# ---- design 1 ----
## src/rtl/serial_add_sequencer.sv

```systemverilog
// Operand-pair FIFO and launch/wait/output sequencer for the 8-bit bit-serial adder.
// One pair is in flight at a time; a watchdog turns a silent adder into an error result.
`timescale 1ns/1ps
module serial_add_sequencer #(
  parameter int DEPTH   = 4,
  parameter int TIMEOUT = 16
) (
  input  logic       clk,
  input  logic       rst,
  input  logic       in_valid,
  output logic       in_ready,
  input  logic [7:0] in_a,
  input  logic [7:0] in_b,
  output logic [7:0] add_data_a,
  output logic [7:0] add_data_b,
  output logic       add_start,
  input  logic [7:0] add_out,
  input  logic       add_done,
  output logic       res_valid,
  input  logic       res_ready,
  output logic [7:0] res_data,
  output logic       res_err,
  output logic       busy
);
  localparam int AW = $clog2(DEPTH);
  localparam int WW = $clog2(TIMEOUT);

  typedef struct packed {
    logic [7:0] a;
    logic [7:0] b;
  } pair_t;

  typedef enum logic [1:0] {IDLE, LAUNCH, WAIT, OUT} state_t;

  pair_t         mem [DEPTH];
  logic [AW:0]   wr_ptr;
  logic [AW:0]   rd_ptr;
  logic          full;
  logic          empty;
  logic          push;
  state_t        state;
  logic [WW-1:0] wd;

  // Extra pointer MSB distinguishes full from empty when the index bits match.
  assign empty    = (wr_ptr == rd_ptr);
  assign full     = (wr_ptr[AW] != rd_ptr[AW]) && (wr_ptr[AW-1:0] == rd_ptr[AW-1:0]);
  assign in_ready = !full;
  assign push     = in_valid && !full;
  assign busy     = (state != IDLE) || !empty;

  always_ff @(posedge clk) begin
    if (push) mem[wr_ptr[AW-1:0]] <= '{a: in_a, b: in_b};
  end

  always_ff @(posedge clk) begin
    if (rst) begin
      state      <= IDLE;
      wr_ptr     <= '0;
      rd_ptr     <= '0;
      wd         <= '0;
      add_start  <= 1'b0;
      add_data_a <= '0;
      add_data_b <= '0;
      res_valid  <= 1'b0;
      res_data   <= '0;
      res_err    <= 1'b0;
    end else begin
      if (push) wr_ptr <= wr_ptr + 1'b1;
      add_start <= 1'b0;
      case (state)
        IDLE: begin
          if (!empty) begin
            add_data_a <= mem[rd_ptr[AW-1:0]].a;
            add_data_b <= mem[rd_ptr[AW-1:0]].b;
            rd_ptr     <= rd_ptr + 1'b1;
            add_start  <= 1'b1;
            state      <= LAUNCH;
          end
        end
        LAUNCH: begin
          wd    <= '0;
          state <= WAIT;
        end
        WAIT: begin
          // done is only trusted here; a stale done is cleared by start during LAUNCH
          if (add_done) begin
            res_data  <= add_out;
            res_err   <= 1'b0;
            res_valid <= 1'b1;
            state     <= OUT;
          end else if (wd == WW'(TIMEOUT - 1)) begin
            res_data  <= '0;
            res_err   <= 1'b1;
            res_valid <= 1'b1;
            state     <= OUT;
          end else begin
            wd <= wd + WW'(1);
          end
        end
        OUT: begin
          if (res_ready) begin
            res_valid <= 1'b0;
            state     <= IDLE;
          end
        end
        default: state <= IDLE;
      endcase
    end
  end

endmodule

```

## config.mk

```make
export PLATFORM = sky130hd
export DESIGN_NAME = serial_add_sequencer
export DESIGN_NICKNAME = d
export VERILOG_FILES = /design/src/rtl/serial_add_sequencer.sv
export SDC_FILE = /design/constraint.sdc
export NUM_CORES = 1
export LEC_CHECK = 0
export CAP_MARGIN = 20
export CORE_ASPECT_RATIO = 0.9
export CORE_MARGIN = 2
export CORE_UTILIZATION = 54
export DETAILED_ROUTE_END_ITERATION = 8
export GPL_TIMING_DRIVEN = 0
export HOLD_SLACK_MARGIN = 0.05
export PLACE_DENSITY_LB_ADDON = 0.08
export SETUP_SLACK_MARGIN = 0.15
export SKIP_CTS_REPAIR_TIMING = 1
export SLEW_MARGIN = 10
export SYNTH_ARGS = -nofsm -noshare
export SYNTH_HDL_FRONTEND = slang
export SYNTH_SLANG_ARGS = --single-unit
```

## constraint.sdc

```tcl
create_clock -name clk -period 2.3 [get_ports clk]
set_input_delay 0.575 -clock clk [delete_from_list [all_inputs] [get_ports clk]]
set_output_delay 0.575 -clock clk [all_outputs]
set_load 0.05 [all_outputs]
```

Design 1, clock wiring as the flow saved it:
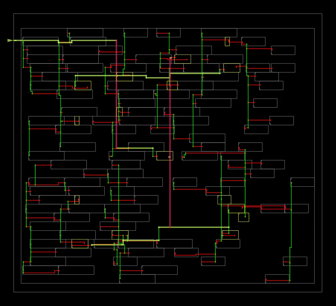
clkbuf count: 12
worst skew pair latency: 0.36 ns
CTS Buf Count: 9
clk_skew: 0.0100 ns

Design 1, placed cells, one color a class:
Bar = 20 µm.
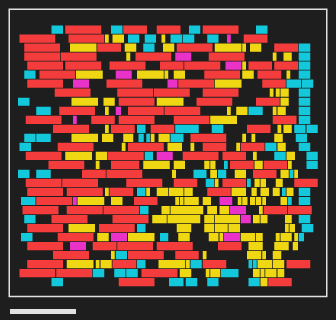
legend:
  registers:
    color: red
    cells: 103
  clock drivers and dummy loads:
    color: magenta
    cells: 16
  remaining logic cells:
    color: yellow
    cells: 143
  remaining buffers and delay cells:
    color: cyan
    cells: 78

==> reports/results.tsv <==
stage	metric	value	unit
detailed_routing	DRC violation total after the first TritonRoute iteration	82	
final_layout	Layout area overhead	23.7	%
logic_synthesis	ys async rst share	0	
timing	Hold Vio Cnt, Final	0	
timing	Slew @ Worst Pin	0.720	ns
logic_synthesis	Area contributors post-synth	edfxtp_1 (47%), dfxtp_1 (19%), mux4_2 (8.9%)	
floorplan	chip width	95.3	µm
setup_path	delay-heaviest family, CP	simple AND/OR/NAND/NOR gates	
detailed_routing	met2 WL	3430	µm
clock_network	TritonCTS Sinks	103	
flow_run	OpenROAD warning count	34	
pwr	Clk pwr share	0.179	
timing	RSZ-0062 raised after global routing	true	
pwr	power in the clock group	1.01	mW
global_routing	first-pass GRT wire length	11100	µm
pwr	Leak	1.93	nW
logic_synthesis	Syn Inst Count	259	
place	Place WS	-0.190	ns
min_path	HP Start	res_err	
setup_path	CP Capture Type	output pin	
status	status	complete, no violations	
timing	slew margin rel.	0.519	
logic_synthesis	syn nets	299	
clock_network	CTS H-tree lvls	3	
setup_path	CP endpoint	in_ready	
detailed_routing	routed length on met3	409	µm
setup_path	critical path launch point type	register	
timing	Fmax achieved	454	MHz
logic_synthesis	post-synth top area cell	edfxtp_1	
timing	PnR worst setup slack	0.0988	ns
setup_path	crit path from	rd_ptr[0]	
detailed_routing	drt pass-1 iters	4	
setup_path	FF-to-FF path depth	4	
detailed_routing	Top Layer Used	met4	
setup_path	Critical Path Stages	4	
logic_synthesis	Flops after synth	103	
timing	minimum clock period	2.20	ns
detailed_routing	DR vias/cell	5.25	
floorplan	I/O pins	58	
final_layout	cell area after layout	5010	µm²
logic_synthesis	syn_area_per_cell	15.6	µm²
detailed_routing	vias	2274	
logic_synthesis	XOR/XNOR Area Share	0.0244	

# ---- design 2 ----
Design 2, clock wires, drivers and flops:
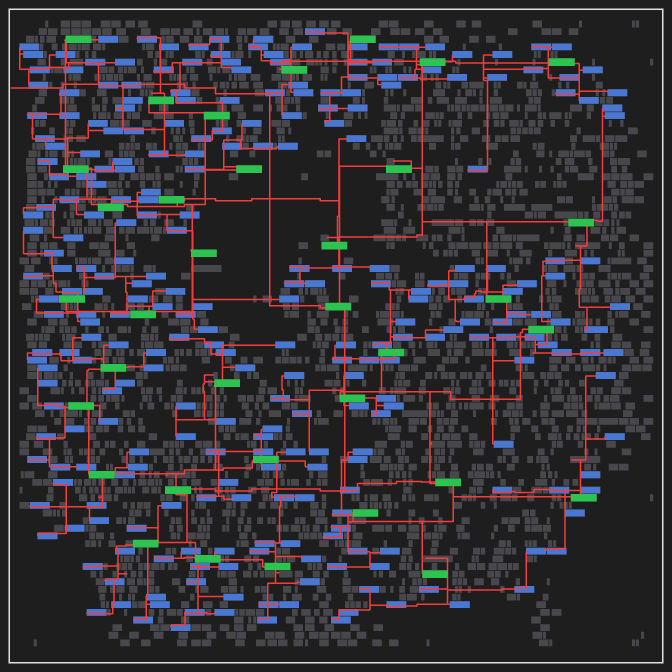
Design 2, cells by drive strength:
Bar = 50 µm.
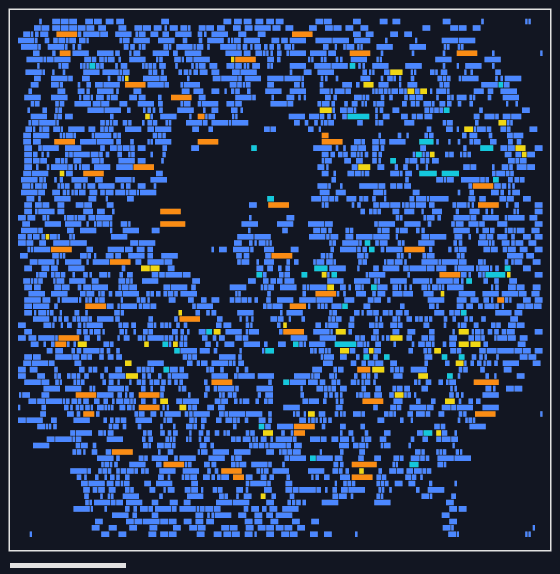
$ cat src/rtl/xdma_c2h_request_splitter.sv
// Splits C2H transfer requests into descriptor commands that never cross a
// MAX_CHUNK-aligned address window. One request is processed at a time.
module xdma_c2h_request_splitter #(
   parameter int unsigned LOG2_MAX_CHUNK = 16
) (
   input  logic          clk,
   input  logic          resetn,
   input  logic [95:0]   S_AXIS_tdata,
   input  logic          S_AXIS_tvalid,
   output logic          S_AXIS_tready,
   output logic [103:0]  M_AXIS_tdata,
   output logic          M_AXIS_tvalid,
   input  logic          M_AXIS_tready,
   output logic [31:0]   req_count,
   output logic [31:0]   dsc_count,
   output logic [31:0]   zero_len_count
);

   localparam logic [32:0] MAX_CHUNK = 33'(1) << LOG2_MAX_CHUNK;

   typedef enum logic {
      IDLE = 1'b0,
      EMIT = 1'b1
   } state_t;

   // Handshakes on both sides follow AXI-Stream rules: a transfer happens on
   // the rising edge where valid and ready are both high; a valid source holds
   // its data unchanged until that edge.
   state_t          state_q;
   logic [63:0]     addr_q;
   logic [31:0]     rem_q;
   logic [103:0]    m_tdata_q;
   logic            m_tvalid_q;
   logic [31:0]     req_cnt_q;
   logic [31:0]     dsc_cnt_q;
   logic [31:0]     zero_cnt_q;

   logic            s_hs_d;
   logic            m_hs_d;
   logic [63:0]     next_addr_d;
   logic [31:0]     next_rem_d;
   logic [32:0]     win_d;
   logic [32:0]     chunk_d;
   logic [103:0]    next_desc_d;

   assign S_AXIS_tready  = (state_q == IDLE) & resetn;
   assign M_AXIS_tdata   = m_tdata_q;
   assign M_AXIS_tvalid  = m_tvalid_q;
   assign req_count      = req_cnt_q;
   assign dsc_count      = dsc_cnt_q;
   assign zero_len_count = zero_cnt_q;

   assign s_hs_d = S_AXIS_tvalid & S_AXIS_tready;
   assign m_hs_d = m_tvalid_q & M_AXIS_tready;

   // The descriptor to present next is built from either the incoming request
   // (IDLE) or the position just past the descriptor now being handed off.
   always_comb begin
      next_addr_d = addr_q + 64'(m_tdata_q[22:0]);
      next_rem_d  = rem_q - 32'(m_tdata_q[22:0]);
      if (state_q == IDLE) begin
         next_addr_d = S_AXIS_tdata[95:32];
         next_rem_d  = S_AXIS_tdata[31:0];
      end
      win_d       = MAX_CHUNK - 33'(next_addr_d[LOG2_MAX_CHUNK-1:0]);
      chunk_d     = ({1'b0, next_rem_d} < win_d) ? {1'b0, next_rem_d} : win_d;
      next_desc_d = {7'd0, (chunk_d == {1'b0, next_rem_d}), next_addr_d,
                     9'd0, chunk_d[22:0]};
   end

   always_ff @(posedge clk) begin
      if (!resetn) begin
         state_q    <= IDLE;
         addr_q     <= '0;
         rem_q      <= '0;
         m_tdata_q  <= '0;
         m_tvalid_q <= 1'b0;
         req_cnt_q  <= '0;
         dsc_cnt_q  <= '0;
         zero_cnt_q <= '0;
      end else begin
         case (state_q)
            IDLE: begin
               if (s_hs_d) begin
                  if (S_AXIS_tdata[31:0] == 32'd0) begin
                     zero_cnt_q <= zero_cnt_q + 32'd1;
                  end else begin
                     addr_q     <= next_addr_d;
                     rem_q      <= next_rem_d;
                     m_tdata_q  <= next_desc_d;
                     m_tvalid_q <= 1'b1;
                     req_cnt_q  <= req_cnt_q + 32'd1;
                     state_q    <= EMIT;
                  end
               end
            end
            EMIT: begin
               if (m_hs_d) begin
                  dsc_cnt_q <= dsc_cnt_q + 32'd1;
                  if (m_tdata_q[96]) begin
                     m_tvalid_q <= 1'b0;
                     state_q    <= IDLE;
                  end else begin
                     addr_q    <= next_addr_d;
                     rem_q     <= next_rem_d;
                     m_tdata_q <= next_desc_d;
                  end
               end
            end
            default: state_q <= IDLE;
         endcase
      end
   end

endmodule

$ cat config.mk
export PLATFORM = sky130hd
export DESIGN_NAME = xdma_c2h_request_splitter
export DESIGN_NICKNAME = d
export VERILOG_FILES = /design/src/rtl/xdma_c2h_request_splitter.sv
export SDC_FILE = /design/constraint.sdc
export NUM_CORES = 1
export LEC_CHECK = 0
export ABC_AREA = 0
export CAP_MARGIN = 15
export CORE_MARGIN = 3
export CORE_UTILIZATION = 35
export DETAILED_ROUTE_END_ITERATION = 10
export PLACE_DENSITY = 0.58
export SYNTH_ARGS = -nofsm -noshare
export SYNTH_HDL_FRONTEND = slang
export SYNTH_SLANG_ARGS = --single-unit
$ cat constraint.sdc
create_clock -name clk -period 7.13 [get_ports clk]
set_input_delay 1.7825 -clock clk [delete_from_list [all_inputs] [get_ports clk]]
set_output_delay 1.7825 -clock clk [all_outputs]
set_load 0.005 [all_outputs]
==> reports/results.tsv <==
stage	metric	value	unit
timing	Final Cycle Share	0.853	
detailed_routing	Top Layer Used	met5	
timing	PnR worst setup slack	1.05	ns
pwr	power in the clock group	1.86	mW
final_layout	multi-input logic area	11300	µm²
detailed_routing	met2 WL	29800	µm
final_layout	flip-flop count of the largest register after layout	88	
pwr	Clk pwr share	0.395	
flow_run	OpenROAD warning count	29	
place	placed instance area	21200	µm²
logic_synthesis	most instantiated cells after synthesis	dfxtp_1 (282), nor2_1 (261), nand2_1 (195)	
clock_network	maximum clock path buffer count	3	
status	status	complete, no violations	
global_routing	gr usage total	0.232	
setup_path	r2r setup slk	1.26	ns
final_layout	antenna diode count	4	
final_layout	Clock buf/inv share	0.0533	
place	GPL Wtd Cong	0.874	
## Picture notes: 'clock wires, drivers and flops' of design 2
legend:
  clock wires:
    color: red
    length: 4,670 µm
  clock-net drivers:
    color: green
    count: 35
  flip-flops:
    color: blue
    count: 282
routed clock nets: 36
flops lie: widely spread

## Picture notes: 'cells by drive strength' of design 2
legend:
  x3 and x4:
    color: cyan
    cells: 43
    share: 1.7%
  x6 and larger:
    color: orange
    cells: 50
    share: 2.0%
  x1 and smaller:
    color: blue
    cells: 2,383
    share: 94%
  x2:
    color: yellow
    cells: 50
    share: 2.0%


# ---- design 3 ----
`src/rtl/ps2_rx_fifo.sv`:
```
// PS/2 device-to-host receiver: synchronises the raw pins, deframes 11-bit frames
// into scan-code bytes and buffers them in a small FIFO for the decoder.
module ps2_rx_fifo #(
    parameter int DEPTH_LOG2 = 3,
    parameter int TIMEOUT    = 100000
) (
    input  logic       clk,
    input  logic       clrn,
    input  logic       ps2_clk,
    input  logic       ps2_data,
    input  logic       nextdata_n,
    output logic [7:0] data,
    output logic       ready,
    output logic       overflow,
    output logic       frame_err
);

    localparam int DEPTH = 1 << DEPTH_LOG2;
    localparam int TW    = $clog2(TIMEOUT + 1);

    typedef enum logic [1:0] {IDLE, SHIFT, CHECK} state_t;

    state_t              state_q, state_d;
    logic [2:0]          clk_sync_q, clk_sync_d;
    logic [2:0]          data_sync_q, data_sync_d;
    logic [3:0]          bitcnt_q, bitcnt_d;
    logic [9:0]          shreg_q, shreg_d;
    logic [TW-1:0]       tmo_q, tmo_d;
    logic [DEPTH_LOG2:0] wr_ptr_q, wr_ptr_d;
    logic [DEPTH_LOG2:0] rd_ptr_q, rd_ptr_d;
    logic                overflow_q, overflow_d;
    logic                frame_err_q, frame_err_d;
    logic [7:0]          mem_q [DEPTH];

    logic fall, bit_in, empty, full, pop, accept, push, drop;

    always_comb begin
        clk_sync_d  = {clk_sync_q[1:0], ps2_clk};
        data_sync_d = {data_sync_q[1:0], ps2_data};
        fall   = (clk_sync_q[2:1] == 2'b10);
        bit_in = data_sync_q[2];

        empty  = (wr_ptr_q == rd_ptr_q);
        full   = (wr_ptr_q[DEPTH_LOG2] != rd_ptr_q[DEPTH_LOG2]) &&
                 (wr_ptr_q[DEPTH_LOG2-1:0] == rd_ptr_q[DEPTH_LOG2-1:0]);
        pop    = !empty && !nextdata_n;
        // shreg holds {stop, parity, data[7:0]} once all ten bits have shifted in
        accept = shreg_q[9] && (^shreg_q[8:0]);
        push   = (state_q == CHECK) && accept && (!full || pop);
        drop   = (state_q == CHECK) && accept && full && !pop;

        state_d     = state_q;
        bitcnt_d    = bitcnt_q;
        shreg_d     = shreg_q;
        tmo_d       = tmo_q;
        frame_err_d = 1'b0;

        case (state_q)
            IDLE: begin
                tmo_d = '0;
                if (fall && !bit_in) begin
                    state_d  = SHIFT;
                    bitcnt_d = 4'd0;
                end
            end
            SHIFT: begin
                if (fall) begin
                    shreg_d = {bit_in, shreg_q[9:1]};
                    tmo_d   = '0;
                    if (bitcnt_q == 4'd9) state_d = CHECK;
                    else                  bitcnt_d = bitcnt_q + 4'd1;
                end else if (tmo_q == TW'(TIMEOUT - 1)) begin
                    // keyboard stalled mid-frame: drop the partial byte
                    frame_err_d = 1'b1;
                    state_d     = IDLE;
                    tmo_d       = '0;
                end else begin
                    tmo_d = tmo_q + 1'b1;
                end
            end
            CHECK: begin
                frame_err_d = !accept;
                state_d     = IDLE;
            end
            default: state_d = IDLE;
        endcase

        overflow_d = overflow_q;
        if (pop)  overflow_d = 1'b0;
        if (drop) overflow_d = 1'b1;

        wr_ptr_d = wr_ptr_q + {{DEPTH_LOG2{1'b0}}, push};
        rd_ptr_d = rd_ptr_q + {{DEPTH_LOG2{1'b0}}, pop};
    end

    always_ff @(posedge clk) begin
        if (clrn) begin
            state_q     <= IDLE;
            clk_sync_q  <= 3'b111;
            data_sync_q <= 3'b111;
            bitcnt_q    <= 4'd0;
            shreg_q     <= 10'd0;
            tmo_q       <= '0;
            wr_ptr_q    <= '0;
            rd_ptr_q    <= '0;
            overflow_q  <= 1'b0;
            frame_err_q <= 1'b0;
            for (int i = 0; i < DEPTH; i++) mem_q[i] <= 8'h00;
        end else begin
            state_q     <= state_d;
            clk_sync_q  <= clk_sync_d;
            data_sync_q <= data_sync_d;
            bitcnt_q    <= bitcnt_d;
            shreg_q     <= shreg_d;
            tmo_q       <= tmo_d;
            wr_ptr_q    <= wr_ptr_d;
            rd_ptr_q    <= rd_ptr_d;
            overflow_q  <= overflow_d;
            frame_err_q <= frame_err_d;
            if (push) mem_q[wr_ptr_q[DEPTH_LOG2-1:0]] <= shreg_q[7:0];
        end
    end

    assign data      = mem_q[rd_ptr_q[DEPTH_LOG2-1:0]];
    assign ready     = !empty;
    assign overflow  = overflow_q;
    assign frame_err = frame_err_q;

endmodule

```
`config.mk`:
```
export PLATFORM = sky130hd
export DESIGN_NAME = ps2_rx_fifo
export DESIGN_NICKNAME = d
export VERILOG_FILES = /design/src/rtl/ps2_rx_fifo.sv
export SDC_FILE = /design/constraint.sdc
export NUM_CORES = 1
export LEC_CHECK = 0
export ABC_AREA = 1
export CAP_MARGIN = 20
export CORE_ASPECT_RATIO = 0.5
export CORE_MARGIN = 2
export CORE_UTILIZATION = 40
export DETAILED_ROUTE_END_ITERATION = 16
export HOLD_SLACK_MARGIN = 0.08
export SKIP_LAST_GASP = 1
export SLEW_MARGIN = 25
export SYNTH_ARGS = -nofsm -noshare
export SYNTH_HDL_FRONTEND = slang
export SYNTH_SLANG_ARGS = --single-unit
```
`constraint.sdc`:
```
create_clock -name clk -period 3 [get_ports clk]
set_clock_uncertainty 0.15 [all_clocks]
set_input_delay 0.3 -clock clk [delete_from_list [all_inputs] [get_ports clk]]
set_output_delay 0.3 -clock clk [all_outputs]
set_load 0.1 [all_outputs]
```
==> reports/results.tsv <==
stage	metric	value	unit
pwr	total combinational power	0.448	mW
pwr	Tot Pwr	4.30	mW
floorplan	I/O pins	16	
pwr	Largest Pwr Group	clock	
detailed_routing	drt pass-1 iters	7	
place	GPL Wtd Cong	0.794	
final_layout	multi-input logic area	2230	µm²
logic_synthesis	Max-area cell share	0.355	
pwr	Pwr Density	664	nW/µm²
detailed_routing	vias	4094	
logic_synthesis	synthesized cell area	5410	µm²
final_layout	sequential cell area share	0.448	
pwr	P_seq	1.74	mW
logic_synthesis	AND-OR/OR-AND Cells, Area Fraction	0.0973	
place	Placed Cells	778	
final_layout	Largest regs	mem_q: 64 flops, tmo_q: 17 flops, shreg_q: 10 flops	
min_path	HP Start	data_sync_q[0]	
floorplan	Core Box Area	12900	µm²
final_layout	Clock buf/inv share	0.0957	
final_layout	most common logic cells in the final layout	nor2_1 (134), nand2_1 (78), edfxtp_1 (64)	
pwr	Pint	3.21	mW
final_layout	invs w/o clock	55	
setup_path	Slowest-stage cell, CP	dfxtp_1	
final_layout	filler cell count	1177	
logic_synthesis	syn_area_per_cell	8.90	µm²
status	status	complete, no violations	
setup_path	Worst R2R End	mem_q[7][1]	
setup_path	delay-heaviest family, CP	AND-OR/OR-AND gates	
final_layout	Biggest register	mem_q	
logic_synthesis	ys cells	608	
setup_path	CP Capture Type	output pin	
global_routing	Overflow after GRT	0	
setup_path	crit path cell chain	buf_4, o21ai_0, o22ai_1, nor2_1, a31oi_2, buf_12	
detailed_routing	DR vias/cell	5.05	
pwr	Reg power frac	0.404	
logic_synthesis	most numerous cell in the Yosys netlist	nor2_1	
logic_synthesis	Area contributors post-synth	edfxtp_1 (36%), dfxtp_1 (18%), nor2_1 (9.3%)	
floorplan	chip width	169	µm
clock_network	CTS Buf Count	17	
logic_synthesis	Synth warnings	0	
final_layout	fin util	0.501	
logic_synthesis	ys async rst share	0	
setup_path	r2r setup slk	0.48	ns
logic_synthesis	Syn Inst Count	608	
clock_network	clk slew on worst S/H paths	0.05	ns
logic_synthesis	Flops after synth	113	
logic_synthesis	Post-synth EDFFs	64	
final_layout	buffer share of cell area	0.0468	
logic_synthesis	syn nets	623	
final_layout	Top cell excl fill/tap	nor2_1	
final_layout	register area	2900	µm²
global_routing	vias in the first global route	3919	
flow_run	max_cap viols	0	
floorplan	die area	14500	µm²
logic_synthesis	YS chip area	5410	µm²
Design 3, clock wiring as the flow saved it:
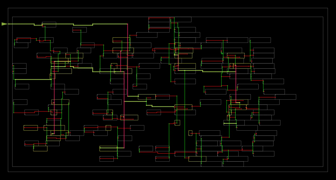
clkbuf count: 18
TritonCTS Sinks: 113
number of sequential cells: 113


# ---- design 4 ----
**src/rtl/sr_pkg.sv**
```systemverilog
// sr_pkg: shared types and constants for the SR latch pulse driver.
// Holds the FSM state enum, counter width and the timer load helper.
package sr_pkg;

   localparam int SR_CNT_W = 8;

   typedef enum logic [1:0] {
      IDLE,
      PULSE,
      GUARD,
      CHECK
   } sr_drv_state_t;

   // A phase of n cycles loads n-1 so the last cycle sees the count at zero.
   function automatic logic [SR_CNT_W-1:0] cnt_load(input int n);
      return (n > 0) ? SR_CNT_W'(n - 1) : '0;
   endfunction

endpackage

```
**src/rtl/sr_pulse_driver_if.sv**
```systemverilog
// sr_pulse_driver_if: write-request handshake into the pulse driver.
// Signals: req_valid, req_val (1 = set, 0 = reset), req_ready.
interface sr_pulse_driver_if;

   logic req_valid;
   logic req_val;
   logic req_ready;

   modport master (
      output req_valid,
      output req_val,
      input  req_ready
   );

   modport slave (
      input  req_valid,
      input  req_val,
      output req_ready
   );

endinterface

```
**src/rtl/sr_cycle_timer.sv**
```systemverilog
// sr_cycle_timer: loadable 8-bit down-counter that stops at zero.
// Ports: clk, rst_n, load, load_val, done (count is zero).
module sr_cycle_timer
   import sr_pkg::*;
(
   input  logic                clk,
   input  logic                rst_n,
   input  logic                load,
   input  logic [SR_CNT_W-1:0] load_val,
   output logic                done
);

   logic [SR_CNT_W-1:0] cnt;

   always_ff @(posedge clk or negedge rst_n) begin
      if (!rst_n) begin
         cnt <= '0;
      end else if (load) begin
         cnt <= load_val;
      end else if (cnt != '0) begin
         cnt <= cnt - 1'b1;
      end
   end

   assign done = (cnt == '0);

endmodule

```
**src/rtl/sr_pulse_driver.sv**
```systemverilog
// sr_pulse_driver: drives exclusive S/R pulses into a NOR SR latch.
// Ports: clk, rst_n, req (slave handshake), S, R, Q, Qnot, busy,
// fault, fault_clr. Define SR_DRV_READBACK_EN for the readback
// CHECK phase and the sticky fault flag; otherwise GUARD -> IDLE.
module sr_pulse_driver
   import sr_pkg::*;
#(
   parameter int PULSE_CYCLES = 2,
   parameter int GUARD_CYCLES = 1,
   parameter int CHECK_CYCLES = 4
) (
   input  logic             clk,
   input  logic             rst_n,
   sr_pulse_driver_if.slave req,
   output logic             S,
   output logic             R,
   input  logic             Q,
   input  logic             Qnot,
   output logic             busy,
   output logic             fault,
   input  logic             fault_clr
);

`ifdef SR_DRV_READBACK_EN
   localparam sr_drv_state_t POST_GUARD = CHECK;
`else
   localparam sr_drv_state_t POST_GUARD = IDLE;
`endif

   localparam sr_drv_state_t POST_PULSE =
      (GUARD_CYCLES != 0) ? GUARD : POST_GUARD;

   sr_drv_state_t       state;
   sr_drv_state_t       nxt;
   logic                val_q;
   logic                hs;
   logic                nxt_val;
   logic                done;
   logic                tmr_load;
   logic [SR_CNT_W-1:0] tmr_val;
   logic                set_fault;

`ifdef SR_DRV_READBACK_EN
   logic match;
   // Q == Qnot can never satisfy both terms, so it counts as a mismatch.
   assign match = (Q == val_q) && (Qnot == ~val_q);
`else
   logic unused_rb;
   assign unused_rb = ^{Q, Qnot, fault_clr};
`endif

   assign hs      = req.req_valid & req.req_ready;
   assign nxt_val = hs ? req.req_val : val_q;

   always_comb begin
      nxt       = state;
      set_fault = 1'b0;
      unique case (state)
         IDLE:  if (hs) nxt = PULSE;
         PULSE: if (done) nxt = POST_PULSE;
         GUARD: if (done) nxt = POST_GUARD;
         CHECK: begin
`ifdef SR_DRV_READBACK_EN
            if (match) begin
               nxt = IDLE;
            end else if (done) begin
               nxt       = IDLE;
               set_fault = 1'b1;
            end
`else
            nxt = IDLE;
`endif
         end
         default: nxt = IDLE;
      endcase
   end

   // Every state entry restarts the timer at the phase length minus one.
   assign tmr_load = (nxt != state);

   always_comb begin
      tmr_val = '0;
      unique case (nxt)
         PULSE:   tmr_val = cnt_load(PULSE_CYCLES);
         GUARD:   tmr_val = cnt_load(GUARD_CYCLES);
         CHECK:   tmr_val = cnt_load(CHECK_CYCLES);
         default: tmr_val = '0;
      endcase
   end

   sr_cycle_timer u_tmr (
      .clk      (clk),
      .rst_n    (rst_n),
      .load     (tmr_load),
      .load_val (tmr_val),
      .done     (done)
   );

   always_ff @(posedge clk or negedge rst_n) begin
      if (!rst_n) begin
         state         <= IDLE;
         val_q         <= 1'b0;
         S             <= 1'b0;
         R             <= 1'b0;
         busy          <= 1'b0;
         req.req_ready <= 1'b0;
      end else begin
         state         <= nxt;
         if (hs) val_q <= req.req_val;
         S             <= (nxt == PULSE) &  nxt_val;
         R             <= (nxt == PULSE) & ~nxt_val;
         busy          <= (nxt != IDLE);
         req.req_ready <= (nxt == IDLE);
      end
   end

`ifdef SR_DRV_READBACK_EN
   // A new mismatch outranks a coincident clear.
   always_ff @(posedge clk or negedge rst_n) begin
      if (!rst_n) begin
         fault <= 1'b0;
      end else if (set_fault) begin
         fault <= 1'b1;
      end else if (fault_clr) begin
         fault <= 1'b0;
      end
   end
`else
   assign fault = 1'b0;
`endif

endmodule

```
**src/flat_wrapper.sv**
```systemverilog
// flat-port wrapper written by rule: the top's interface ports become plain ports
module sr_pulse_driver_flat import sr_pkg::*;
#(
   parameter int PULSE_CYCLES = 2,
   parameter int GUARD_CYCLES = 1,
   parameter int CHECK_CYCLES = 4
)
  (clk, rst_n, S, R, Q, Qnot, busy, fault, fault_clr, req_req_valid, req_req_val, req_req_ready);
  sr_pulse_driver_if req_i ();
  input  logic clk;
  input  logic rst_n;
  output logic S;
  output logic R;
  input  logic Q;
  input  logic Qnot;
  output logic busy;
  output logic fault;
  input  logic fault_clr;
  input wire logic [$bits(req_i.req_valid)-1:0] req_req_valid;
  input wire logic [$bits(req_i.req_val)-1:0] req_req_val;
  output wire logic [$bits(req_i.req_ready)-1:0] req_req_ready;
  assign req_i.req_valid = req_req_valid;
  assign req_i.req_val = req_req_val;
  assign req_req_ready = req_i.req_ready;
  sr_pulse_driver #(.PULSE_CYCLES(PULSE_CYCLES), .GUARD_CYCLES(GUARD_CYCLES), .CHECK_CYCLES(CHECK_CYCLES)) u_core (.clk(clk), .rst_n(rst_n), .req(req_i), .S(S), .R(R), .Q(Q), .Qnot(Qnot), .busy(busy), .fault(fault), .fault_clr(fault_clr));
endmodule
```
**config.mk**
```make
export PLATFORM = sky130hd
export DESIGN_NAME = sr_pulse_driver_flat
export DESIGN_NICKNAME = d
export VERILOG_FILES = /design/src/rtl/sr_pkg.sv /design/src/rtl/sr_pulse_driver_if.sv /design/src/rtl/sr_cycle_timer.sv /design/src/rtl/sr_pulse_driver.sv /design/src/flat_wrapper.sv
export SDC_FILE = /design/constraint.sdc
export NUM_CORES = 1
export LEC_CHECK = 0
export ABC_CLOCK_PERIOD_IN_PS = 4000
export CAP_MARGIN = 20
export CORE_MARGIN = 2
export CORE_UTILIZATION = 40
export DETAILED_ROUTE_END_ITERATION = 12
export PLACE_DENSITY_LB_ADDON = 0.12
export RECOVER_POWER = 100
export SKIP_LAST_GASP = 1
export SLEW_MARGIN = 40
export SYNTH_ARGS = -nofsm -noshare
export SYNTH_HDL_FRONTEND = slang
export SYNTH_SLANG_ARGS = --single-unit
```
**constraint.sdc**
```tcl
create_clock -name clk -period 4 [get_ports clk]
set_input_delay 0.6 -clock clk [delete_from_list [all_inputs] [get_ports clk]]
set_output_delay 0.6 -clock clk [all_outputs]
set_load 0.01 [all_outputs]
```
Design 4, gate-type map:
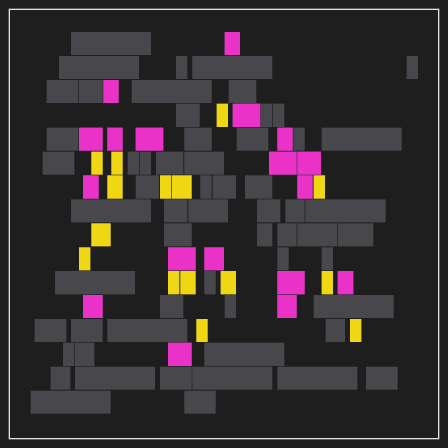
legend:
  nand cells:
    color: yellow
    cells: 15
  aoi and oai cells:
    color: magenta
    cells: 18

Design 4, placed cells, one color a class:
Bar = 10 µm.
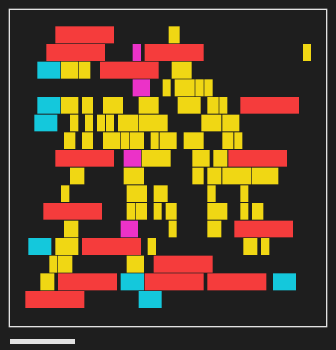
legend:
  remaining buffers and delay cells:
    color: cyan
    cells: 7
  remaining logic cells:
    color: yellow
    cells: 66
  registers:
    color: red
    cells: 15
  clock drivers and dummy loads:
    color: magenta
    cells: 4

Design 4, cells by drive strength:
Bar = 10 µm.
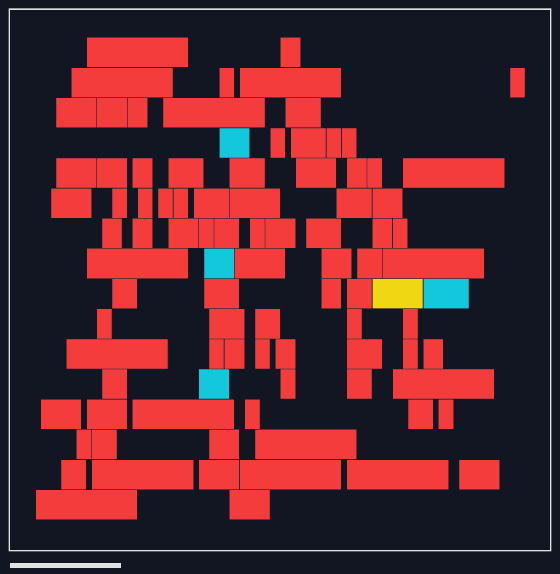
legend:
  x3 and x4:
    color: cyan
    cells: 4
    share: 4.3%
  x2:
    color: yellow
    cells: 1
    share: 1.1%
  x1 and smaller:
    color: red
    cells: 87
    share: 95%

==> reports/results.tsv <==
stage	metric	value	unit
setup_path	CP Capture Type	register	
final_layout	cell area after layout	915	µm²
timing	WHS	0.510	ns
global_routing	M3 GR Usage	0.0216	
min_path	HP Start	u_core.val_q	
final_layout	share of post-route cells with drive strength above 1	0.0543	
logic_synthesis	Synth Area in Simple Gates	0.210	
setup_path	crit path cell chain	inv_1, ha_1, or3b_1, nor3_1, a21boi_0, o32ai_1	
clock_network	postcts setup bufs	0	
detailed_routing	DR vias/cell	5.54	
detailed_routing	drt drc	0	
min_path	Hold Crit Endpoint	u_core.val_q	
global_routing	vias in the first global route	633	
final_layout	invs w/o clock	6	
clock_network	# hold bufs at CTS	0	
global_routing	M2 GR Usage	0.249	
setup_path	critical path's largest stage delay	0.55	ns
logic_synthesis	Post-synth EDFFs	0	
setup_path	Critical Path Stages	6	
status	status	complete, no violations	
clock_network	clk slew on worst S/H paths	0.09	ns
global_routing	first-pass GRT wire length	2920	µm
setup_path	Critical Path Fanout Max	5	
global_routing	gr usage total	0.157	
logic_synthesis	Max-area cell share	0.469	
logic_synthesis	AND-OR/OR-AND Cells, Area Fraction	0.203	
detailed_routing	met2 WL	796	µm
timing	Hold Vio Cnt, Final	0	
pwr	Leak	0.409	nW
final_layout	Nets	102	
detailed_routing	drt pass-1 iters	4	
setup_path	r2r setup slk	1.69	ns
setup_path	worst path required time	4.18	ns
floorplan	n_taps	27	
setup_path	Slowest-stage cell, CP	nor3_1	
detailed_routing	Top Layer Used	met4	
clock_network	root buf cell	clkbuf_4	
final_layout	buffer share of cell area	0.0766	
final_layout	sequential cell area share	0.410	
logic_synthesis	Syn Inst Count	84	
pwr	Pwr Density	275	nW/µm²
clock_network	CTS tree	yes	
pwr	Reg power frac	0.610	
timing	TNS Setup	0	ns
final_layout	non-filler cells, final	119	
final_layout	register area	375	µm²
logic_synthesis	most instantiated cells after synthesis	dfrtp_1 (15), nand2_1 (10), a21oi_1 (6), inv_1 (6), nor2_1 (5)	
global_routing	initial antenna violation count	0	
final_layout	dominant kind of cell	multi-input combinational cells	
clock_network	CTS Buf Count	3	
timing	Slew @ Worst Pin	0.661	ns
timing	PnR worst setup slack	1.69	ns
pwr	Largest Pwr Group	registers	
pwr	Comb power frac	0.038	
detailed_routing	total wire length	1650	µm
logic_synthesis	syn nets	93	
logic_synthesis	Flops after synth	15	

# ---- design 5 ----
Design 5, cells by drive strength:
Bar = 20 µm.
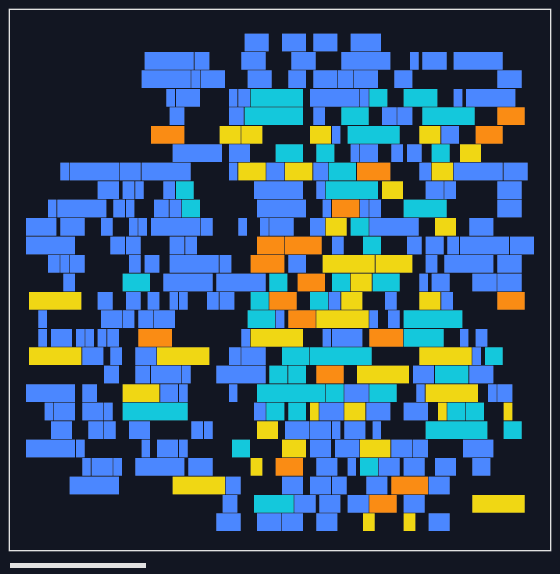
==> src/rtl/hazard_pkg.sv <==
// rtl/hazard_pkg.sv - state encoding and operand-match helper for the pipeline hazard controller
package hazard_pkg;

  typedef enum logic [1:0] {
    RUN        = 2'd0,
    LOAD_STALL = 2'd1,
    MEM_WAIT   = 2'd2
  } state_e;

  localparam logic [4:0] REG_ZERO = 5'd0;

  // A load into $0 is architecturally discarded, so it can never feed a consumer.
  function automatic logic operand_match(input logic [4:0] rs, input logic [4:0] rt,
                                         input logic uses_rs, input logic uses_rt,
                                         input logic [4:0] dst);
    return (dst != REG_ZERO) && ((uses_rs && (rs == dst)) || (uses_rt && (rt == dst)));
  endfunction

endpackage

==> src/rtl/sat_counter.sv <==
// rtl/sat_counter.sv - saturating up-counter with synchronous clear and active-low reset
module sat_counter #(
  parameter int W = 16
) (
  input  logic         clk_i,
  input  logic         rst_ni,
  input  logic         inc_i,
  input  logic         clr_i,
  output logic [W-1:0] cnt_o
);

  logic [W-1:0] cnt_q, cnt_d;

  always_comb begin
    cnt_d = cnt_q;
    if (clr_i) begin
      cnt_d = '0;
    end else if (inc_i && (cnt_q != {W{1'b1}})) begin
      cnt_d = cnt_q + W'(1);
    end
  end

  always_ff @(posedge clk_i) begin
    if (!rst_ni) begin
      cnt_q <= '0;
    end else begin
      cnt_q <= cnt_d;
    end
  end

  assign cnt_o = cnt_q;

endmodule

==> src/rtl/pipe_hazard_ctrl.sv <==
// rtl/pipe_hazard_ctrl.sv - load-use stall, branch flush and memory-wait freeze control for the 5-stage core
module pipe_hazard_ctrl
  import hazard_pkg::*;
#(
  parameter int LOAD_STALL_CYCLES = 1,
  parameter int MEM_TIMEOUT       = 255,
  parameter int CNT_W             = 16
) (
  input  logic             clock,
  input  logic             reset,
  input  logic [4:0]       id_rs,
  input  logic [4:0]       id_rt,
  input  logic             id_uses_rs,
  input  logic             id_uses_rt,
  input  logic             idex_memread,
  input  logic [4:0]       idex_rt,
  input  logic             branch_taken,
  input  logic             dmem_req,
  input  logic             dmem_ready,
  output logic             PCWriteEn,
  output logic             PipeWriteEn,
  output logic             IdExBubble,
  output logic             IfIdFlush,
  output logic             ExMemHold,
  output logic             mem_timeout,
  output logic [CNT_W-1:0] stall_cycles
);

  localparam logic [2:0]  LS_INIT = 3'(LOAD_STALL_CYCLES - 1);
  localparam logic [15:0] TO_LAST = 16'(MEM_TIMEOUT - 1);

  state_e      state_q, state_d, eff_state;
  logic [2:0]  rem_q, rem_d;
  logic        mem_timeout_q, mem_timeout_d;
  logic        hazard, memwait;
  logic [15:0] wait_cnt;

  assign hazard  = idex_memread && operand_match(id_rs, id_rt, id_uses_rs, id_uses_rt, idex_rt);
  assign memwait = dmem_req && !dmem_ready;

  // Leaving MEM_WAIT behaves as the resumed state in the same cycle, so resolve it up front.
  always_comb begin
    case (state_q)
      LOAD_STALL: eff_state = LOAD_STALL;
      MEM_WAIT:   eff_state = (rem_q != 3'd0) ? LOAD_STALL : RUN;
      default:    eff_state = RUN;
    endcase
  end

  always_ff @(posedge clock) begin
    if (!reset) begin
      state_q       <= RUN;
      rem_q         <= '0;
      mem_timeout_q <= 1'b0;
    end else begin
      state_q       <= state_d;
      rem_q         <= rem_d;
      mem_timeout_q <= mem_timeout_d;
    end
  end

  always_comb begin
    state_d = eff_state;
    rem_d   = rem_q;
    if (memwait) begin
      state_d = MEM_WAIT;
    end else if (eff_state == LOAD_STALL) begin
      if (rem_q <= 3'd1) begin
        state_d = RUN;
        rem_d   = '0;
      end else begin
        rem_d = rem_q - 3'd1;
      end
    end else if (hazard && (LOAD_STALL_CYCLES > 1)) begin
      state_d = LOAD_STALL;
      rem_d   = LS_INIT;
    end
  end

  always_comb begin
    PCWriteEn   = 1'b1;
    PipeWriteEn = 1'b1;
    IdExBubble  = 1'b0;
    IfIdFlush   = 1'b0;
    ExMemHold   = 1'b0;
    if (!reset) begin
      PCWriteEn   = 1'b0;
      PipeWriteEn = 1'b0;
      IdExBubble  = 1'b1;
      IfIdFlush   = 1'b1;
    end else if (memwait) begin
      PCWriteEn   = 1'b0;
      PipeWriteEn = 1'b0;
      ExMemHold   = 1'b1;
    end else if ((eff_state == LOAD_STALL) || hazard) begin
      PCWriteEn   = 1'b0;
      PipeWriteEn = 1'b0;
      IdExBubble  = 1'b1;
    end else if (branch_taken) begin
      IfIdFlush = 1'b1;
    end
  end

  assign mem_timeout_d = mem_timeout_q || (memwait && (wait_cnt >= TO_LAST));
  assign mem_timeout   = mem_timeout_q;

  sat_counter #(.W(16)) u_wait_cnt (
    .clk_i  (clock),
    .rst_ni (reset),
    .inc_i  (memwait),
    .clr_i  (!memwait),
    .cnt_o  (wait_cnt)
  );

  sat_counter #(.W(CNT_W)) u_stall_cnt (
    .clk_i  (clock),
    .rst_ni (reset),
    .inc_i  (!PipeWriteEn),
    .clr_i  (1'b0),
    .cnt_o  (stall_cycles)
  );

endmodule

==> config.mk <==
export PLATFORM = sky130hd
export DESIGN_NAME = pipe_hazard_ctrl
export DESIGN_NICKNAME = d
export VERILOG_FILES = /design/src/rtl/hazard_pkg.sv /design/src/rtl/sat_counter.sv /design/src/rtl/pipe_hazard_ctrl.sv
export SDC_FILE = /design/constraint.sdc
export NUM_CORES = 1
export LEC_CHECK = 0
export CORE_MARGIN = 2
export CORE_UTILIZATION = 37
export CTS_CLUSTER_DIAMETER = 100
export DETAILED_ROUTE_END_ITERATION = 8
export GPL_TIMING_DRIVEN = 0
export PLACE_DENSITY = 0.62
export SLEW_MARGIN = 20
export SYNTH_ARGS = -nofsm -noshare
export SYNTH_HDL_FRONTEND = slang
export SYNTH_SLANG_ARGS = --single-unit
==> constraint.sdc <==
create_clock -name clock -period 1.8 [get_ports clock]
set_input_delay 0.18 -clock clock [delete_from_list [all_inputs] [get_ports clock]]
set_output_delay 0.18 -clock clock [all_outputs]
set_load 0.01 [all_outputs]
==> reports/results.tsv <==
stage	metric	value	unit
final_layout	clkbuf count	7	
place	GPL Wtd Cong	0.790	
final_layout	buffer share of cell area	0.220	
setup_path	critical path launch point type	input pin	
pwr	Comb power frac	0.141	
setup_path	crit path cell chain	buf_8, or4_4, o21ai_2, inv_2, a2111oi_4, buf_6, buf_6, buf_6, buf_6	
final_layout	fin util	0.577	
logic_synthesis	ys flop type	dfxtp_1	
final_layout	cell area after layout	3180	µm²
clock_network	TritonCTS Sinks	38	
pwr	sw frac	0.249	
logic_synthesis	Flops after synth	38	
min_path	worst min-delay path class	in -> reg	
floorplan	n_taps	72	
logic_synthesis	ys cells	249	
timing	clk_skew	0.00922	ns
detailed_routing	DR vias/cell	5.27	
setup_path	worst path required time	1.62	ns
final_layout	non-filler cells, final	395	
final_layout	#MultiIn Comb	189	
final_layout	Nets	353	
timing	minimum clock period	1.99	ns
pwr	Pwr Density	522	nW/µm²
pwr	P_seq	0.858	mW
global_routing	initial antenna violation count	0	
logic_synthesis	Synth Area in Simple Gates	0.277	
setup_path	Critical Path Stages	9	
final_layout	filler cell count	494	
pwr	Reg power frac	0.517	
place	placed instance area	2700	µm²
logic_synthesis	yosys adder share	0.0414	
detailed_routing	drt pass-1 iters	4	
logic_synthesis	syn nets	279	
timing	RSZ-0062 raised after global routing	true	
timing	TNS Setup	-1.76	ns
clock_network	maximum clock path buffer count	2	
logic_synthesis	Post-synth EDFFs	0	
logic_synthesis	YS chip area	2110	µm²
clock_network	CTS tree	yes	
clock_network	worst skew pair latency	0.29	ns
status	status	complete, but fails checks	
final_layout	multi-input logic area	1480	µm²
global_routing	M3 GR Usage	0.0351	
global_routing	busiest grt layer	met2	
min_path	Hold Crit Endpoint	u_stall_cnt.cnt_o[11]	
final_layout	buffers outside the clock class	76	
final_layout	share of post-route cells with drive strength above 1	0.310	
status	failing checks	setup timing	
timing	PnR worst setup slack	-0.188	ns
setup_path	worst r2r src	state_q[0]	
global_routing	gr usage total	0.191	
timing	WHS	0.351	ns
clock_network	CTS Buf Count	5	
floorplan	Core Box Area	5510	µm²
setup_path	Critical path buffers and inverters	6	
global_routing	largest net degree at the start of global routing	11	
pwr	VDD IR max	0.300	mV
place	Placed Cells	365	
timing	Setup violations, final	19	
flow_run	max_cap viols	0	
clock_network	postcts setup bufs	11	
## Picture notes: 'cells by drive strength' of design 5
legend:
  x2:
    color: yellow
    cells: 37
    share: 11%
  x1 and smaller:
    color: blue
    cells: 223
    share: 69%
  x6 and larger:
    color: orange
    cells: 18
    share: 5.6%
  x3 and x4:
    color: cyan
    cells: 45
    share: 14%


# ---- design 6 ----
Design 6, clock wires, drivers and flops:
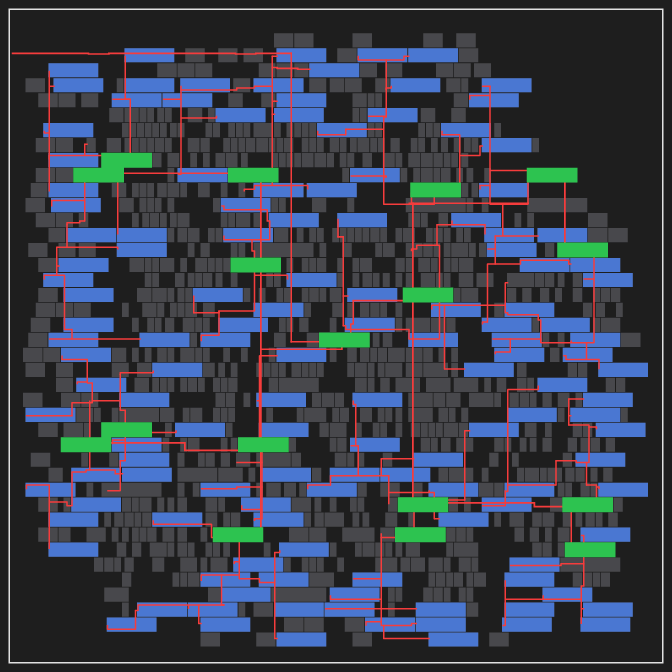
`config.mk`:
```
export PLATFORM = sky130hd
export DESIGN_NAME = adc_spi_responder
export DESIGN_NICKNAME = d
export VERILOG_FILES = /design/src/rtl/adc_spi_responder.sv
export SDC_FILE = /design/constraint.sdc
export NUM_CORES = 1
export LEC_CHECK = 0
export ABC_AREA = 1
export CAP_MARGIN = 20
export CORE_MARGIN = 2
export CORE_UTILIZATION = 53
export CTS_CLUSTER_SIZE = 16
export DETAILED_ROUTE_END_ITERATION = 7
export PLACE_DENSITY = 0.74
export SYNTH_ARGS = -nofsm -noshare
export SYNTH_HDL_FRONTEND = slang
export SYNTH_SLANG_ARGS = --single-unit
```
`constraint.sdc`:
```
create_clock -name aclk -period 4.84 [get_ports aclk]
set_clock_uncertainty 0.05 [all_clocks]
set_input_delay 0.968 -clock aclk [delete_from_list [all_inputs] [get_ports aclk]]
set_output_delay 0.968 -clock aclk [all_outputs]
set_load 0.05 [all_outputs]
```
`src/rtl/adc_spi_responder.sv`:
```
// ----------------------------------------------------------------------------
// adc_spi_responder
// Behavioural stand-in for an SPI-read ADC. A rising edge on cnv starts a
// conversion. The conversion returns the sample offered on the AXI-Stream
// slave port. The word is then shifted out on 1, 2 or 4 SPI lanes, MSB first.
// An SPI command path handles register-access mode and lane-mode selection.
//
// Ports
//   aclk, areset        clock, asynchronous active-high reset
//   cnv                 conversion start pin (async, rising edge)
//   busy                high for CNV_CYCLES cycles while converting
//   spi_sck/csn/sdi     SPI initiator pins (async)
//   spi_sdo[3:0]        readout lanes
//   s_axis_tdata/tvalid sample returned by the next conversion
//   s_axis_tready       one-cycle pulse when a sample is taken
//   lane_mode           00 one lane, 01 two lanes, 10 four lanes
//   reg_access          high while in register-access mode
//   underflow           sticky: no sample was available at conversion start
// ----------------------------------------------------------------------------
module adc_spi_responder #(
  parameter int unsigned DATA_WIDTH = 32,
  parameter int unsigned CNV_CYCLES = 28
) (
  input  logic                  aclk,
  input  logic                  areset,
  input  logic                  cnv,
  output logic                  busy,
  input  logic                  spi_sck,
  input  logic                  spi_csn,
  input  logic                  spi_sdi,
  output logic [3:0]            spi_sdo,
  input  logic [DATA_WIDTH-1:0] s_axis_tdata,
  input  logic                  s_axis_tvalid,
  output logic                  s_axis_tready,
  output logic [1:0]            lane_mode,
  output logic                  reg_access,
  output logic                  underflow
);

  localparam int unsigned CNT_W     = 10;
  localparam int unsigned PTR_W     = 6;
  localparam int unsigned CMD_W     = 24;
  localparam int unsigned CMD_CNT_W = 5;
  localparam int unsigned SYNC_W    = 4;
  localparam int unsigned ARM_W     = 2;

  localparam logic [15:0] LANE_ADDR = {1'b1, 15'h0020};
  localparam logic [15:0] EXIT_ADDR = {1'b1, 15'h0014};

  typedef enum logic [1:0] {
    S_IDLE    = 2'd0,
    S_CONVERT = 2'd1,
    S_READY   = 2'd2
  } state_e;

  state_e                 state_q, state_d;

  // Synchronizer bit order: 0 cnv, 1 sck, 2 csn, 3 sdi
  logic [SYNC_W-1:0]      sync1_q, sync1_d;
  logic [SYNC_W-1:0]      sync2_q, sync2_d;
  logic [2:0]             prev_q, prev_d;
  logic [ARM_W-1:0]       arm_q, arm_d;

  logic [CNT_W-1:0]       cnt_q, cnt_d;
  logic [DATA_WIDTH-1:0]  word_q, word_d;
  logic [DATA_WIDTH-1:0]  shift_q, shift_d;
  logic [PTR_W-1:0]       bits_left_q, bits_left_d;
  logic                   rd_active_q, rd_active_d;
  logic [3:0]             sdo_q, sdo_d;
  logic                   busy_q, busy_d;
  logic                   tready_q, tready_d;
  logic                   underflow_q, underflow_d;

  logic [CMD_W-1:0]       cmd_q, cmd_d;
  logic [CMD_CNT_W-1:0]   cmd_cnt_q, cmd_cnt_d;
  logic [1:0]             lane_q, lane_d;
  logic                   reg_access_q, reg_access_d;

  logic edge_en, cnv_rise, sck_rise, sck_fall, csn_rise, csn_fall, csn_low, sdi_s;
  logic start_cnv, conv_done, present;

  // Edges are masked until both synchronizer stages and the history flop hold
  // real pin values, so a level already present at reset release is not an edge.
  always_comb begin
    sync1_d  = {spi_sdi, spi_csn, spi_sck, cnv};
    sync2_d  = sync1_q;
    prev_d   = sync2_q[2:0];
    arm_d    = (arm_q == '1) ? arm_q : arm_q + ARM_W'(1);
    edge_en  = (arm_q == '1);
    cnv_rise = edge_en &  sync2_q[0] & ~prev_q[0];
    sck_rise = edge_en &  sync2_q[1] & ~prev_q[1];
    sck_fall = edge_en & ~sync2_q[1] &  prev_q[1];
    csn_rise = edge_en &  sync2_q[2] & ~prev_q[2];
    csn_fall = edge_en & ~sync2_q[2] &  prev_q[2];
    csn_low  = ~sync2_q[2];
    sdi_s    = sync2_q[3];
  end

  // State register and all datapath flops
  always_ff @(posedge aclk or posedge areset) begin
    if (areset) begin
      state_q      <= S_IDLE;
      sync1_q      <= '0;
      sync2_q      <= '0;
      prev_q       <= '0;
      arm_q        <= '0;
      cnt_q        <= '0;
      word_q       <= '0;
      shift_q      <= '0;
      bits_left_q  <= '0;
      rd_active_q  <= 1'b0;
      sdo_q        <= '0;
      busy_q       <= 1'b0;
      tready_q     <= 1'b0;
      underflow_q  <= 1'b0;
      cmd_q        <= '0;
      cmd_cnt_q    <= '0;
      lane_q       <= '0;
      reg_access_q <= 1'b0;
    end else begin
      state_q      <= state_d;
      sync1_q      <= sync1_d;
      sync2_q      <= sync2_d;
      prev_q       <= prev_d;
      arm_q        <= arm_d;
      cnt_q        <= cnt_d;
      word_q       <= word_d;
      shift_q      <= shift_d;
      bits_left_q  <= bits_left_d;
      rd_active_q  <= rd_active_d;
      sdo_q        <= sdo_d;
      busy_q       <= busy_d;
      tready_q     <= tready_d;
      underflow_q  <= underflow_d;
      cmd_q        <= cmd_d;
      cmd_cnt_q    <= cmd_cnt_d;
      lane_q       <= lane_d;
      reg_access_q <= reg_access_d;
    end
  end

  // Conversion FSM next-state
  always_comb begin
    state_d = state_q;
    case (state_q)
      S_IDLE: begin
        if (cnv_rise && !reg_access_q) state_d = S_CONVERT;
      end
      S_CONVERT: begin
        if (cnt_q == '0) state_d = S_READY;
      end
      S_READY: begin
        // A new conversion discards the unread word
        if (cnv_rise && !reg_access_q)                          state_d = S_CONVERT;
        else if (rd_active_q && csn_rise)                       state_d = S_IDLE;
        else if (rd_active_q && sck_fall && bits_left_q == '0)  state_d = S_IDLE;
      end
      default: state_d = S_IDLE;
    endcase
  end

  // Conversion FSM outputs and readout shifter
  always_comb begin
    busy_d      = busy_q;
    tready_d    = 1'b0;
    underflow_d = underflow_q;
    cnt_d       = cnt_q;
    word_d      = word_q;
    shift_d     = shift_q;
    bits_left_d = bits_left_q;
    rd_active_d = rd_active_q;
    sdo_d       = sdo_q;
    present     = 1'b0;
    start_cnv   = (state_d == S_CONVERT) && (state_q != S_CONVERT);
    conv_done   = (state_q == S_CONVERT) && (state_d == S_READY);

    if (start_cnv) begin
      busy_d      = 1'b1;
      cnt_d       = CNT_W'(CNV_CYCLES - 1);
      rd_active_d = 1'b0;
      sdo_d       = '0;
      shift_d     = '0;
      bits_left_d = '0;
      if (s_axis_tvalid) begin
        word_d   = s_axis_tdata;
        tready_d = 1'b1;
      end else begin
        word_d      = '0;
        underflow_d = 1'b1;
      end
    end else if (state_q == S_CONVERT) begin
      if (conv_done) begin
        busy_d      = 1'b0;
        shift_d     = word_q;
        bits_left_d = PTR_W'(DATA_WIDTH);
      end else begin
        cnt_d = cnt_q - CNT_W'(1);
      end
    end else if (state_q == S_READY) begin
      if (state_d == S_IDLE) begin
        rd_active_d = 1'b0;
        sdo_d       = '0;
      end else if (rd_active_q && sck_fall) begin
        present = 1'b1;
      end else if (!rd_active_q && csn_fall && !reg_access_q) begin
        rd_active_d = 1'b1;
        present     = 1'b1;
      end
    end

    // Present the next group; the group MSB goes on the highest used lane
    if (present) begin
      case (lane_q)
        2'b01: begin
          sdo_d       = {2'b00, shift_q[DATA_WIDTH-1 -: 2]};
          shift_d     = shift_q << 2;
          bits_left_d = bits_left_q - PTR_W'(2);
        end
        2'b10: begin
          sdo_d       = shift_q[DATA_WIDTH-1 -: 4];
          shift_d     = shift_q << 4;
          bits_left_d = bits_left_q - PTR_W'(4);
        end
        default: begin
          sdo_d       = {3'b000, shift_q[DATA_WIDTH-1]};
          shift_d     = shift_q << 1;
          bits_left_d = bits_left_q - PTR_W'(1);
        end
      endcase
    end
  end

  // Command capture and decode; runs in every frame regardless of readout
  always_comb begin
    cmd_d        = cmd_q;
    cmd_cnt_d    = cmd_cnt_q;
    lane_d       = lane_q;
    reg_access_d = reg_access_q;

    if (csn_fall) begin
      cmd_d     = '0;
      cmd_cnt_d = '0;
    end else if (sck_rise && csn_low && cmd_cnt_q != CMD_CNT_W'(CMD_W)) begin
      cmd_d     = {cmd_q[CMD_W-2:0], sdi_s};
      cmd_cnt_d = cmd_cnt_q + CMD_CNT_W'(1);
    end

    // Only frames of exactly 24 bits are decoded
    if (csn_rise && cmd_cnt_q == CMD_CNT_W'(CMD_W)) begin
      if (cmd_q[23:21] == 3'b101) begin
        reg_access_d = 1'b1;
      end else if (reg_access_q && cmd_q[23:8] == LANE_ADDR) begin
        if (cmd_q[7:6] != 2'b11) lane_d = cmd_q[7:6];
      end else if (reg_access_q && cmd_q[23:8] == EXIT_ADDR && cmd_q[0]) begin
        reg_access_d = 1'b0;
      end
    end
  end

  assign busy          = busy_q;
  assign spi_sdo       = sdo_q;
  assign s_axis_tready = tready_q;
  assign lane_mode     = lane_q;
  assign reg_access    = reg_access_q;
  assign underflow     = underflow_q;

endmodule

```
==> reports/results.tsv <==
stage	metric	value	unit
global_routing	first-pass GRT wire length	26500	µm
timing	WHS	0.300	ns
pwr	sw frac	0.318	
clock_network	TritonCTS Sinks	135	
final_layout	most common logic cells in the final layout	nand2_1 (229), dfrtp_1 (135), inv_1 (102)	
clock_network	worst skew pair latency	0.42	ns
final_layout	combinational share of cell area	0.359	
setup_path	Worst EP arrival	3.18	ns
floorplan	n_taps	172	
final_layout	Nets	918	
logic_synthesis	yosys adder share	0.0217	
setup_path	Critical path buffers and inverters	2	
clock_network	CTS tree	yes	
setup_path	delay-heaviest family, CP	simple AND/OR/NAND/NOR gates	
pwr	Clk pwr share	0.345	
flow_run	max_cap viols	0	
setup_path	Slowest-stage cell, CP	nand2_2	
final_layout	Largest regs	shift_q: 32 flops, word_q: 32 flops, cmd_q: 24 flops	
detailed_routing	routed metal-1 wirelength	7010	µm
clock_network	# hold bufs at CTS	0	
status	status	complete, no violations	
setup_path	crit path cell chain	ha_1, nand2_1, nor3_2, nand2_2, nand3_4, nand2_8, nand2_4, inv_2, nand2_1, nand2_1, inv_1	
place	final HPWL from detailed placement	9620	µm
place	Placed Cells	1019	
logic_synthesis	AND-OR/OR-AND Cells, Area Fraction	0.187	
pwr	total combinational power	1.06	mW
detailed_routing	routed length on met3	685	µm
About 'clock wires, drivers and flops' of design 6:
legend:
  clock wires:
    color: red
    length: 1,740 µm
  flip-flops:
    color: blue
    count: 135
  clock-net drivers:
    color: green
    count: 17
routed clock nets: 18


# ---- design 7 ----
--- src/rtl/gen_step_ctrl.sv ---
// Generation step controller: turns strobe ticks and single-step presses into
// start/done handshakes with the CA core, then swaps buffers and counts generations.
module gen_step_ctrl #(
  parameter int CNT_W   = 16,
  parameter int TIMEOUT = 1023
) (
  input  logic             clk,
  input  logic             rst,
  input  logic             tick,
  input  logic             step_btn,
  input  logic             ca_done,
  input  logic             clr_count,
  output logic             ca_start,
  output logic             ca_swap,
  output logic             busy,
  output logic [CNT_W-1:0] gen_count,
  output logic             overrun,
  output logic             timeout
);

  localparam logic [15:0] TO_VAL = 16'(TIMEOUT);

  typedef enum logic [1:0] {IDLE, START, WAIT, SWAP} state_t;

  state_t      state, state_nxt;
  logic [2:0]  sync_q;
  logic        step_req;
  logic        req;
  logic        pending, pending_nxt;
  logic        ovr_set, to_hit;
  logic [15:0] wait_cnt;

  // sync_q[1] is the synchronised level; sync_q[2] is its previous value
  always_ff @(posedge clk or posedge rst) begin
    if (rst) begin
      sync_q   <= '0;
      step_req <= 1'b0;
    end else begin
      sync_q   <= {sync_q[1:0], step_btn};
      step_req <= sync_q[1] & ~sync_q[2];
    end
  end

  assign req = tick | step_req;

  always_comb begin
    state_nxt   = state;
    pending_nxt = pending;
    ovr_set     = 1'b0;
    to_hit      = 1'b0;
    case (state)
      IDLE: begin
        if (pending || req) begin
          state_nxt = START;
          // a pending launch leaves a coincident req queued behind it
          pending_nxt = pending & req;
        end
      end
      START: state_nxt = WAIT;
      WAIT: begin
        if (ca_done) begin
          state_nxt = SWAP;
        end else if (wait_cnt == TO_VAL) begin
          state_nxt = IDLE;
          to_hit    = 1'b1;
        end
      end
      SWAP: state_nxt = IDLE;
      default: state_nxt = IDLE;
    endcase
    if (state != IDLE && req) begin
      if (pending) ovr_set = 1'b1;
      else         pending_nxt = 1'b1;
    end
  end

  always_ff @(posedge clk or posedge rst) begin
    if (rst) begin
      state    <= IDLE;
      pending  <= 1'b0;
      wait_cnt <= '0;
    end else begin
      state   <= state_nxt;
      pending <= pending_nxt;
      if (state == START)     wait_cnt <= '0;
      else if (state == WAIT) wait_cnt <= wait_cnt + 16'd1;
    end
  end

  always_ff @(posedge clk or posedge rst) begin
    if (rst) begin
      gen_count <= '0;
      overrun   <= 1'b0;
      timeout   <= 1'b0;
    end else if (clr_count) begin
      gen_count <= '0;
      overrun   <= 1'b0;
      timeout   <= 1'b0;
    end else begin
      if (state == SWAP) gen_count <= gen_count + 1'b1;
      if (ovr_set)       overrun   <= 1'b1;
      if (to_hit)        timeout   <= 1'b1;
    end
  end

  assign ca_start = (state == START);
  assign ca_swap  = (state == SWAP);
  assign busy     = (state != IDLE);

endmodule

--- config.mk ---
export PLATFORM = sky130hd
export DESIGN_NAME = gen_step_ctrl
export DESIGN_NICKNAME = d
export VERILOG_FILES = /design/src/rtl/gen_step_ctrl.sv
export SDC_FILE = /design/constraint.sdc
export NUM_CORES = 1
export LEC_CHECK = 0
export CAP_MARGIN = 20
export CORE_MARGIN = 2
export CORE_UTILIZATION = 38
export DETAILED_ROUTE_END_ITERATION = 6
export MAX_ROUTING_LAYER = met4
export PLACE_DENSITY = 0.63
export SLEW_MARGIN = 20
export SYNTH_ARGS = -nofsm -noshare
export SYNTH_HDL_FRONTEND = slang
export SYNTH_SLANG_ARGS = --single-unit
export TNS_END_PERCENT = 10
--- constraint.sdc ---
create_clock -name clk -period 2 [get_ports clk]
set_input_delay 0.4 -clock clk [delete_from_list [all_inputs] [get_ports clk]]
set_output_delay 0.4 -clock clk [all_outputs]
set_load 0.005 [all_outputs]
Design 7, cells by drive strength:
Bar = 20 µm.
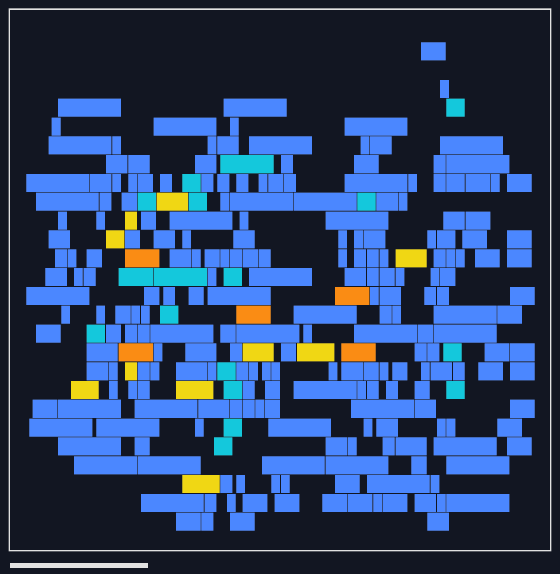
legend:
  x3 and x4:
    color: cyan
    cells: 17
    share: 6.6%
  x6 and larger:
    color: orange
    cells: 5
    share: 1.9%
  x1 and smaller:
    color: blue
    cells: 227
    share: 88%
  x2:
    color: yellow
    cells: 10
    share: 3.9%

==> reports/results.tsv <==
stage	metric	value	unit
pwr	P_seq	1.00	mW
setup_path	Slowest-stage cell, CP	clkdlybuf4s50_1	
logic_synthesis	Synth warnings	0	
detailed_routing	total wire length	3940	µm
floorplan	Core Box Area	5200	µm²
setup_path	Critical path buffers and inverters	2	
final_layout	invs w/o clock	14	
place	placed instance area	2510	µm²
timing	Slew @ Worst Pin	0.601	ns
logic_synthesis	AND-OR/OR-AND Cells, Area Fraction	0.100	
clock_network	CTS resizes	1	
timing	Fmax achieved	518	MHz
final_layout	sequential cell area share	0.393	
logic_synthesis	synthesized cell area	2080	µm²
logic_synthesis	ys flop type	dfrtp_1	
logic_synthesis	post-synth top area cell	dfrtp_1	
setup_path	critical path launch point type	register	
final_layout	share of post-route cells with drive strength above 1	0.124	
place	GPL Wtd Cong	0.850	
logic_synthesis	Synth Seq Share	0.492	
timing	max-slew violation count	0	
min_path	HP Start	sync_q[0]	
logic_synthesis	Synth Area in Simple Gates	0.251	
logic_synthesis	most numerous cell in the Yosys netlist	dfrtp_1	
logic_synthesis	Area contributors post-synth	dfrtp_1 (49%), xnor2_1 (6.3%), nor2_1 (5.6%)	
timing	minimum clock period	1.93	ns
status	status	complete, no violations	
logic_synthesis	synth unique cells	38	
place	port bufs	26	
pwr	Pwr Density	876	nW/µm²
detailed_routing	drt drc	0	
logic_synthesis	comb area leader	simple AND/OR/NAND/NOR gates	
final_layout	clkbuf count	6	
global_routing	initial antenna violation count	0	
setup_path	crit path from	state[1]	
Design 7, clock wires, drivers and flops:
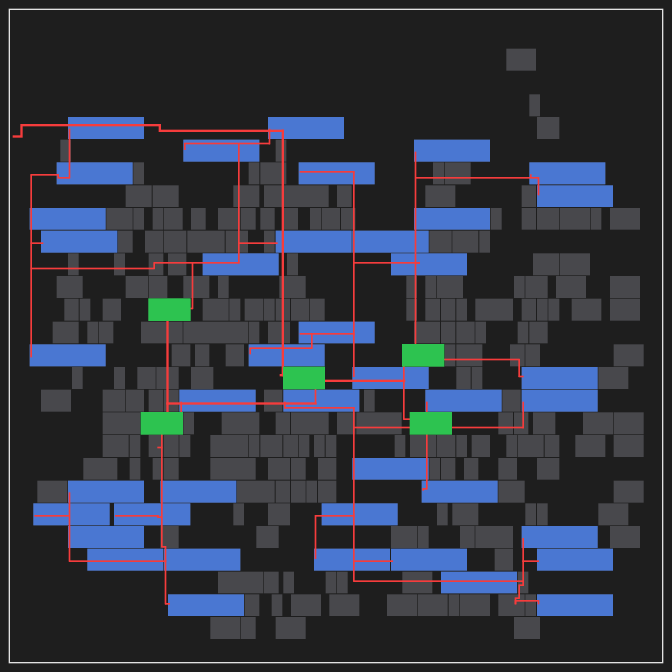
legend:
  clock-net drivers:
    color: green
    count: 5
  flip-flops:
    color: blue
    count: 41
  clock wires:
    color: red
    length: 501 µm
routed clock nets: 6


# ---- design 8 ----
Design 8, pin placement:
Pins as bars across the die edge, other pins in gray.
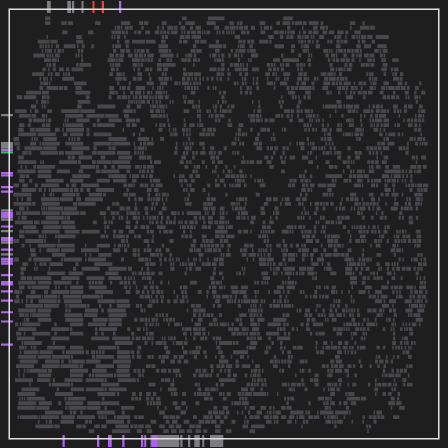
Design 8, cells by drive strength:
Bar = 100 µm.
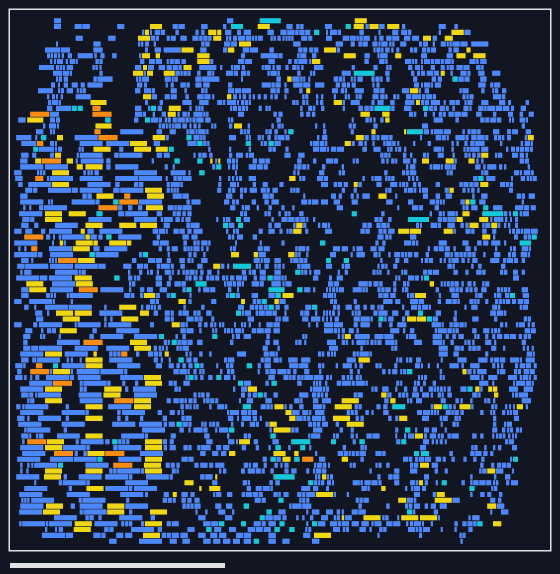
==> src/rtl/err_acc_bank_pkg.sv <==
// Shared definitions for the multi-channel error accumulator.
//   FP_EXN_*   : FloPoCo exception codes carried in the top two bits of each value.
//   state_e    : accumulator FSM states.
//   fp_exp_w() : exponent width for a given IEEE-style float width.
package err_acc_bank_pkg;

  localparam logic [1:0] FP_EXN_ZERO   = 2'b00;
  localparam logic [1:0] FP_EXN_NORMAL = 2'b01;
  localparam logic [1:0] FP_EXN_INF    = 2'b10;
  localparam logic [1:0] FP_EXN_NAN    = 2'b11;

  typedef enum logic {
    ST_ACCUM = 1'b0,
    ST_DRAIN = 1'b1
  } state_e;

  function automatic int unsigned fp_exp_w(input int unsigned bit_width);
    case (bit_width)
      16:      return 5;
      64:      return 11;
      default: return 8;
    endcase
  endfunction

endpackage

==> src/rtl/FPAdder_nonpipe.sv <==
// Combinational FloPoCo-format floating-point adder, round to nearest even.
//   X, Y : operands {exn[1:0], sign, exp, frac}
//   R    : X + Y in the same format; NaN/inf pass through, no subnormals
//          (results below the exponent range flush to zero).
module FPAdder_nonpipe
  import err_acc_bank_pkg::*;
#(
  parameter int unsigned BIT_WIDTH = 32
) (
  input  logic [BIT_WIDTH+1:0] X,
  input  logic [BIT_WIDTH+1:0] Y,
  output logic [BIT_WIDTH+1:0] R
);

  localparam int unsigned WE = fp_exp_w(BIT_WIDTH);
  localparam int unsigned WF = BIT_WIDTH - 1 - WE;
  // Significand with hidden bit plus guard, round and sticky bits.
  localparam int unsigned MW = WF + 4;

  logic [1:0]    xn, yn;
  logic          xs, ys, sa, sb, swap;
  logic [WE-1:0] xe, ye, ae, be, d;
  logic [WF-1:0] xf, yf, af, bf, frac;
  logic [MW-1:0] ma, mb, mb_sh, lost, norm;
  logic [MW:0]   sum;
  logic [WF+1:0] mant;
  logic          rnd_up, found;
  logic [BIT_WIDTH+1:0] norm_r;
  int            lz, e_res;

  assign {xn, xs, xe, xf} = X;
  assign {yn, ys, ye, yf} = Y;

  // Larger magnitude goes in the 'a' lane so the subtraction never goes negative.
  assign swap         = {ye, yf} > {xe, xf};
  assign {sa, ae, af} = swap ? {ys, ye, yf} : {xs, xe, xf};
  assign {sb, be, bf} = swap ? {xs, xe, xf} : {ys, ye, yf};

  always_comb begin
    d  = ae - be;
    ma = {1'b1, af, 3'b000};
    mb = {1'b1, bf, 3'b000};
    if (int'(d) >= int'(MW)) begin
      mb_sh = '0;
      lost  = mb;
    end else begin
      mb_sh = mb >> d;
      lost  = mb & ~({MW{1'b1}} << d);
    end
    mb_sh[0] = mb_sh[0] | (|lost);
    sum = (sa ^ sb) ? ({1'b0, ma} - {1'b0, mb_sh}) : ({1'b0, ma} + {1'b0, mb_sh});

    lz    = 0;
    found = 1'b0;
    for (int i = int'(MW) - 1; i >= 0; i--) begin
      if (!found) begin
        if (sum[i]) found = 1'b1;
        else        lz = lz + 1;
      end
    end

    if (sum[MW]) begin
      norm  = {sum[MW:2], sum[1] | sum[0]};
      e_res = int'(ae) + 1;
    end else begin
      norm  = sum[MW-1:0] << lz;
      e_res = int'(ae) - lz;
    end

    rnd_up = norm[2] & (norm[3] | norm[1] | norm[0]);
    mant   = {1'b0, norm[MW-1:3]} + {{(WF+1){1'b0}}, rnd_up};
    if (mant[WF+1]) e_res = e_res + 1;
    frac = mant[WF+1] ? mant[WF:1] : mant[WF-1:0];

    norm_r = {FP_EXN_NORMAL, sa, e_res[WE-1:0], frac};
    if (sum == '0) begin
      norm_r = '0;
    end else if (e_res > (2 ** WE) - 1) begin
      norm_r = {FP_EXN_INF, sa, {(BIT_WIDTH-1){1'b0}}};
    end else if (e_res < 0) begin
      norm_r = {FP_EXN_ZERO, sa, {(BIT_WIDTH-1){1'b0}}};
    end
  end

  always_comb begin
    R = norm_r;
    if (xn == FP_EXN_NAN || yn == FP_EXN_NAN ||
        (xn == FP_EXN_INF && yn == FP_EXN_INF && xs != ys)) begin
      R = '0;
      R[BIT_WIDTH+1:BIT_WIDTH] = FP_EXN_NAN;
    end else if (xn == FP_EXN_INF) begin
      R = X;
    end else if (yn == FP_EXN_INF) begin
      R = Y;
    end else if (xn == FP_EXN_ZERO && yn == FP_EXN_ZERO) begin
      R = {FP_EXN_ZERO, xs & ys, {(BIT_WIDTH-1){1'b0}}};
    end else if (xn == FP_EXN_ZERO) begin
      R = Y;
    end else if (yn == FP_EXN_ZERO) begin
      R = X;
    end
  end

endmodule

==> src/rtl/err_acc_bank.sv <==
// Multi-channel error accumulator: sums one FloPoCo error value per channel per
// sample over a batch, then drains the per-channel sums with the sample count.
//   CLK, RESET            : clock, synchronous active-high reset
//   IN_DATA/VALID/READY   : error stream, channel order 0..N_CH-1 repeating
//   FLUSH                 : end the batch at the next sample boundary
//   OUT_DATA/CH/COUNT     : drained sum, its channel, samples in the batch
//   OUT_VALID/READY       : drain handshake
// EXTRA_BITS must be 0 or 2.
module err_acc_bank
  import err_acc_bank_pkg::*;
#(
  parameter int unsigned BIT_WIDTH  = 32,
  parameter int unsigned EXTRA_BITS = 2,
  parameter int unsigned N_CH       = 4,
  parameter int unsigned BATCH      = 8,
  parameter int unsigned CH_W       = (N_CH > 1) ? $clog2(N_CH) : 1,
  parameter int unsigned CNT_W      = $clog2(BATCH + 1)
) (
  input  logic                            CLK,
  input  logic                            RESET,
  input  logic [BIT_WIDTH+EXTRA_BITS-1:0] IN_DATA,
  input  logic                            IN_VALID,
  output logic                            IN_READY,
  input  logic                            FLUSH,
  output logic [BIT_WIDTH+EXTRA_BITS-1:0] OUT_DATA,
  output logic [CH_W-1:0]                 OUT_CH,
  output logic [CNT_W-1:0]                OUT_COUNT,
  output logic                            OUT_VALID,
  input  logic                            OUT_READY
);

  localparam int unsigned FW = BIT_WIDTH + 2;

  state_e            state_q, state_d;
  logic [CH_W-1:0]   in_ch_q, in_ch_d, rd_ch_q, rd_ch_d;
  logic [CNT_W-1:0]  smp_cnt_q, smp_cnt_d;
  logic              flush_pend_q, flush_pend_d;
  logic [FW-1:0]     acc_q [N_CH];
  logic [FW-1:0]     in_ext, rhs, sum, out_full;
  logic              in_hs, last_in, last_rd;

  if (EXTRA_BITS == 0) begin : g_no_exn
    assign in_ext   = {FP_EXN_NORMAL, IN_DATA};
    assign OUT_DATA = out_full[BIT_WIDTH-1:0];
  end else begin : g_exn
    assign in_ext   = IN_DATA;
    assign OUT_DATA = out_full;
  end

  assign IN_READY = (state_q == ST_ACCUM);
  assign in_hs    = IN_VALID & IN_READY;
  assign last_in  = (in_ch_q == CH_W'(N_CH - 1));
  assign last_rd  = (rd_ch_q == CH_W'(N_CH - 1));

  // First sample of a batch adds to zero so old sums never need clearing.
  assign rhs = (smp_cnt_q != '0) ? acc_q[in_ch_q] : '0;

  FPAdder_nonpipe #(
    .BIT_WIDTH(BIT_WIDTH)
  ) u_add (
    .X(in_ext),
    .Y(rhs),
    .R(sum)
  );

  always_comb begin
    state_d      = state_q;
    in_ch_d      = in_ch_q;
    rd_ch_d      = rd_ch_q;
    smp_cnt_d    = smp_cnt_q;
    flush_pend_d = flush_pend_q;
    unique case (state_q)
      ST_ACCUM: begin
        if (in_hs) begin
          if (last_in) begin
            in_ch_d   = '0;
            smp_cnt_d = smp_cnt_q + CNT_W'(1);
          end else begin
            in_ch_d = in_ch_q + CH_W'(1);
          end
        end
        // FLUSH is judged against the position after this cycle's beat: a
        // sample still in progress defers the drain to its last beat.
        if (FLUSH) begin
          if (in_ch_d != '0)        flush_pend_d = 1'b1;
          else if (smp_cnt_d != '0) state_d = ST_DRAIN;
        end
        if (in_hs && last_in && (smp_cnt_d == CNT_W'(BATCH) || flush_pend_q)) begin
          state_d = ST_DRAIN;
        end
      end
      ST_DRAIN: begin
        if (OUT_READY) begin
          if (last_rd) begin
            state_d      = ST_ACCUM;
            rd_ch_d      = '0;
            smp_cnt_d    = '0;
            flush_pend_d = 1'b0;
          end else begin
            rd_ch_d = rd_ch_q + CH_W'(1);
          end
        end
      end
    endcase
  end

  assign OUT_VALID = (state_q == ST_DRAIN);
  assign out_full  = OUT_VALID ? acc_q[rd_ch_q] : '0;
  assign OUT_CH    = OUT_VALID ? rd_ch_q : '0;
  assign OUT_COUNT = OUT_VALID ? smp_cnt_q : '0;

  always_ff @(posedge CLK) begin
    if (RESET) begin
      state_q      <= ST_ACCUM;
      in_ch_q      <= '0;
      rd_ch_q      <= '0;
      smp_cnt_q    <= '0;
      flush_pend_q <= 1'b0;
      for (int i = 0; i < int'(N_CH); i++) acc_q[i] <= '0;
    end else begin
      state_q      <= state_d;
      in_ch_q      <= in_ch_d;
      rd_ch_q      <= rd_ch_d;
      smp_cnt_q    <= smp_cnt_d;
      flush_pend_q <= flush_pend_d;
      if (in_hs) acc_q[in_ch_q] <= sum;
    end
  end

endmodule

==> config.mk <==
export PLATFORM = sky130hd
export DESIGN_NAME = err_acc_bank
export DESIGN_NICKNAME = d
export VERILOG_FILES = /design/src/rtl/err_acc_bank_pkg.sv /design/src/rtl/FPAdder_nonpipe.sv /design/src/rtl/err_acc_bank.sv
export SDC_FILE = /design/constraint.sdc
export NUM_CORES = 1
export LEC_CHECK = 0
export CORE_MARGIN = 1.5
export CORE_UTILIZATION = 40
export DETAILED_ROUTE_END_ITERATION = 16
export PLACE_DENSITY_LB_ADDON = 0.15
export SKIP_CTS_REPAIR_TIMING = 1
export SYNTH_ARGS = -nofsm -noshare
export SYNTH_HDL_FRONTEND = slang
export SYNTH_SLANG_ARGS = --single-unit
==> constraint.sdc <==
create_clock -name CLK -period 35.2 [get_ports CLK]
set_clock_uncertainty 0.2 [all_clocks]
set_input_delay 5.28 -clock CLK [delete_from_list [all_inputs] [get_ports CLK]]
set_output_delay 5.28 -clock CLK [all_outputs]
set_load 0.05 [all_outputs]
==> reports/results.tsv <==
stage	metric	value	unit
final_layout	invs w/o clock	154	
final_layout	most common logic cells in the final layout	nor2_1 (366), nand2_1 (331), a21oi_1 (229)	
final_layout	cell area after layout	27000	µm²
floorplan	Vert. Die Dim	251	µm
setup_path	Critical Path Stages	131	
pwr	Largest Pwr Group	combinational cells	
global_routing	Overflow after GRT	0	
status	status	complete, no violations	
pwr	Leak	10.3	nW
final_layout	clkbuf count	18	
logic_synthesis	Synth Seq Share	0.177	
pwr	Reg power frac	0.315	
clock_network	TritonCTS Sinks	150	
logic_synthesis	synthesized cell area	24600	µm²
global_routing	gr usage total	0.340	
detailed_routing	DR vias/cell	6.68	
clock_network	CTS Buf Count	17	
clock_network	CTS tree	yes	
setup_path	worst path required time	35.16	ns
setup_path	CP endpoint	acc_q[3][0]	
place	Placed Cells	4000	
floorplan	Core Box Area	60600	µm²
pwr	Sw Pwr	0.274	mW
logic_synthesis	syn_area_per_cell	7.56	µm²
detailed_routing	met2 WL	49100	µm
pwr	P_seq	0.208	mW
timing	max-slew violation count	0	
setup_path	Slowest-stage cell, CP	clkdlybuf4s50_1	
timing	TNS Setup	0	ns
setup_path	crit path from	IN_DATA[26]	
timing	Setup violations, final	0	
final_layout	buffer share of cell area	0.0578	
final_layout	Largest regs	acc_q: 136 flops, smp_cnt_q: 4 flops	
setup_path	critical path launch point type	input pin	
timing	minimum clock period	33.42	ns
logic_synthesis	multiplexer share of the synthesized area	0.110	
place	final HPWL from detailed placement	86100	µm
global_routing	met1 usage	0.474	
logic_synthesis	Synth Area in Simple Gates	0.278	
setup_path	Worst EP arrival	33.38	ns
place	GPL Wtd Cong	1.08	
flow_run	OpenROAD warning count	50	
setup_path	most numerous cell on the critical path	ha_1	
logic_synthesis	syn nets	3419	
pwr	Pint	0.388	mW
logic_synthesis	post-synth top area cell	edfxtp_1	
min_path	worst min-delay path class	reg -> reg	
About 'pin placement' of design 8:
legend:
  OUT_DATA:
    color: purple
    pins: 34
    direction: output
    edge: 23 left, 10 bottom, 1 top
  OUT_CH:
    color: red
    pins: 2
    direction: output
    edge: top
  RESET:
    color: green
    pins: 1
    direction: input
    edge: left
all pins by edge: 39 bottom, 33 left, 9 top

About 'cells by drive strength' of design 8:
legend:
  x3 and x4:
    color: cyan
    cells: 119
    share: 3.7%
  x6 and larger:
    color: orange
    cells: 26
    share: 0.80%
  x2:
    color: yellow
    cells: 226
    share: 6.9%
  x1 and smaller:
    color: blue
    cells: 2,882
    share: 89%


# ---- design 9 ----
Design 9, signal wires on met4:
Bar = 50 µm.
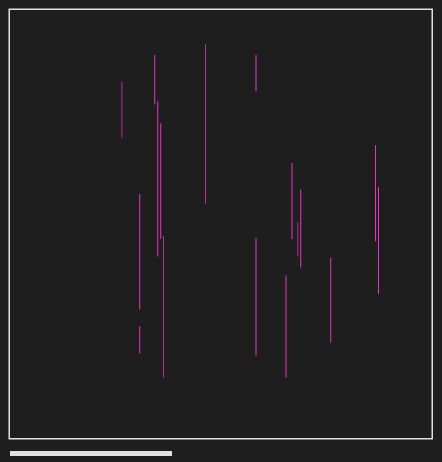
Design 9, clock wiring as the flow saved it:
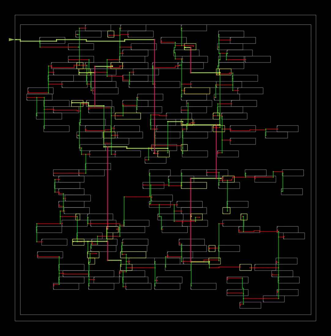
## src/rtl/proc_feeder.sv

```systemverilog
// Instruction sequencer feeding the 8-bit proc datapath: program RAM, issue/immediate/wait/gap
// sequencing, Done watchdog and program-end pulse. Define PROC_FEEDER_LOOP_EN to repeat the program forever.
module proc_feeder #(
    parameter int DEPTH = 16,
    parameter int AW    = 4,
    parameter int TMO   = 7
) (
    input  logic          i_clk,
    input  logic          i_rst_n,
    input  logic          i_ld_en,
    input  logic [AW-1:0] i_ld_addr,
    input  logic [7:0]    i_ld_data,
    input  logic [AW:0]   i_prog_len,
    input  logic          i_start,
    input  logic          i_done,
    output logic [7:0]    o_din,
    output logic          o_run,
    output logic [AW:0]   o_pc,
    output logic          o_busy,
    output logic          o_prog_end,
    output logic          o_err
);

    // state  | meaning
    // IDLE   | waiting for Start, RAM loadable
    // ISSUE  | instruction word on DIN, Run high
    // IMM    | immediate word of an mvi on DIN
    // WAIT   | Run high, waiting for Done with watchdog
    // GAP    | Run low for one cycle, PC advances
    typedef enum logic [2:0] {S_IDLE, S_ISSUE, S_IMM, S_WAIT, S_GAP} state_t;

    localparam int CW = (TMO > 1) ? $clog2(TMO) : 1;
    localparam logic [CW-1:0] WCNT_LAST = CW'(TMO - 1);
    localparam logic [AW:0]   PC_ONE    = (AW+1)'(1);
    localparam logic [AW:0]   PC_TWO    = (AW+1)'(2);

    logic [7:0]    r_mem [DEPTH];
    state_t        r_state;
    logic [AW:0]   r_pc;
    logic [AW:0]   r_len;
    logic [7:0]    r_din;
    logic          r_run;
    logic          r_busy;
    logic          r_prog_end;
    logic          r_err;
    logic          r_mvi;
    logic [CW-1:0] r_wcnt;

    logic [AW:0]   w_pc_nxt;
    logic [AW-1:0] w_imm_addr;
    logic          w_last;

    assign w_pc_nxt   = r_pc + (r_mvi ? PC_TWO : PC_ONE);
    assign w_imm_addr = r_pc[AW-1:0] + {{(AW-1){1'b0}}, 1'b1};
    assign w_last     = (w_pc_nxt >= r_len);

    // RAM has no reset; writes only while idle
    always_ff @(posedge i_clk) begin
        if (i_ld_en && r_state == S_IDLE) begin
            r_mem[i_ld_addr] <= i_ld_data;
        end
    end

    always_ff @(posedge i_clk or negedge i_rst_n) begin
        if (!i_rst_n) begin
            r_state    <= S_IDLE;
            r_pc       <= '0;
            r_len      <= '0;
            r_din      <= '0;
            r_run      <= 1'b0;
            r_busy     <= 1'b0;
            r_prog_end <= 1'b0;
            r_err      <= 1'b0;
            r_mvi      <= 1'b0;
            r_wcnt     <= '0;
        end else begin
            r_prog_end <= 1'b0;
            case (r_state)
                S_IDLE: begin
                    if (i_start) begin
                        r_len <= i_prog_len;
                        r_pc  <= '0;
                        r_err <= 1'b0;
                        if (i_prog_len == '0) begin
                            r_prog_end <= 1'b1;
                        end else begin
                            r_state <= S_ISSUE;
                            r_din   <= r_mem[0];
                            r_run   <= 1'b1;
                            r_busy  <= 1'b1;
                        end
                    end
                end
                S_ISSUE: begin
                    r_wcnt <= '0;
                    if (r_din[7:6] == 2'b01) begin
                        r_mvi   <= 1'b1;
                        r_state <= S_IMM;
                        r_din   <= r_mem[w_imm_addr];
                    end else begin
                        r_mvi   <= 1'b0;
                        r_state <= S_WAIT;
                        r_din   <= '0;
                    end
                end
                S_IMM: begin
                    r_din <= '0;
                    if (i_done) begin
                        r_state <= S_GAP;
                        r_run   <= 1'b0;
                    end else begin
                        r_state <= S_WAIT;
                    end
                end
                S_WAIT: begin
                    // Done on the terminal cycle still wins over the timeout
                    if (i_done) begin
                        r_state <= S_GAP;
                        r_run   <= 1'b0;
                    end else if (r_wcnt == WCNT_LAST) begin
                        r_state <= S_IDLE;
                        r_run   <= 1'b0;
                        r_busy  <= 1'b0;
                        r_err   <= 1'b1;
                    end else begin
                        r_wcnt <= r_wcnt + 1'b1;
                    end
                end
                S_GAP: begin
                    if (w_last) begin
                        r_prog_end <= 1'b1;
`ifdef PROC_FEEDER_LOOP_EN
                        r_pc    <= '0;
                        r_state <= S_ISSUE;
                        r_din   <= r_mem[0];
                        r_run   <= 1'b1;
`else
                        r_pc    <= w_pc_nxt;
                        r_state <= S_IDLE;
                        r_busy  <= 1'b0;
`endif
                    end else begin
                        r_pc    <= w_pc_nxt;
                        r_state <= S_ISSUE;
                        r_din   <= r_mem[w_pc_nxt[AW-1:0]];
                        r_run   <= 1'b1;
                    end
                end
                default: begin
                    r_state <= S_IDLE;
                    r_run   <= 1'b0;
                    r_busy  <= 1'b0;
                    r_din   <= '0;
                end
            endcase
        end
    end

    assign o_din      = r_din;
    assign o_run      = r_run;
    assign o_pc       = r_pc;
    assign o_busy     = r_busy;
    assign o_prog_end = r_prog_end;
    assign o_err      = r_err;

endmodule

```

## config.mk

```make
export PLATFORM = sky130hd
export DESIGN_NAME = proc_feeder
export DESIGN_NICKNAME = d
export VERILOG_FILES = /design/src/rtl/proc_feeder.sv
export SDC_FILE = /design/constraint.sdc
export NUM_CORES = 1
export LEC_CHECK = 0
export CAP_MARGIN = 20
export CORE_AREA = 2 2 128 130
export CTS_BUF_LIST = sky130_fd_sc_hd__clkbuf_4 sky130_fd_sc_hd__clkbuf_8
export CTS_CLUSTER_SIZE = 14
export DETAILED_ROUTE_END_ITERATION = 16
export DIE_AREA = 0 0 130 132
export PLACE_DENSITY = 0.67
export SYNTH_ARGS = -nofsm -noshare
export SYNTH_HDL_FRONTEND = slang
export SYNTH_SLANG_ARGS = --single-unit
```

## constraint.sdc

```tcl
create_clock -name i_clk -period 3.43 [get_ports i_clk]
set_input_delay 0.343 -clock i_clk [delete_from_list [all_inputs] [get_ports i_clk]]
set_output_delay 0.343 -clock i_clk [all_outputs]
set_load 0.01 [all_outputs]
```

==> reports/results.tsv <==
stage	metric	value	unit
logic_synthesis	most numerous cell in the Yosys netlist	edfxtp_1	
setup_path	FF-to-FF path depth	12	
pwr	total combinational power	3.41	mW
setup_path	crit path from	r_mvi	
logic_synthesis	syn nets	493	
setup_path	Worst R2R End	o_din[3]	
detailed_routing	Top Layer Used	met4	
detailed_routing	ANT nets after route	0	
floorplan	row cnt	46	
final_layout	cell area after layout	8960	µm²
logic_synthesis	ys cells	460	
global_routing	largest net degree at the start of global routing	36	
status	status	complete, no violations	
final_layout	antenna diode count	0	
flow_run	max_cap viols	0	
pwr	VDD IR max	0.652	mV
clock_network	postcts setup bufs	0	
logic_synthesis	YS chip area	7810	µm²
place	port bufs	38	
setup_path	delay-heaviest family, CP	AND-OR/OR-AND gates	
logic_synthesis	ys flop type	edfxtp_1	
clock_network	CTS Buf Count	17	
timing	Fmax achieved	327	MHz
logic_synthesis	ys async rst share	0.185	
logic_synthesis	Flops after synth	157	
flow_run	OpenROAD warning count	27	
logic_synthesis	Synth Area in Simple Gates	0.0538	
detailed_routing	vias	4557	
logic_synthesis	Syn Inst Count	460	
Notes on 'signal wires on met4' of design 9 above:
wire length on this layer: 474 µm
main direction: vertical

Notes on 'clock wiring as the flow saved it' of design 9 above:
power in the clock group: 1.48 mW
TritonCTS Sinks: 157


# ---- design 10 ----
Design 10, clock wiring as the flow saved it:
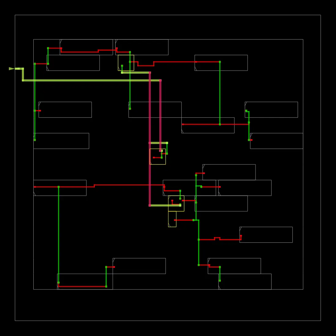
Design 10, placed cells, one color a class:
Bar = 20 µm.
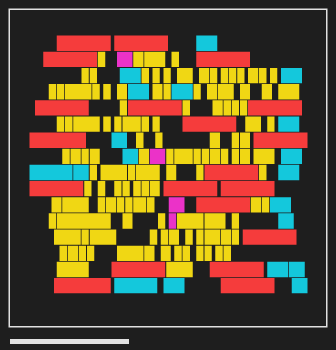
File: src/rtl/serial_pkg.sv
// Shared types and line levels for the framed serial transmitter.
// Also intended for reuse by a matching receiver.
package serial_pkg;

    typedef enum logic [1:0] {
        IDLE  = 2'd0,
        START = 2'd1,
        DATA  = 2'd2,
        STOP  = 2'd3
    } tx_state_e;

    localparam logic IDLE_LEVEL  = 1'b1;
    localparam logic START_LEVEL = 1'b0;

endpackage

File: src/rtl/serial_byte_tx_if.sv
// Word-level valid/ready handshake into the serial transmitter.
// The master is upstream; the slave is the transmitter.
interface serial_byte_tx_if #(
    parameter int DATA_W = 8
);

    logic [DATA_W-1:0] data_in;
    logic              data_valid;
    logic              lsb_first;
    logic              data_ready;

    modport master (
        output data_in,
        output data_valid,
        output lsb_first,
        input  data_ready
    );

    modport slave (
        input  data_in,
        input  data_valid,
        input  lsb_first,
        output data_ready
    );

endinterface

File: src/rtl/bit_tick_gen.sv
// Bit-period counter: ticks on the last clock of every serial bit.
// pre_tick flags the clock before the tick so callers can register pulses.
module bit_tick_gen #(
    parameter int CLKS_PER_BIT = 4
) (
    input  logic clk,
    input  logic reset_n,
    input  logic clear,
    input  logic enable,
    output logic tick,
    output logic pre_tick
);

    localparam int CNT_W = $clog2(CLKS_PER_BIT + 1);
    localparam logic [CNT_W-1:0] LAST = CNT_W'(CLKS_PER_BIT - 1);
    localparam logic [CNT_W-1:0] PRE =
        (CLKS_PER_BIT > 1) ? CNT_W'(CLKS_PER_BIT - 2) : '0;
    localparam logic ONE_CLK = (CLKS_PER_BIT == 1);

    logic [CNT_W-1:0] r_cnt;

    assign tick     = enable && (r_cnt == LAST);
    // With one clock per bit every clock is both tick and pre-tick
    assign pre_tick = ONE_CLK || (r_cnt == PRE);

    always_ff @(posedge clk or negedge reset_n) begin
        if (!reset_n) begin
            r_cnt <= '0;
        end else if (clear) begin
            r_cnt <= '0;
        end else if (enable) begin
            r_cnt <= tick ? '0 : r_cnt + CNT_W'(1);
        end
    end

endmodule

File: src/rtl/serial_byte_tx.sv
// Framed parallel-to-serial transmitter: start(0), DATA_W bits, stop(1).
// Bit order chosen per word; all line-side outputs are registered.
module serial_byte_tx
    import serial_pkg::*;
#(
    parameter int DATA_W       = 8,
    parameter int CLKS_PER_BIT = 4
) (
    input  logic             clk,
    input  logic             reset_n,
    serial_byte_tx_if.slave  s_if,
    output logic             ser_out,
    output logic             busy,
    output logic             done
);

    localparam int BIT_W = $clog2(DATA_W);
    localparam logic [BIT_W-1:0] LAST_BIT = BIT_W'(DATA_W - 1);
    localparam logic ONE_CLK = (CLKS_PER_BIT == 1);

    tx_state_e         r_state;
    logic [DATA_W-1:0] r_shreg;
    logic              r_lsb;
    logic [BIT_W-1:0]  r_bitcnt;
    logic              r_ser;
    logic              r_busy;
    logic              r_done;

    logic w_accept;
    logic w_tick;
    logic w_pre_tick;
    logic w_last_bit;
    logic w_first_bit;
    logic w_next_bit;

    assign s_if.data_ready = (r_state == IDLE);
    assign w_accept    = s_if.data_valid && s_if.data_ready;
    assign w_last_bit  = (r_bitcnt == LAST_BIT);
    assign w_first_bit = r_lsb ? r_shreg[0] : r_shreg[DATA_W-1];
    // Bit that will be on the line after this shift
    assign w_next_bit  = r_lsb ? r_shreg[1] : r_shreg[DATA_W-2];

    assign ser_out = r_ser;
    assign busy    = r_busy;
    assign done    = r_done;

    bit_tick_gen #(
        .CLKS_PER_BIT(CLKS_PER_BIT)
    ) u_tick (
        .clk      (clk),
        .reset_n  (reset_n),
        .clear    (w_accept),
        .enable   (r_state != IDLE),
        .tick     (w_tick),
        .pre_tick (w_pre_tick)
    );

    always_ff @(posedge clk or negedge reset_n) begin
        if (!reset_n) begin
            r_state  <= IDLE;
            r_shreg  <= '0;
            r_lsb    <= 1'b0;
            r_bitcnt <= '0;
            r_ser    <= IDLE_LEVEL;
            r_busy   <= 1'b0;
            r_done   <= 1'b0;
        end else begin
            r_done <= 1'b0;
            unique case (r_state)
                IDLE: begin
                    if (w_accept) begin
                        r_shreg  <= s_if.data_in;
                        r_lsb    <= s_if.lsb_first;
                        r_bitcnt <= '0;
                        r_state  <= START;
                        r_ser    <= START_LEVEL;
                        r_busy   <= 1'b1;
                    end
                end
                START: begin
                    if (w_tick) begin
                        r_state <= DATA;
                        r_ser   <= w_first_bit;
                    end
                end
                DATA: begin
                    if (w_tick) begin
                        r_shreg <= r_lsb ? (r_shreg >> 1)
                                         : (r_shreg << 1);
                        if (w_last_bit) begin
                            r_state <= STOP;
                            r_ser   <= IDLE_LEVEL;
                            r_done  <= ONE_CLK;
                        end else begin
                            r_bitcnt <= r_bitcnt + BIT_W'(1);
                            r_ser    <= w_next_bit;
                        end
                    end
                end
                STOP: begin
                    // done lands on the final STOP clock
                    if (!ONE_CLK && w_pre_tick) begin
                        r_done <= 1'b1;
                    end
                    if (w_tick) begin
                        r_state <= IDLE;
                        r_busy  <= 1'b0;
                    end
                end
                default: r_state <= IDLE;
            endcase
        end
    end

endmodule
File: src/flat_wrapper.sv
// flat-port wrapper written by rule: the top's interface ports become plain ports
module serial_byte_tx_flat import serial_pkg::*;
#(
    parameter int DATA_W       = 8,
    parameter int CLKS_PER_BIT = 4
)
  (clk, reset_n, ser_out, busy, done, s_if_data_in, s_if_data_valid, s_if_lsb_first, s_if_data_ready);
  serial_byte_tx_if #(.DATA_W(DATA_W)) s_if_i ();
  input  logic clk;
  input  logic reset_n;
  output logic ser_out;
  output logic busy;
  output logic done;
  input wire logic [$bits(s_if_i.data_in)-1:0] s_if_data_in;
  input wire logic [$bits(s_if_i.data_valid)-1:0] s_if_data_valid;
  input wire logic [$bits(s_if_i.lsb_first)-1:0] s_if_lsb_first;
  output wire logic [$bits(s_if_i.data_ready)-1:0] s_if_data_ready;
  assign s_if_i.data_in = s_if_data_in;
  assign s_if_i.data_valid = s_if_data_valid;
  assign s_if_i.lsb_first = s_if_lsb_first;
  assign s_if_data_ready = s_if_i.data_ready;
  serial_byte_tx #(.DATA_W(DATA_W), .CLKS_PER_BIT(CLKS_PER_BIT)) u_core (.clk(clk), .reset_n(reset_n), .s_if(s_if_i), .ser_out(ser_out), .busy(busy), .done(done));
endmodule
File: config.mk
export PLATFORM = sky130hd
export DESIGN_NAME = serial_byte_tx_flat
export DESIGN_NICKNAME = d
export VERILOG_FILES = /design/src/rtl/serial_pkg.sv /design/src/rtl/serial_byte_tx_if.sv /design/src/rtl/bit_tick_gen.sv /design/src/rtl/serial_byte_tx.sv /design/src/flat_wrapper.sv
export SDC_FILE = /design/constraint.sdc
export NUM_CORES = 1
export LEC_CHECK = 0
export ABC_AREA = 1
export CAP_MARGIN = 20
export CORE_MARGIN = 3
export CORE_UTILIZATION = 53
export CTS_CLUSTER_DIAMETER = 60
export CTS_CLUSTER_SIZE = 8
export DETAILED_ROUTE_END_ITERATION = 6
export PLACE_DENSITY_LB_ADDON = 0.08
export SLEW_MARGIN = 40
export SYNTH_ARGS = -nofsm -noshare
export SYNTH_HDL_FRONTEND = slang
export SYNTH_SLANG_ARGS = --single-unit
File: constraint.sdc
create_clock -name clk -period 1.9 [get_ports clk]
set_clock_uncertainty 0.2 [all_clocks]
set_input_delay 0.38 -clock clk [delete_from_list [all_inputs] [get_ports clk]]
set_output_delay 0.38 -clock clk [all_outputs]
set_load 0.05 [all_outputs]
==> reports/results.tsv <==
stage	metric	value	unit
timing	PnR worst setup slack	0.122	ns
final_layout	Clock buf/inv share	0.0184	
clock_network	clk slew on worst S/H paths	0.12	ns
setup_path	Slowest-stage cell, CP	dfrtp_2	
pwr	Tot Pwr	2.27	mW
final_layout	invs w/o clock	18	
global_routing	Overflow after GRT	0	
final_layout	combinational share of cell area	0.422	
timing	Slew @ Worst Pin	0.313	ns
global_routing	initial antenna violation count	0	
logic_synthesis	multiplexer share of the synthesized area	0.0254	
final_layout	fin util	0.700	
timing	Fmax achieved	563	MHz
clock_network	root buf cell	clkbuf_4	
timing	RSZ-0062 raised after global routing	false	
setup_path	Worst Path Class, Setup	reg -> out	
pwr	total combinational power	1.32	mW
setup_path	worst r2r src	u_core.r_state[0]	
clock_network	# hold bufs at CTS	0	
final_layout	filler cell count	165	
clock_network	CTS tree	yes	
logic_synthesis	Synth warnings	0	
pwr	Leak	0.744	nW
status	status	complete, no violations	
setup_path	Critical Path Stages	3	
final_layout	register area	503	µm²
detailed_routing	Top Layer Used	met4	
setup_path	crit path from	u_core.r_state[0]	
place	final HPWL from detailed placement	1620	µm
final_layout	clkbuf count	4	
pwr	Comb power frac	0.580	
final_layout	sequential cell area share	0.352	
setup_path	CP Capture Type	output pin	
final_layout	Biggest register	u_core.r_shreg	
final_layout	Top cell excl fill/tap	nand2_1	
logic_synthesis	Max-area cell share	0.403	
global_routing	vias in the first global route	954	
detailed_routing	ANT nets after route	0	
pwr	VDD IR max	1.34	mV
logic_synthesis	most numerous cell in the Yosys netlist	nand2_1	
logic_synthesis	AND-OR/OR-AND Cells, Area Fraction	0.136	
logic_synthesis	Flops after synth	20	
floorplan	n_taps	27	
timing	TNS Setup	0	ns
detailed_routing	wire length per cell	11.4	µm
Notes on 'clock wiring as the flow saved it' of design 10 above:
CTS Buf Count: 3
worst skew pair latency: 0.31 ns
number of sequential cells: 20

Notes on 'placed cells, one color a class' of design 10 above:
legend:
  clock drivers and dummy loads:
    color: magenta
    cells: 4
  remaining logic cells:
    color: yellow
    cells: 124
  registers:
    color: red
    cells: 20
  remaining buffers and delay cells:
    color: cyan
    cells: 19


# ---- design 11 ----
Design 11, clock wires, drivers and flops:
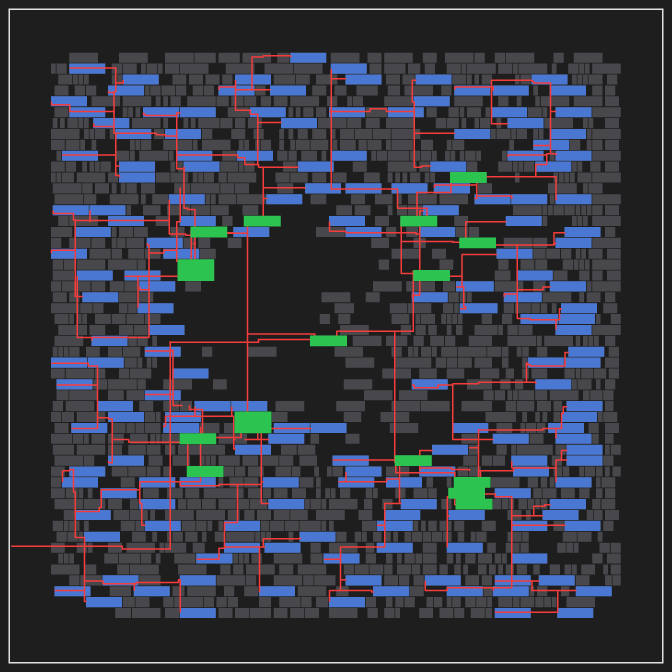
`src/rtl/mem_stage.sv`:
```
// AZPR MEM stage: executes LDW/STW against the scratch-pad memory or the shared bus,
// detects misaligned accesses and produces the MEM/WB pipeline register.
module mem_stage #(
    parameter logic [2:0] SPM_SEL = 3'b011
) (
    input  logic        clk,
    input  logic        reset,
    input  logic        stall,
    input  logic        flush,
    output logic        busy,
    output logic [31:0] fwd_data,
    input  logic [31:0] spm_rd_data,
    output logic [29:0] spm_addr,
    output logic        spm_as_,
    output logic        spm_rw,
    output logic [31:0] spm_wr_data,
    input  logic [31:0] bus_rd_data,
    input  logic        bus_rdy_,
    input  logic        bus_grnt_,
    output logic        bus_req_,
    output logic [29:0] bus_addr,
    output logic        bus_as_,
    output logic        bus_rw,
    output logic [31:0] bus_wr_data,
    input  logic [29:0] ex_pc,
    input  logic        ex_en,
    input  logic        ex_br_flag,
    input  logic [1:0]  ex_mem_op,
    input  logic [31:0] ex_mem_wr_data,
    input  logic [1:0]  ex_ctrl_op,
    input  logic [4:0]  ex_dst_addr,
    input  logic        ex_gpr_we_,
    input  logic [2:0]  ex_exp_code,
    input  logic [31:0] ex_out,
    output logic [29:0] mem_pc,
    output logic        mem_en,
    output logic        mem_br_flag,
    output logic [1:0]  mem_ctrl_op,
    output logic [4:0]  mem_dst_addr,
    output logic        mem_gpr_we_,
    output logic [2:0]  mem_exp_code,
    output logic [31:0] mem_out
);

    localparam logic [1:0] MEM_OP_NOP     = 2'd0;
    localparam logic [1:0] MEM_OP_LDW     = 2'd1;
    localparam logic [1:0] MEM_OP_STW     = 2'd2;
    localparam logic       RW_READ        = 1'b1;
    localparam logic       RW_WRITE       = 1'b0;
    localparam logic [1:0] CTRL_OP_NOP    = 2'd0;
    localparam logic [2:0] EXP_MISS_ALIGN = 3'd4;

    typedef enum logic [1:0] {ST_IDLE, ST_REQ, ST_ACCESS, ST_WAIT} state_t;

    state_t      state;
    logic [31:0] rd_buf;
    logic [29:0] addr;
    logic        mem_access;
    logic        as_;
    logic        rw;
    logic        miss_align;
    logic        spm_hit;
    logic        start;
    logic [31:0] rd_data;
    logic [31:0] out;

    // Memory controller: strobe generation and alignment check
    always_comb begin
        addr       = ex_out[31:2];
        mem_access = ex_en && ((ex_mem_op == MEM_OP_LDW) || (ex_mem_op == MEM_OP_STW));
        as_        = !(mem_access && (ex_out[1:0] == 2'b00));
        miss_align = mem_access && (ex_out[1:0] != 2'b00);
        rw         = (ex_mem_op == MEM_OP_STW) ? RW_WRITE : RW_READ;
        spm_hit    = (addr[29:27] == SPM_SEL);
        start      = (state == ST_IDLE) && !as_ && !flush;
    end

    // Read-data source, stall request and stage result
    always_comb begin
        rd_data = '0;
        busy    = 1'b0;
        case (state)
            ST_IDLE: begin
                rd_data = spm_rd_data;
                busy    = start && !spm_hit;
            end
            ST_REQ, ST_ACCESS: busy = 1'b1;
            ST_WAIT: rd_data = rd_buf;
            default: begin
                rd_data = '0;
                busy    = 1'b0;
            end
        endcase
        out = (ex_en && (ex_mem_op == MEM_OP_LDW) && !miss_align) ? rd_data : ex_out;
    end

    assign fwd_data    = out;
    assign spm_addr    = addr;
    assign spm_rw      = rw;
    assign spm_wr_data = ex_mem_wr_data;
    assign spm_as_     = !(start && spm_hit);

    // Bus handshake FSM; a started transaction always runs to completion
    always_ff @(posedge clk or negedge reset) begin
        if (!reset) begin
            state       <= ST_IDLE;
            bus_req_    <= 1'b1;
            bus_as_     <= 1'b1;
            bus_rw      <= RW_READ;
            bus_addr    <= '0;
            bus_wr_data <= '0;
            rd_buf      <= '0;
        end else begin
            case (state)
                ST_IDLE: begin
                    if (start && !spm_hit) begin
                        bus_req_ <= 1'b0;
                        state    <= ST_REQ;
                    end
                end
                ST_REQ: begin
                    if (!bus_grnt_) begin
                        bus_as_     <= 1'b0;
                        bus_addr    <= addr;
                        bus_rw      <= rw;
                        bus_wr_data <= ex_mem_wr_data;
                        state       <= ST_ACCESS;
                    end
                end
                ST_ACCESS: begin
                    bus_as_ <= 1'b1;
                    if (!bus_rdy_) begin
                        bus_req_ <= 1'b1;
                        if (bus_rw == RW_READ) begin
                            rd_buf <= bus_rd_data;
                        end
                        state <= ST_WAIT;
                    end
                end
                ST_WAIT: begin
                    if (!stall) begin
                        state <= ST_IDLE;
                    end
                end
                default: state <= ST_IDLE;
            endcase
        end
    end

    // MEM/WB pipeline register; misaligned accesses become an exception bubble
    always_ff @(posedge clk or negedge reset) begin
        if (!reset) begin
            mem_pc       <= '0;
            mem_en       <= 1'b0;
            mem_br_flag  <= 1'b0;
            mem_ctrl_op  <= CTRL_OP_NOP;
            mem_dst_addr <= '0;
            mem_gpr_we_  <= 1'b1;
            mem_exp_code <= '0;
            mem_out      <= '0;
        end else if (!stall) begin
            if (flush) begin
                mem_pc       <= '0;
                mem_en       <= 1'b0;
                mem_br_flag  <= 1'b0;
                mem_ctrl_op  <= CTRL_OP_NOP;
                mem_dst_addr <= '0;
                mem_gpr_we_  <= 1'b1;
                mem_exp_code <= '0;
                mem_out      <= '0;
            end else if (miss_align) begin
                mem_pc       <= ex_pc;
                mem_en       <= ex_en;
                mem_br_flag  <= ex_br_flag;
                mem_ctrl_op  <= CTRL_OP_NOP;
                mem_dst_addr <= ex_dst_addr;
                mem_gpr_we_  <= 1'b1;
                mem_exp_code <= EXP_MISS_ALIGN;
                mem_out      <= '0;
            end else begin
                mem_pc       <= ex_pc;
                mem_en       <= ex_en;
                mem_br_flag  <= ex_br_flag;
                mem_ctrl_op  <= ex_ctrl_op;
                mem_dst_addr <= ex_dst_addr;
                mem_gpr_we_  <= ex_gpr_we_;
                mem_exp_code <= ex_exp_code;
                mem_out      <= out;
            end
        end
    end

endmodule

```
`config.mk`:
```
export PLATFORM = sky130hd
export DESIGN_NAME = mem_stage
export DESIGN_NICKNAME = d
export VERILOG_FILES = /design/src/rtl/mem_stage.sv
export SDC_FILE = /design/constraint.sdc
export NUM_CORES = 1
export LEC_CHECK = 0
export ABC_CLOCK_PERIOD_IN_PS = 2300
export CORE_MARGIN = 10
export CORE_UTILIZATION = 40
export CTS_CLUSTER_SIZE = 8
export DETAILED_ROUTE_END_ITERATION = 10
export PLACE_DENSITY = 0.81
export SYNTH_ARGS = -nofsm -noshare
export SYNTH_HDL_FRONTEND = slang
export SYNTH_SLANG_ARGS = --single-unit
```
`constraint.sdc`:
```
create_clock -name clk -period 2.3 [get_ports clk]
set_clock_uncertainty 0.2 [all_clocks]
set_input_delay 0.46 -clock clk [delete_from_list [all_inputs] [get_ports clk]]
set_output_delay 0.46 -clock clk [all_outputs]
set_load 0.1 [all_outputs]
```
==> reports/results.tsv <==
stage	metric	value	unit
detailed_routing	met2 WL	17000	µm
final_layout	buffers outside the clock class	493	
status	failing checks	setup timing	
detailed_routing	routed length on met3	2760	µm
place	final HPWL from detailed placement	25000	µm
min_path	worst min-delay path class	in -> reg	
timing	max-slew violation count	0	
floorplan	Core Box Area	20200	µm²
place	GPL Wtd Cong	0.846	
final_layout	sequential cell area share	0.303	
setup_path	most numerous cell on the critical path	buf_12	
floorplan	row cnt	52	
flow_run	OpenROAD warning count	35	
timing	RSZ-0062 raised after global routing	true	
timing	TNS Setup	-9.85	ns
final_layout	Largest regs	bus_wr_data: 32 flops, mem_out: 32 flops, rd_buf: 32 flops	
setup_path	crit path cell chain	inv_2, ha_4, buf_12, a22oi_2, nor2_2, mux2_4, buf_12	
logic_synthesis	multiplexer share of the synthesized area	0.102	
final_layout	most common logic cells in the final layout	nand2_1 (228), buf_4 (189), dfrtp_1 (170)	
setup_path	CP endpoint	fwd_data[15]	
place	port bufs	415	
status	status	complete, but fails checks	
logic_synthesis	ys cells	797	
global_routing	first-pass GRT wire length	48800	µm
timing	PnR worst setup slack	-0.328	ns
timing	Setup violations, final	33	
final_layout	non-filler cells, final	1479	
setup_path	worst path required time	1.64	ns
pwr	sw frac	0.534	
pwr	Sw Pwr	10.2	mW
detailed_routing	drt drc	0	
clock_network	root buf cell	clkbuf_16	
detailed_routing	ANT nets after route	0	
setup_path	critical path's largest stage delay	0.41	ns
final_layout	#MultiIn Comb	501	
place	placed instance area	13300	µm²
final_layout	Layout area overhead	76.1	%
## Picture notes: 'clock wires, drivers and flops' of design 11
legend:
  clock-net drivers:
    color: green
    count: 17
  clock wires:
    color: red
    length: 2,240 µm
  flip-flops:
    color: blue
    count: 174
routed clock nets: 18
flops lie: widely spread


# ---- design 12 ----
Design 12, pin placement:
Pins as bars across the die edge, other pins in gray.
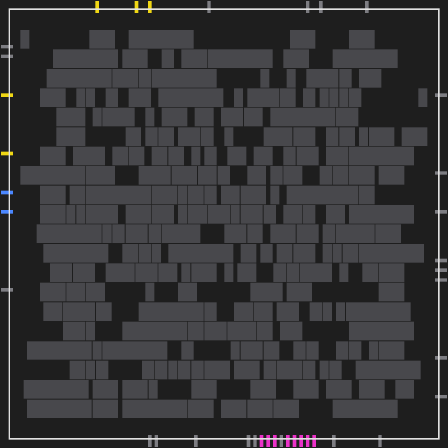
$ cat src/rtl/text_cursor_ctrl.sv
// ============================================================================
// text_cursor_ctrl : UART-to-text-RAM terminal write controller (CR/LF/BS/FF).
// Optional macro TEXT_SCROLL_EN enables ring scrolling via top_row.
// Rev 1.0
// ============================================================================
`default_nettype none

module text_cursor_ctrl #(
  parameter int COLS  = 32,
  parameter int ROWS  = 4,
  parameter int COL_W = 5,
  parameter int ROW_W = 2
) (
  input  logic             clk,
  input  logic             reset,
  input  logic [7:0]       rx_data,
  input  logic             rx_valid,
  output logic             rx_ready,
  output logic             dropped,
  output logic             wr_en,
  output logic [ROW_W-1:0] wr_row,
  output logic [COL_W-1:0] wr_col,
  output logic [7:0]       wr_data,
  output logic [ROW_W-1:0] cur_row,
  output logic [COL_W-1:0] cur_col,
  output logic [ROW_W-1:0] top_row
);

  localparam logic [COL_W-1:0] c_LAST_COL = COL_W'(COLS - 1);
  localparam logic [ROW_W-1:0] c_LAST_ROW = ROW_W'(ROWS - 1);
  localparam logic [7:0]       c_SPACE    = 8'h20;

  localparam logic [1:0] c_ST_IDLE    = 2'd0;
  localparam logic [1:0] c_ST_WRITE   = 2'd1;
  localparam logic [1:0] c_ST_CLEAR   = 2'd2;
`ifdef TEXT_SCROLL_EN
  localparam logic [1:0] c_ST_CLRLINE = 2'd3;
`endif

  logic [1:0]       r_state;
  logic [1:0]       w_state_nxt;
  logic             w_rx_ready;
  logic             r_wr_en;
  logic [ROW_W-1:0] r_wr_row;
  logic [COL_W-1:0] r_wr_col;
  logic [7:0]       r_wr_data;
  logic [ROW_W-1:0] r_cur_row;
  logic [COL_W-1:0] r_cur_col;
  logic             r_cr_seen;
  logic             r_dropped;
  logic [ROW_W-1:0] w_top_row;

  logic             w_is_print;
  logic             w_is_cr;
  logic             w_is_lf;
  logic             w_is_bs;
  logic             w_is_ff;
  logic             w_newline;
  logic             w_bs_block;
  logic             w_clear_last;
  logic [ROW_W-1:0] w_adv_row;
  logic [ROW_W-1:0] w_prev_row;
  logic [ROW_W-1:0] w_bs_row;
  logic [COL_W-1:0] w_bs_col;

  assign w_is_print = (rx_data >= 8'h20) && (rx_data <= 8'h7E);
  assign w_is_cr    = (rx_data == 8'h0D);
  assign w_is_lf    = (rx_data == 8'h0A);
  assign w_is_bs    = (rx_data == 8'h08);
  assign w_is_ff    = (rx_data == 8'h0C);
  // LF directly after CR is the second half of a CRLF pair
  assign w_newline  = w_is_cr | (w_is_lf & ~r_cr_seen);

  assign w_adv_row    = (r_cur_row == c_LAST_ROW) ? '0 : r_cur_row + ROW_W'(1);
  assign w_prev_row   = (r_cur_row == '0) ? c_LAST_ROW : r_cur_row - ROW_W'(1);
  assign w_bs_row     = (r_cur_col == '0) ? w_prev_row : r_cur_row;
  assign w_bs_col     = (r_cur_col == '0) ? c_LAST_COL : r_cur_col - COL_W'(1);
  assign w_bs_block   = (r_cur_row == w_top_row) && (r_cur_col == '0);
  assign w_clear_last = (r_wr_row == c_LAST_ROW) && (r_wr_col == c_LAST_COL);

`ifdef TEXT_SCROLL_EN
  logic [ROW_W-1:0] r_top_row;
  logic             r_scroll_pend;
  logic             w_scroll_hit;
  logic [ROW_W-1:0] w_top_nxt;

  // advancing into the screen's top row means the ring is full
  assign w_scroll_hit = (w_adv_row == r_top_row);
  assign w_top_nxt    = (r_top_row == c_LAST_ROW) ? '0 : r_top_row + ROW_W'(1);
  assign w_top_row    = r_top_row;

  always_ff @(posedge clk or negedge reset) begin
    if (!reset) begin
      r_top_row     <= '0;
      r_scroll_pend <= 1'b0;
    end else begin
      case (r_state)
        c_ST_IDLE:
          if (rx_valid && w_is_print)
            r_scroll_pend <= (r_cur_col == c_LAST_COL) && w_scroll_hit;
        c_ST_WRITE:
          r_scroll_pend <= 1'b0;
        c_ST_CLEAR:
          if (w_clear_last) r_top_row <= '0;
        c_ST_CLRLINE:
          if (r_wr_col == c_LAST_COL) r_top_row <= w_top_nxt;
        default: ;
      endcase
    end
  end
`else
  assign w_top_row = '0;
`endif

  always_ff @(posedge clk or negedge reset) begin
    if (!reset) r_state <= c_ST_IDLE;
    else        r_state <= w_state_nxt;
  end

  always_comb begin
    w_state_nxt = r_state;
    case (r_state)
      c_ST_IDLE:
        if (rx_valid) begin
          if (w_is_print)                  w_state_nxt = c_ST_WRITE;
          else if (w_is_bs && !w_bs_block) w_state_nxt = c_ST_WRITE;
          else if (w_is_ff)                w_state_nxt = c_ST_CLEAR;
`ifdef TEXT_SCROLL_EN
          else if (w_newline && w_scroll_hit) w_state_nxt = c_ST_CLRLINE;
`endif
        end
      c_ST_WRITE: begin
        w_state_nxt = c_ST_IDLE;
`ifdef TEXT_SCROLL_EN
        if (r_scroll_pend) w_state_nxt = c_ST_CLRLINE;
`endif
      end
      c_ST_CLEAR:
        if (w_clear_last) w_state_nxt = c_ST_IDLE;
`ifdef TEXT_SCROLL_EN
      c_ST_CLRLINE:
        if (r_wr_col == c_LAST_COL) w_state_nxt = c_ST_IDLE;
`endif
      default: w_state_nxt = c_ST_IDLE;
    endcase
  end

  always_comb begin
    w_rx_ready = 1'b0;
    if (r_state == c_ST_IDLE) w_rx_ready = 1'b1;
  end

  // write port doubles as the sweep counter during clear operations
  always_ff @(posedge clk or negedge reset) begin
    if (!reset) begin
      r_wr_en   <= 1'b0;
      r_wr_row  <= '0;
      r_wr_col  <= '0;
      r_wr_data <= '0;
      r_cur_row <= '0;
      r_cur_col <= '0;
      r_cr_seen <= 1'b0;
      r_dropped <= 1'b0;
    end else begin
      r_wr_en   <= 1'b0;
      r_dropped <= rx_valid & ~w_rx_ready;
      case (r_state)
        c_ST_IDLE:
          if (rx_valid) begin
            r_cr_seen <= w_is_cr;
            if (w_is_print) begin
              r_wr_en   <= 1'b1;
              r_wr_row  <= r_cur_row;
              r_wr_col  <= r_cur_col;
              r_wr_data <= rx_data;
              if (r_cur_col == c_LAST_COL) begin
                r_cur_col <= '0;
                r_cur_row <= w_adv_row;
              end else begin
                r_cur_col <= r_cur_col + COL_W'(1);
              end
            end else if (w_is_bs) begin
              if (!w_bs_block) begin
                r_wr_en   <= 1'b1;
                r_wr_row  <= w_bs_row;
                r_wr_col  <= w_bs_col;
                r_wr_data <= c_SPACE;
                r_cur_row <= w_bs_row;
                r_cur_col <= w_bs_col;
              end
            end else if (w_is_ff) begin
              r_wr_en   <= 1'b1;
              r_wr_row  <= '0;
              r_wr_col  <= '0;
              r_wr_data <= c_SPACE;
            end else if (w_newline) begin
              r_cur_col <= '0;
              r_cur_row <= w_adv_row;
`ifdef TEXT_SCROLL_EN
              if (w_scroll_hit) begin
                r_wr_en   <= 1'b1;
                r_wr_row  <= w_adv_row;
                r_wr_col  <= '0;
                r_wr_data <= c_SPACE;
              end
`endif
            end
          end
        c_ST_WRITE: begin
`ifdef TEXT_SCROLL_EN
          if (r_scroll_pend) begin
            r_wr_en   <= 1'b1;
            r_wr_row  <= r_cur_row;
            r_wr_col  <= '0;
            r_wr_data <= c_SPACE;
          end
`endif
        end
        c_ST_CLEAR:
          if (w_clear_last) begin
            r_cur_row <= '0;
            r_cur_col <= '0;
          end else begin
            r_wr_en <= 1'b1;
            if (r_wr_col == c_LAST_COL) begin
              r_wr_col <= '0;
              r_wr_row <= r_wr_row + ROW_W'(1);
            end else begin
              r_wr_col <= r_wr_col + COL_W'(1);
            end
          end
`ifdef TEXT_SCROLL_EN
        c_ST_CLRLINE:
          if (r_wr_col != c_LAST_COL) begin
            r_wr_en  <= 1'b1;
            r_wr_col <= r_wr_col + COL_W'(1);
          end
`endif
        default: ;
      endcase
    end
  end

  assign rx_ready = w_rx_ready;
  assign dropped  = r_dropped;
  assign wr_en    = r_wr_en;
  assign wr_row   = r_wr_row;
  assign wr_col   = r_wr_col;
  assign wr_data  = r_wr_data;
  assign cur_row  = r_cur_row;
  assign cur_col  = r_cur_col;
  assign top_row  = w_top_row;

endmodule

`default_nettype wire

$ cat config.mk
export PLATFORM = sky130hd
export DESIGN_NAME = text_cursor_ctrl
export DESIGN_NICKNAME = d
export VERILOG_FILES = /design/src/rtl/text_cursor_ctrl.sv
export SDC_FILE = /design/constraint.sdc
export NUM_CORES = 1
export LEC_CHECK = 0
export CORE_UTILIZATION = 55
export DETAILED_ROUTE_END_ITERATION = 10
export PLACE_DENSITY = 0.83
export SLEW_MARGIN = 15
export SYNTH_ARGS = -nofsm -noshare
export SYNTH_HDL_FRONTEND = slang
export SYNTH_SLANG_ARGS = --single-unit
$ cat constraint.sdc
create_clock -name clk -period 6.05 [get_ports clk]
set_clock_uncertainty 0.2 [all_clocks]
set_input_delay 0.605 -clock clk [delete_from_list [all_inputs] [get_ports clk]]
set_output_delay 0.605 -clock clk [all_outputs]
set_load 0.05 [all_outputs]
==> reports/results.tsv <==
stage	metric	value	unit
global_routing	M2 GR Usage	0.427	
global_routing	met1 usage	0.409	
setup_path	critical path's largest stage delay	0.61	ns
clock_network	# hold bufs at CTS	0	
pwr	Leak	0.922	nW
clock_network	CTS Buf Count	3	
final_layout	Top cell excl fill/tap	clkdlybuf4s50_1	
setup_path	Critical Path Stages	7	
pwr	VDD IR max	0.269	mV
final_layout	fin util	0.721	
min_path	HP Start	wr_data[7]	
final_layout	dominant kind of cell	multi-input combinational cells	
logic_synthesis	comb area leader	AND-OR/OR-AND gates	
floorplan	fp_density	0.594	
detailed_routing	met2 WL	2240	µm
timing	RSZ-0062 raised after global routing	false	
status	status	complete, no violations	
floorplan	Core Box Area	3100	µm²
floorplan	Vert. Die Dim	59.9	µm
global_routing	busiest grt layer	met2	
detailed_routing	Top Layer Used	met4	
setup_path	crit path cell chain	clkdlybuf4s50_1, and4_1, a21oi_1, buf_4, a211oi_1, or3_1, o32ai_1	
logic_synthesis	Synth Area in Simple Gates	0.217	
timing	Final Cycle Share	0.532	
pwr	Tot Pwr	0.713	mW
final_layout	combinational share of cell area	0.467	
detailed_routing	routed length on met3	410	µm
## Picture notes: 'pin placement' of design 12
legend:
  rx_data:
    color: magenta
    pins: 8
    direction: input
    edge: bottom
  wr_col:
    color: yellow
    pins: 5
    direction: output
    edge: 3 top, 2 left
  cur_row:
    color: blue
    pins: 2
    direction: output
    edge: left



## Gallery

Clock wiring as the flow saved it.
panel A
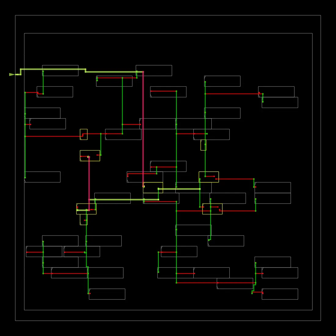
panel B
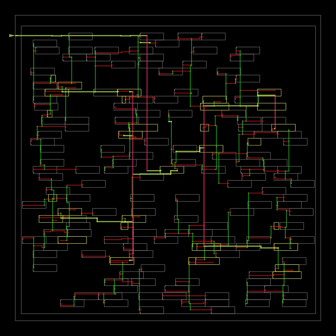
panel C
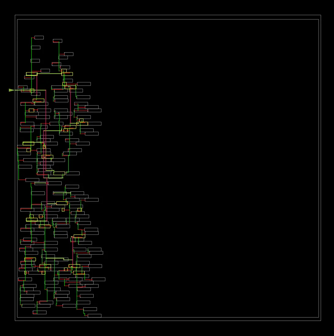
panel D
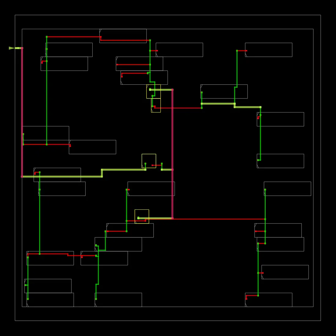
panel E
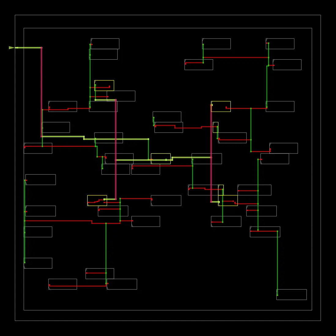
panel F
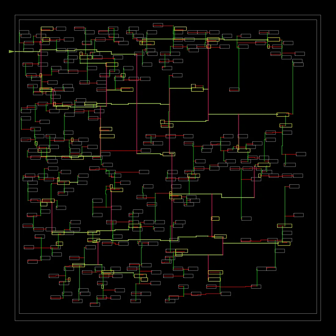
panel C: design 8
panel D: design 12
panel B: design 6
panel A: design 7
panel E: design 5
panel F: design 2
Of these, most clock buffers: panel F
Of these, most sequential cells: panel F


==> notes/layouts.md <==
Pictures saved along the way, in no particular order.

Cells by drive strength.
Plate I
Bar = 20 µm.
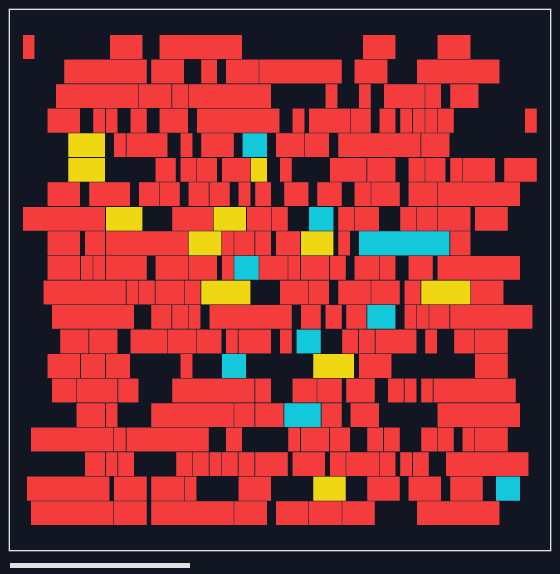
Plate II
Bar = 20 µm.
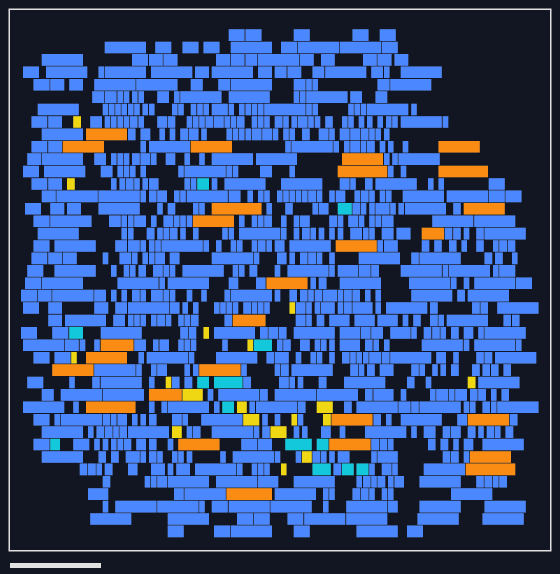
Plate III
Bar = 50 µm.
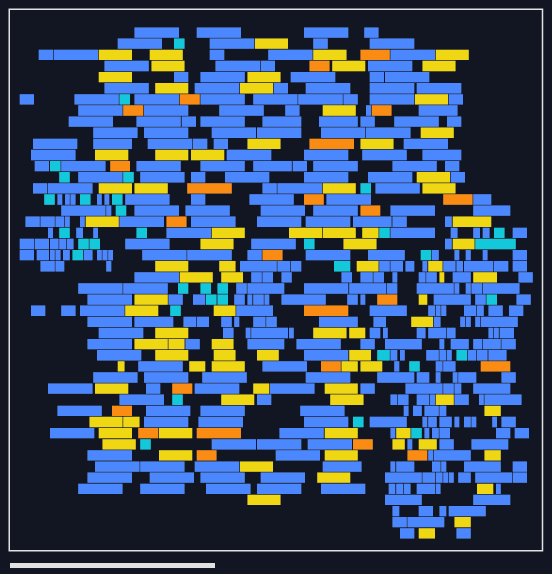
Plate IV
Bar = 20 µm.
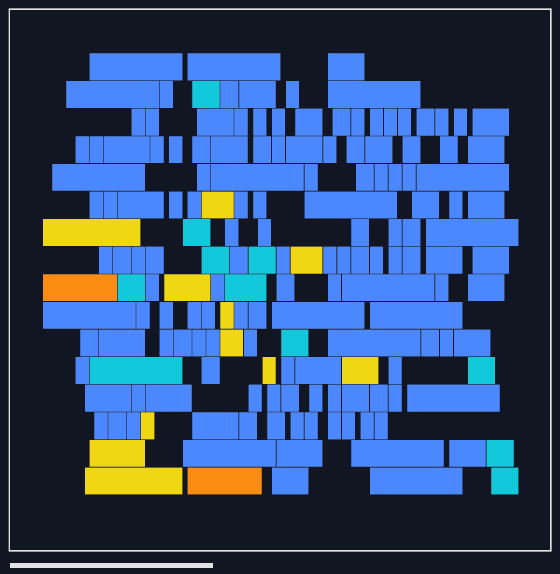
Plate V
Bar = 20 µm.
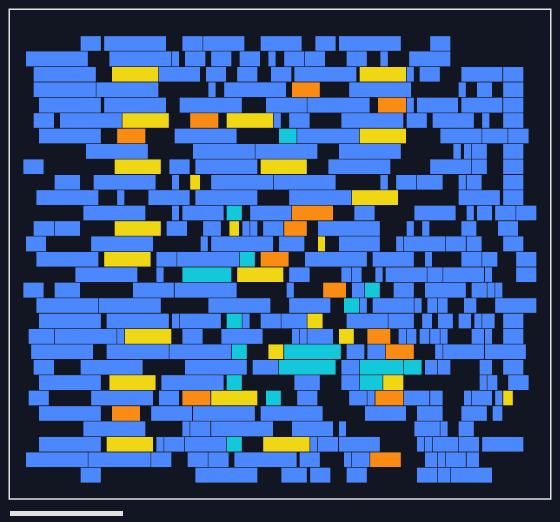
Plate VI
Bar = 50 µm.
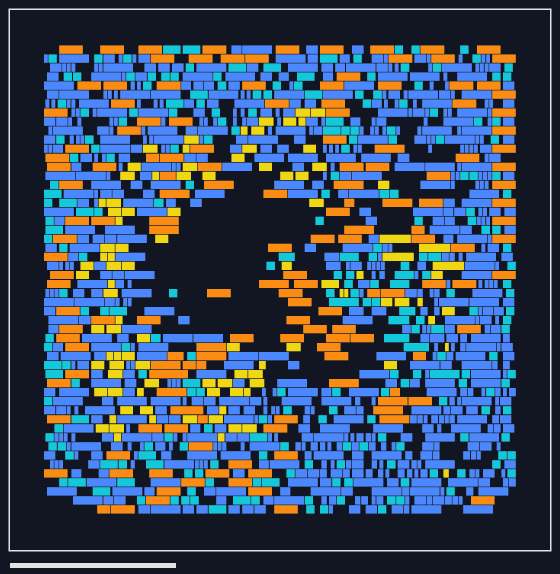
Of these, fewest cells: Plate IV
| picture | from |
|---|---|
| Plate I | design 12 |
| Plate II | design 6 |
| Plate V | design 1 |
| Plate III | design 9 |
| Plate VI | design 11 |
| Plate IV | design 10 |

No activity file was given, so power comes from the tool's default toggle rates.
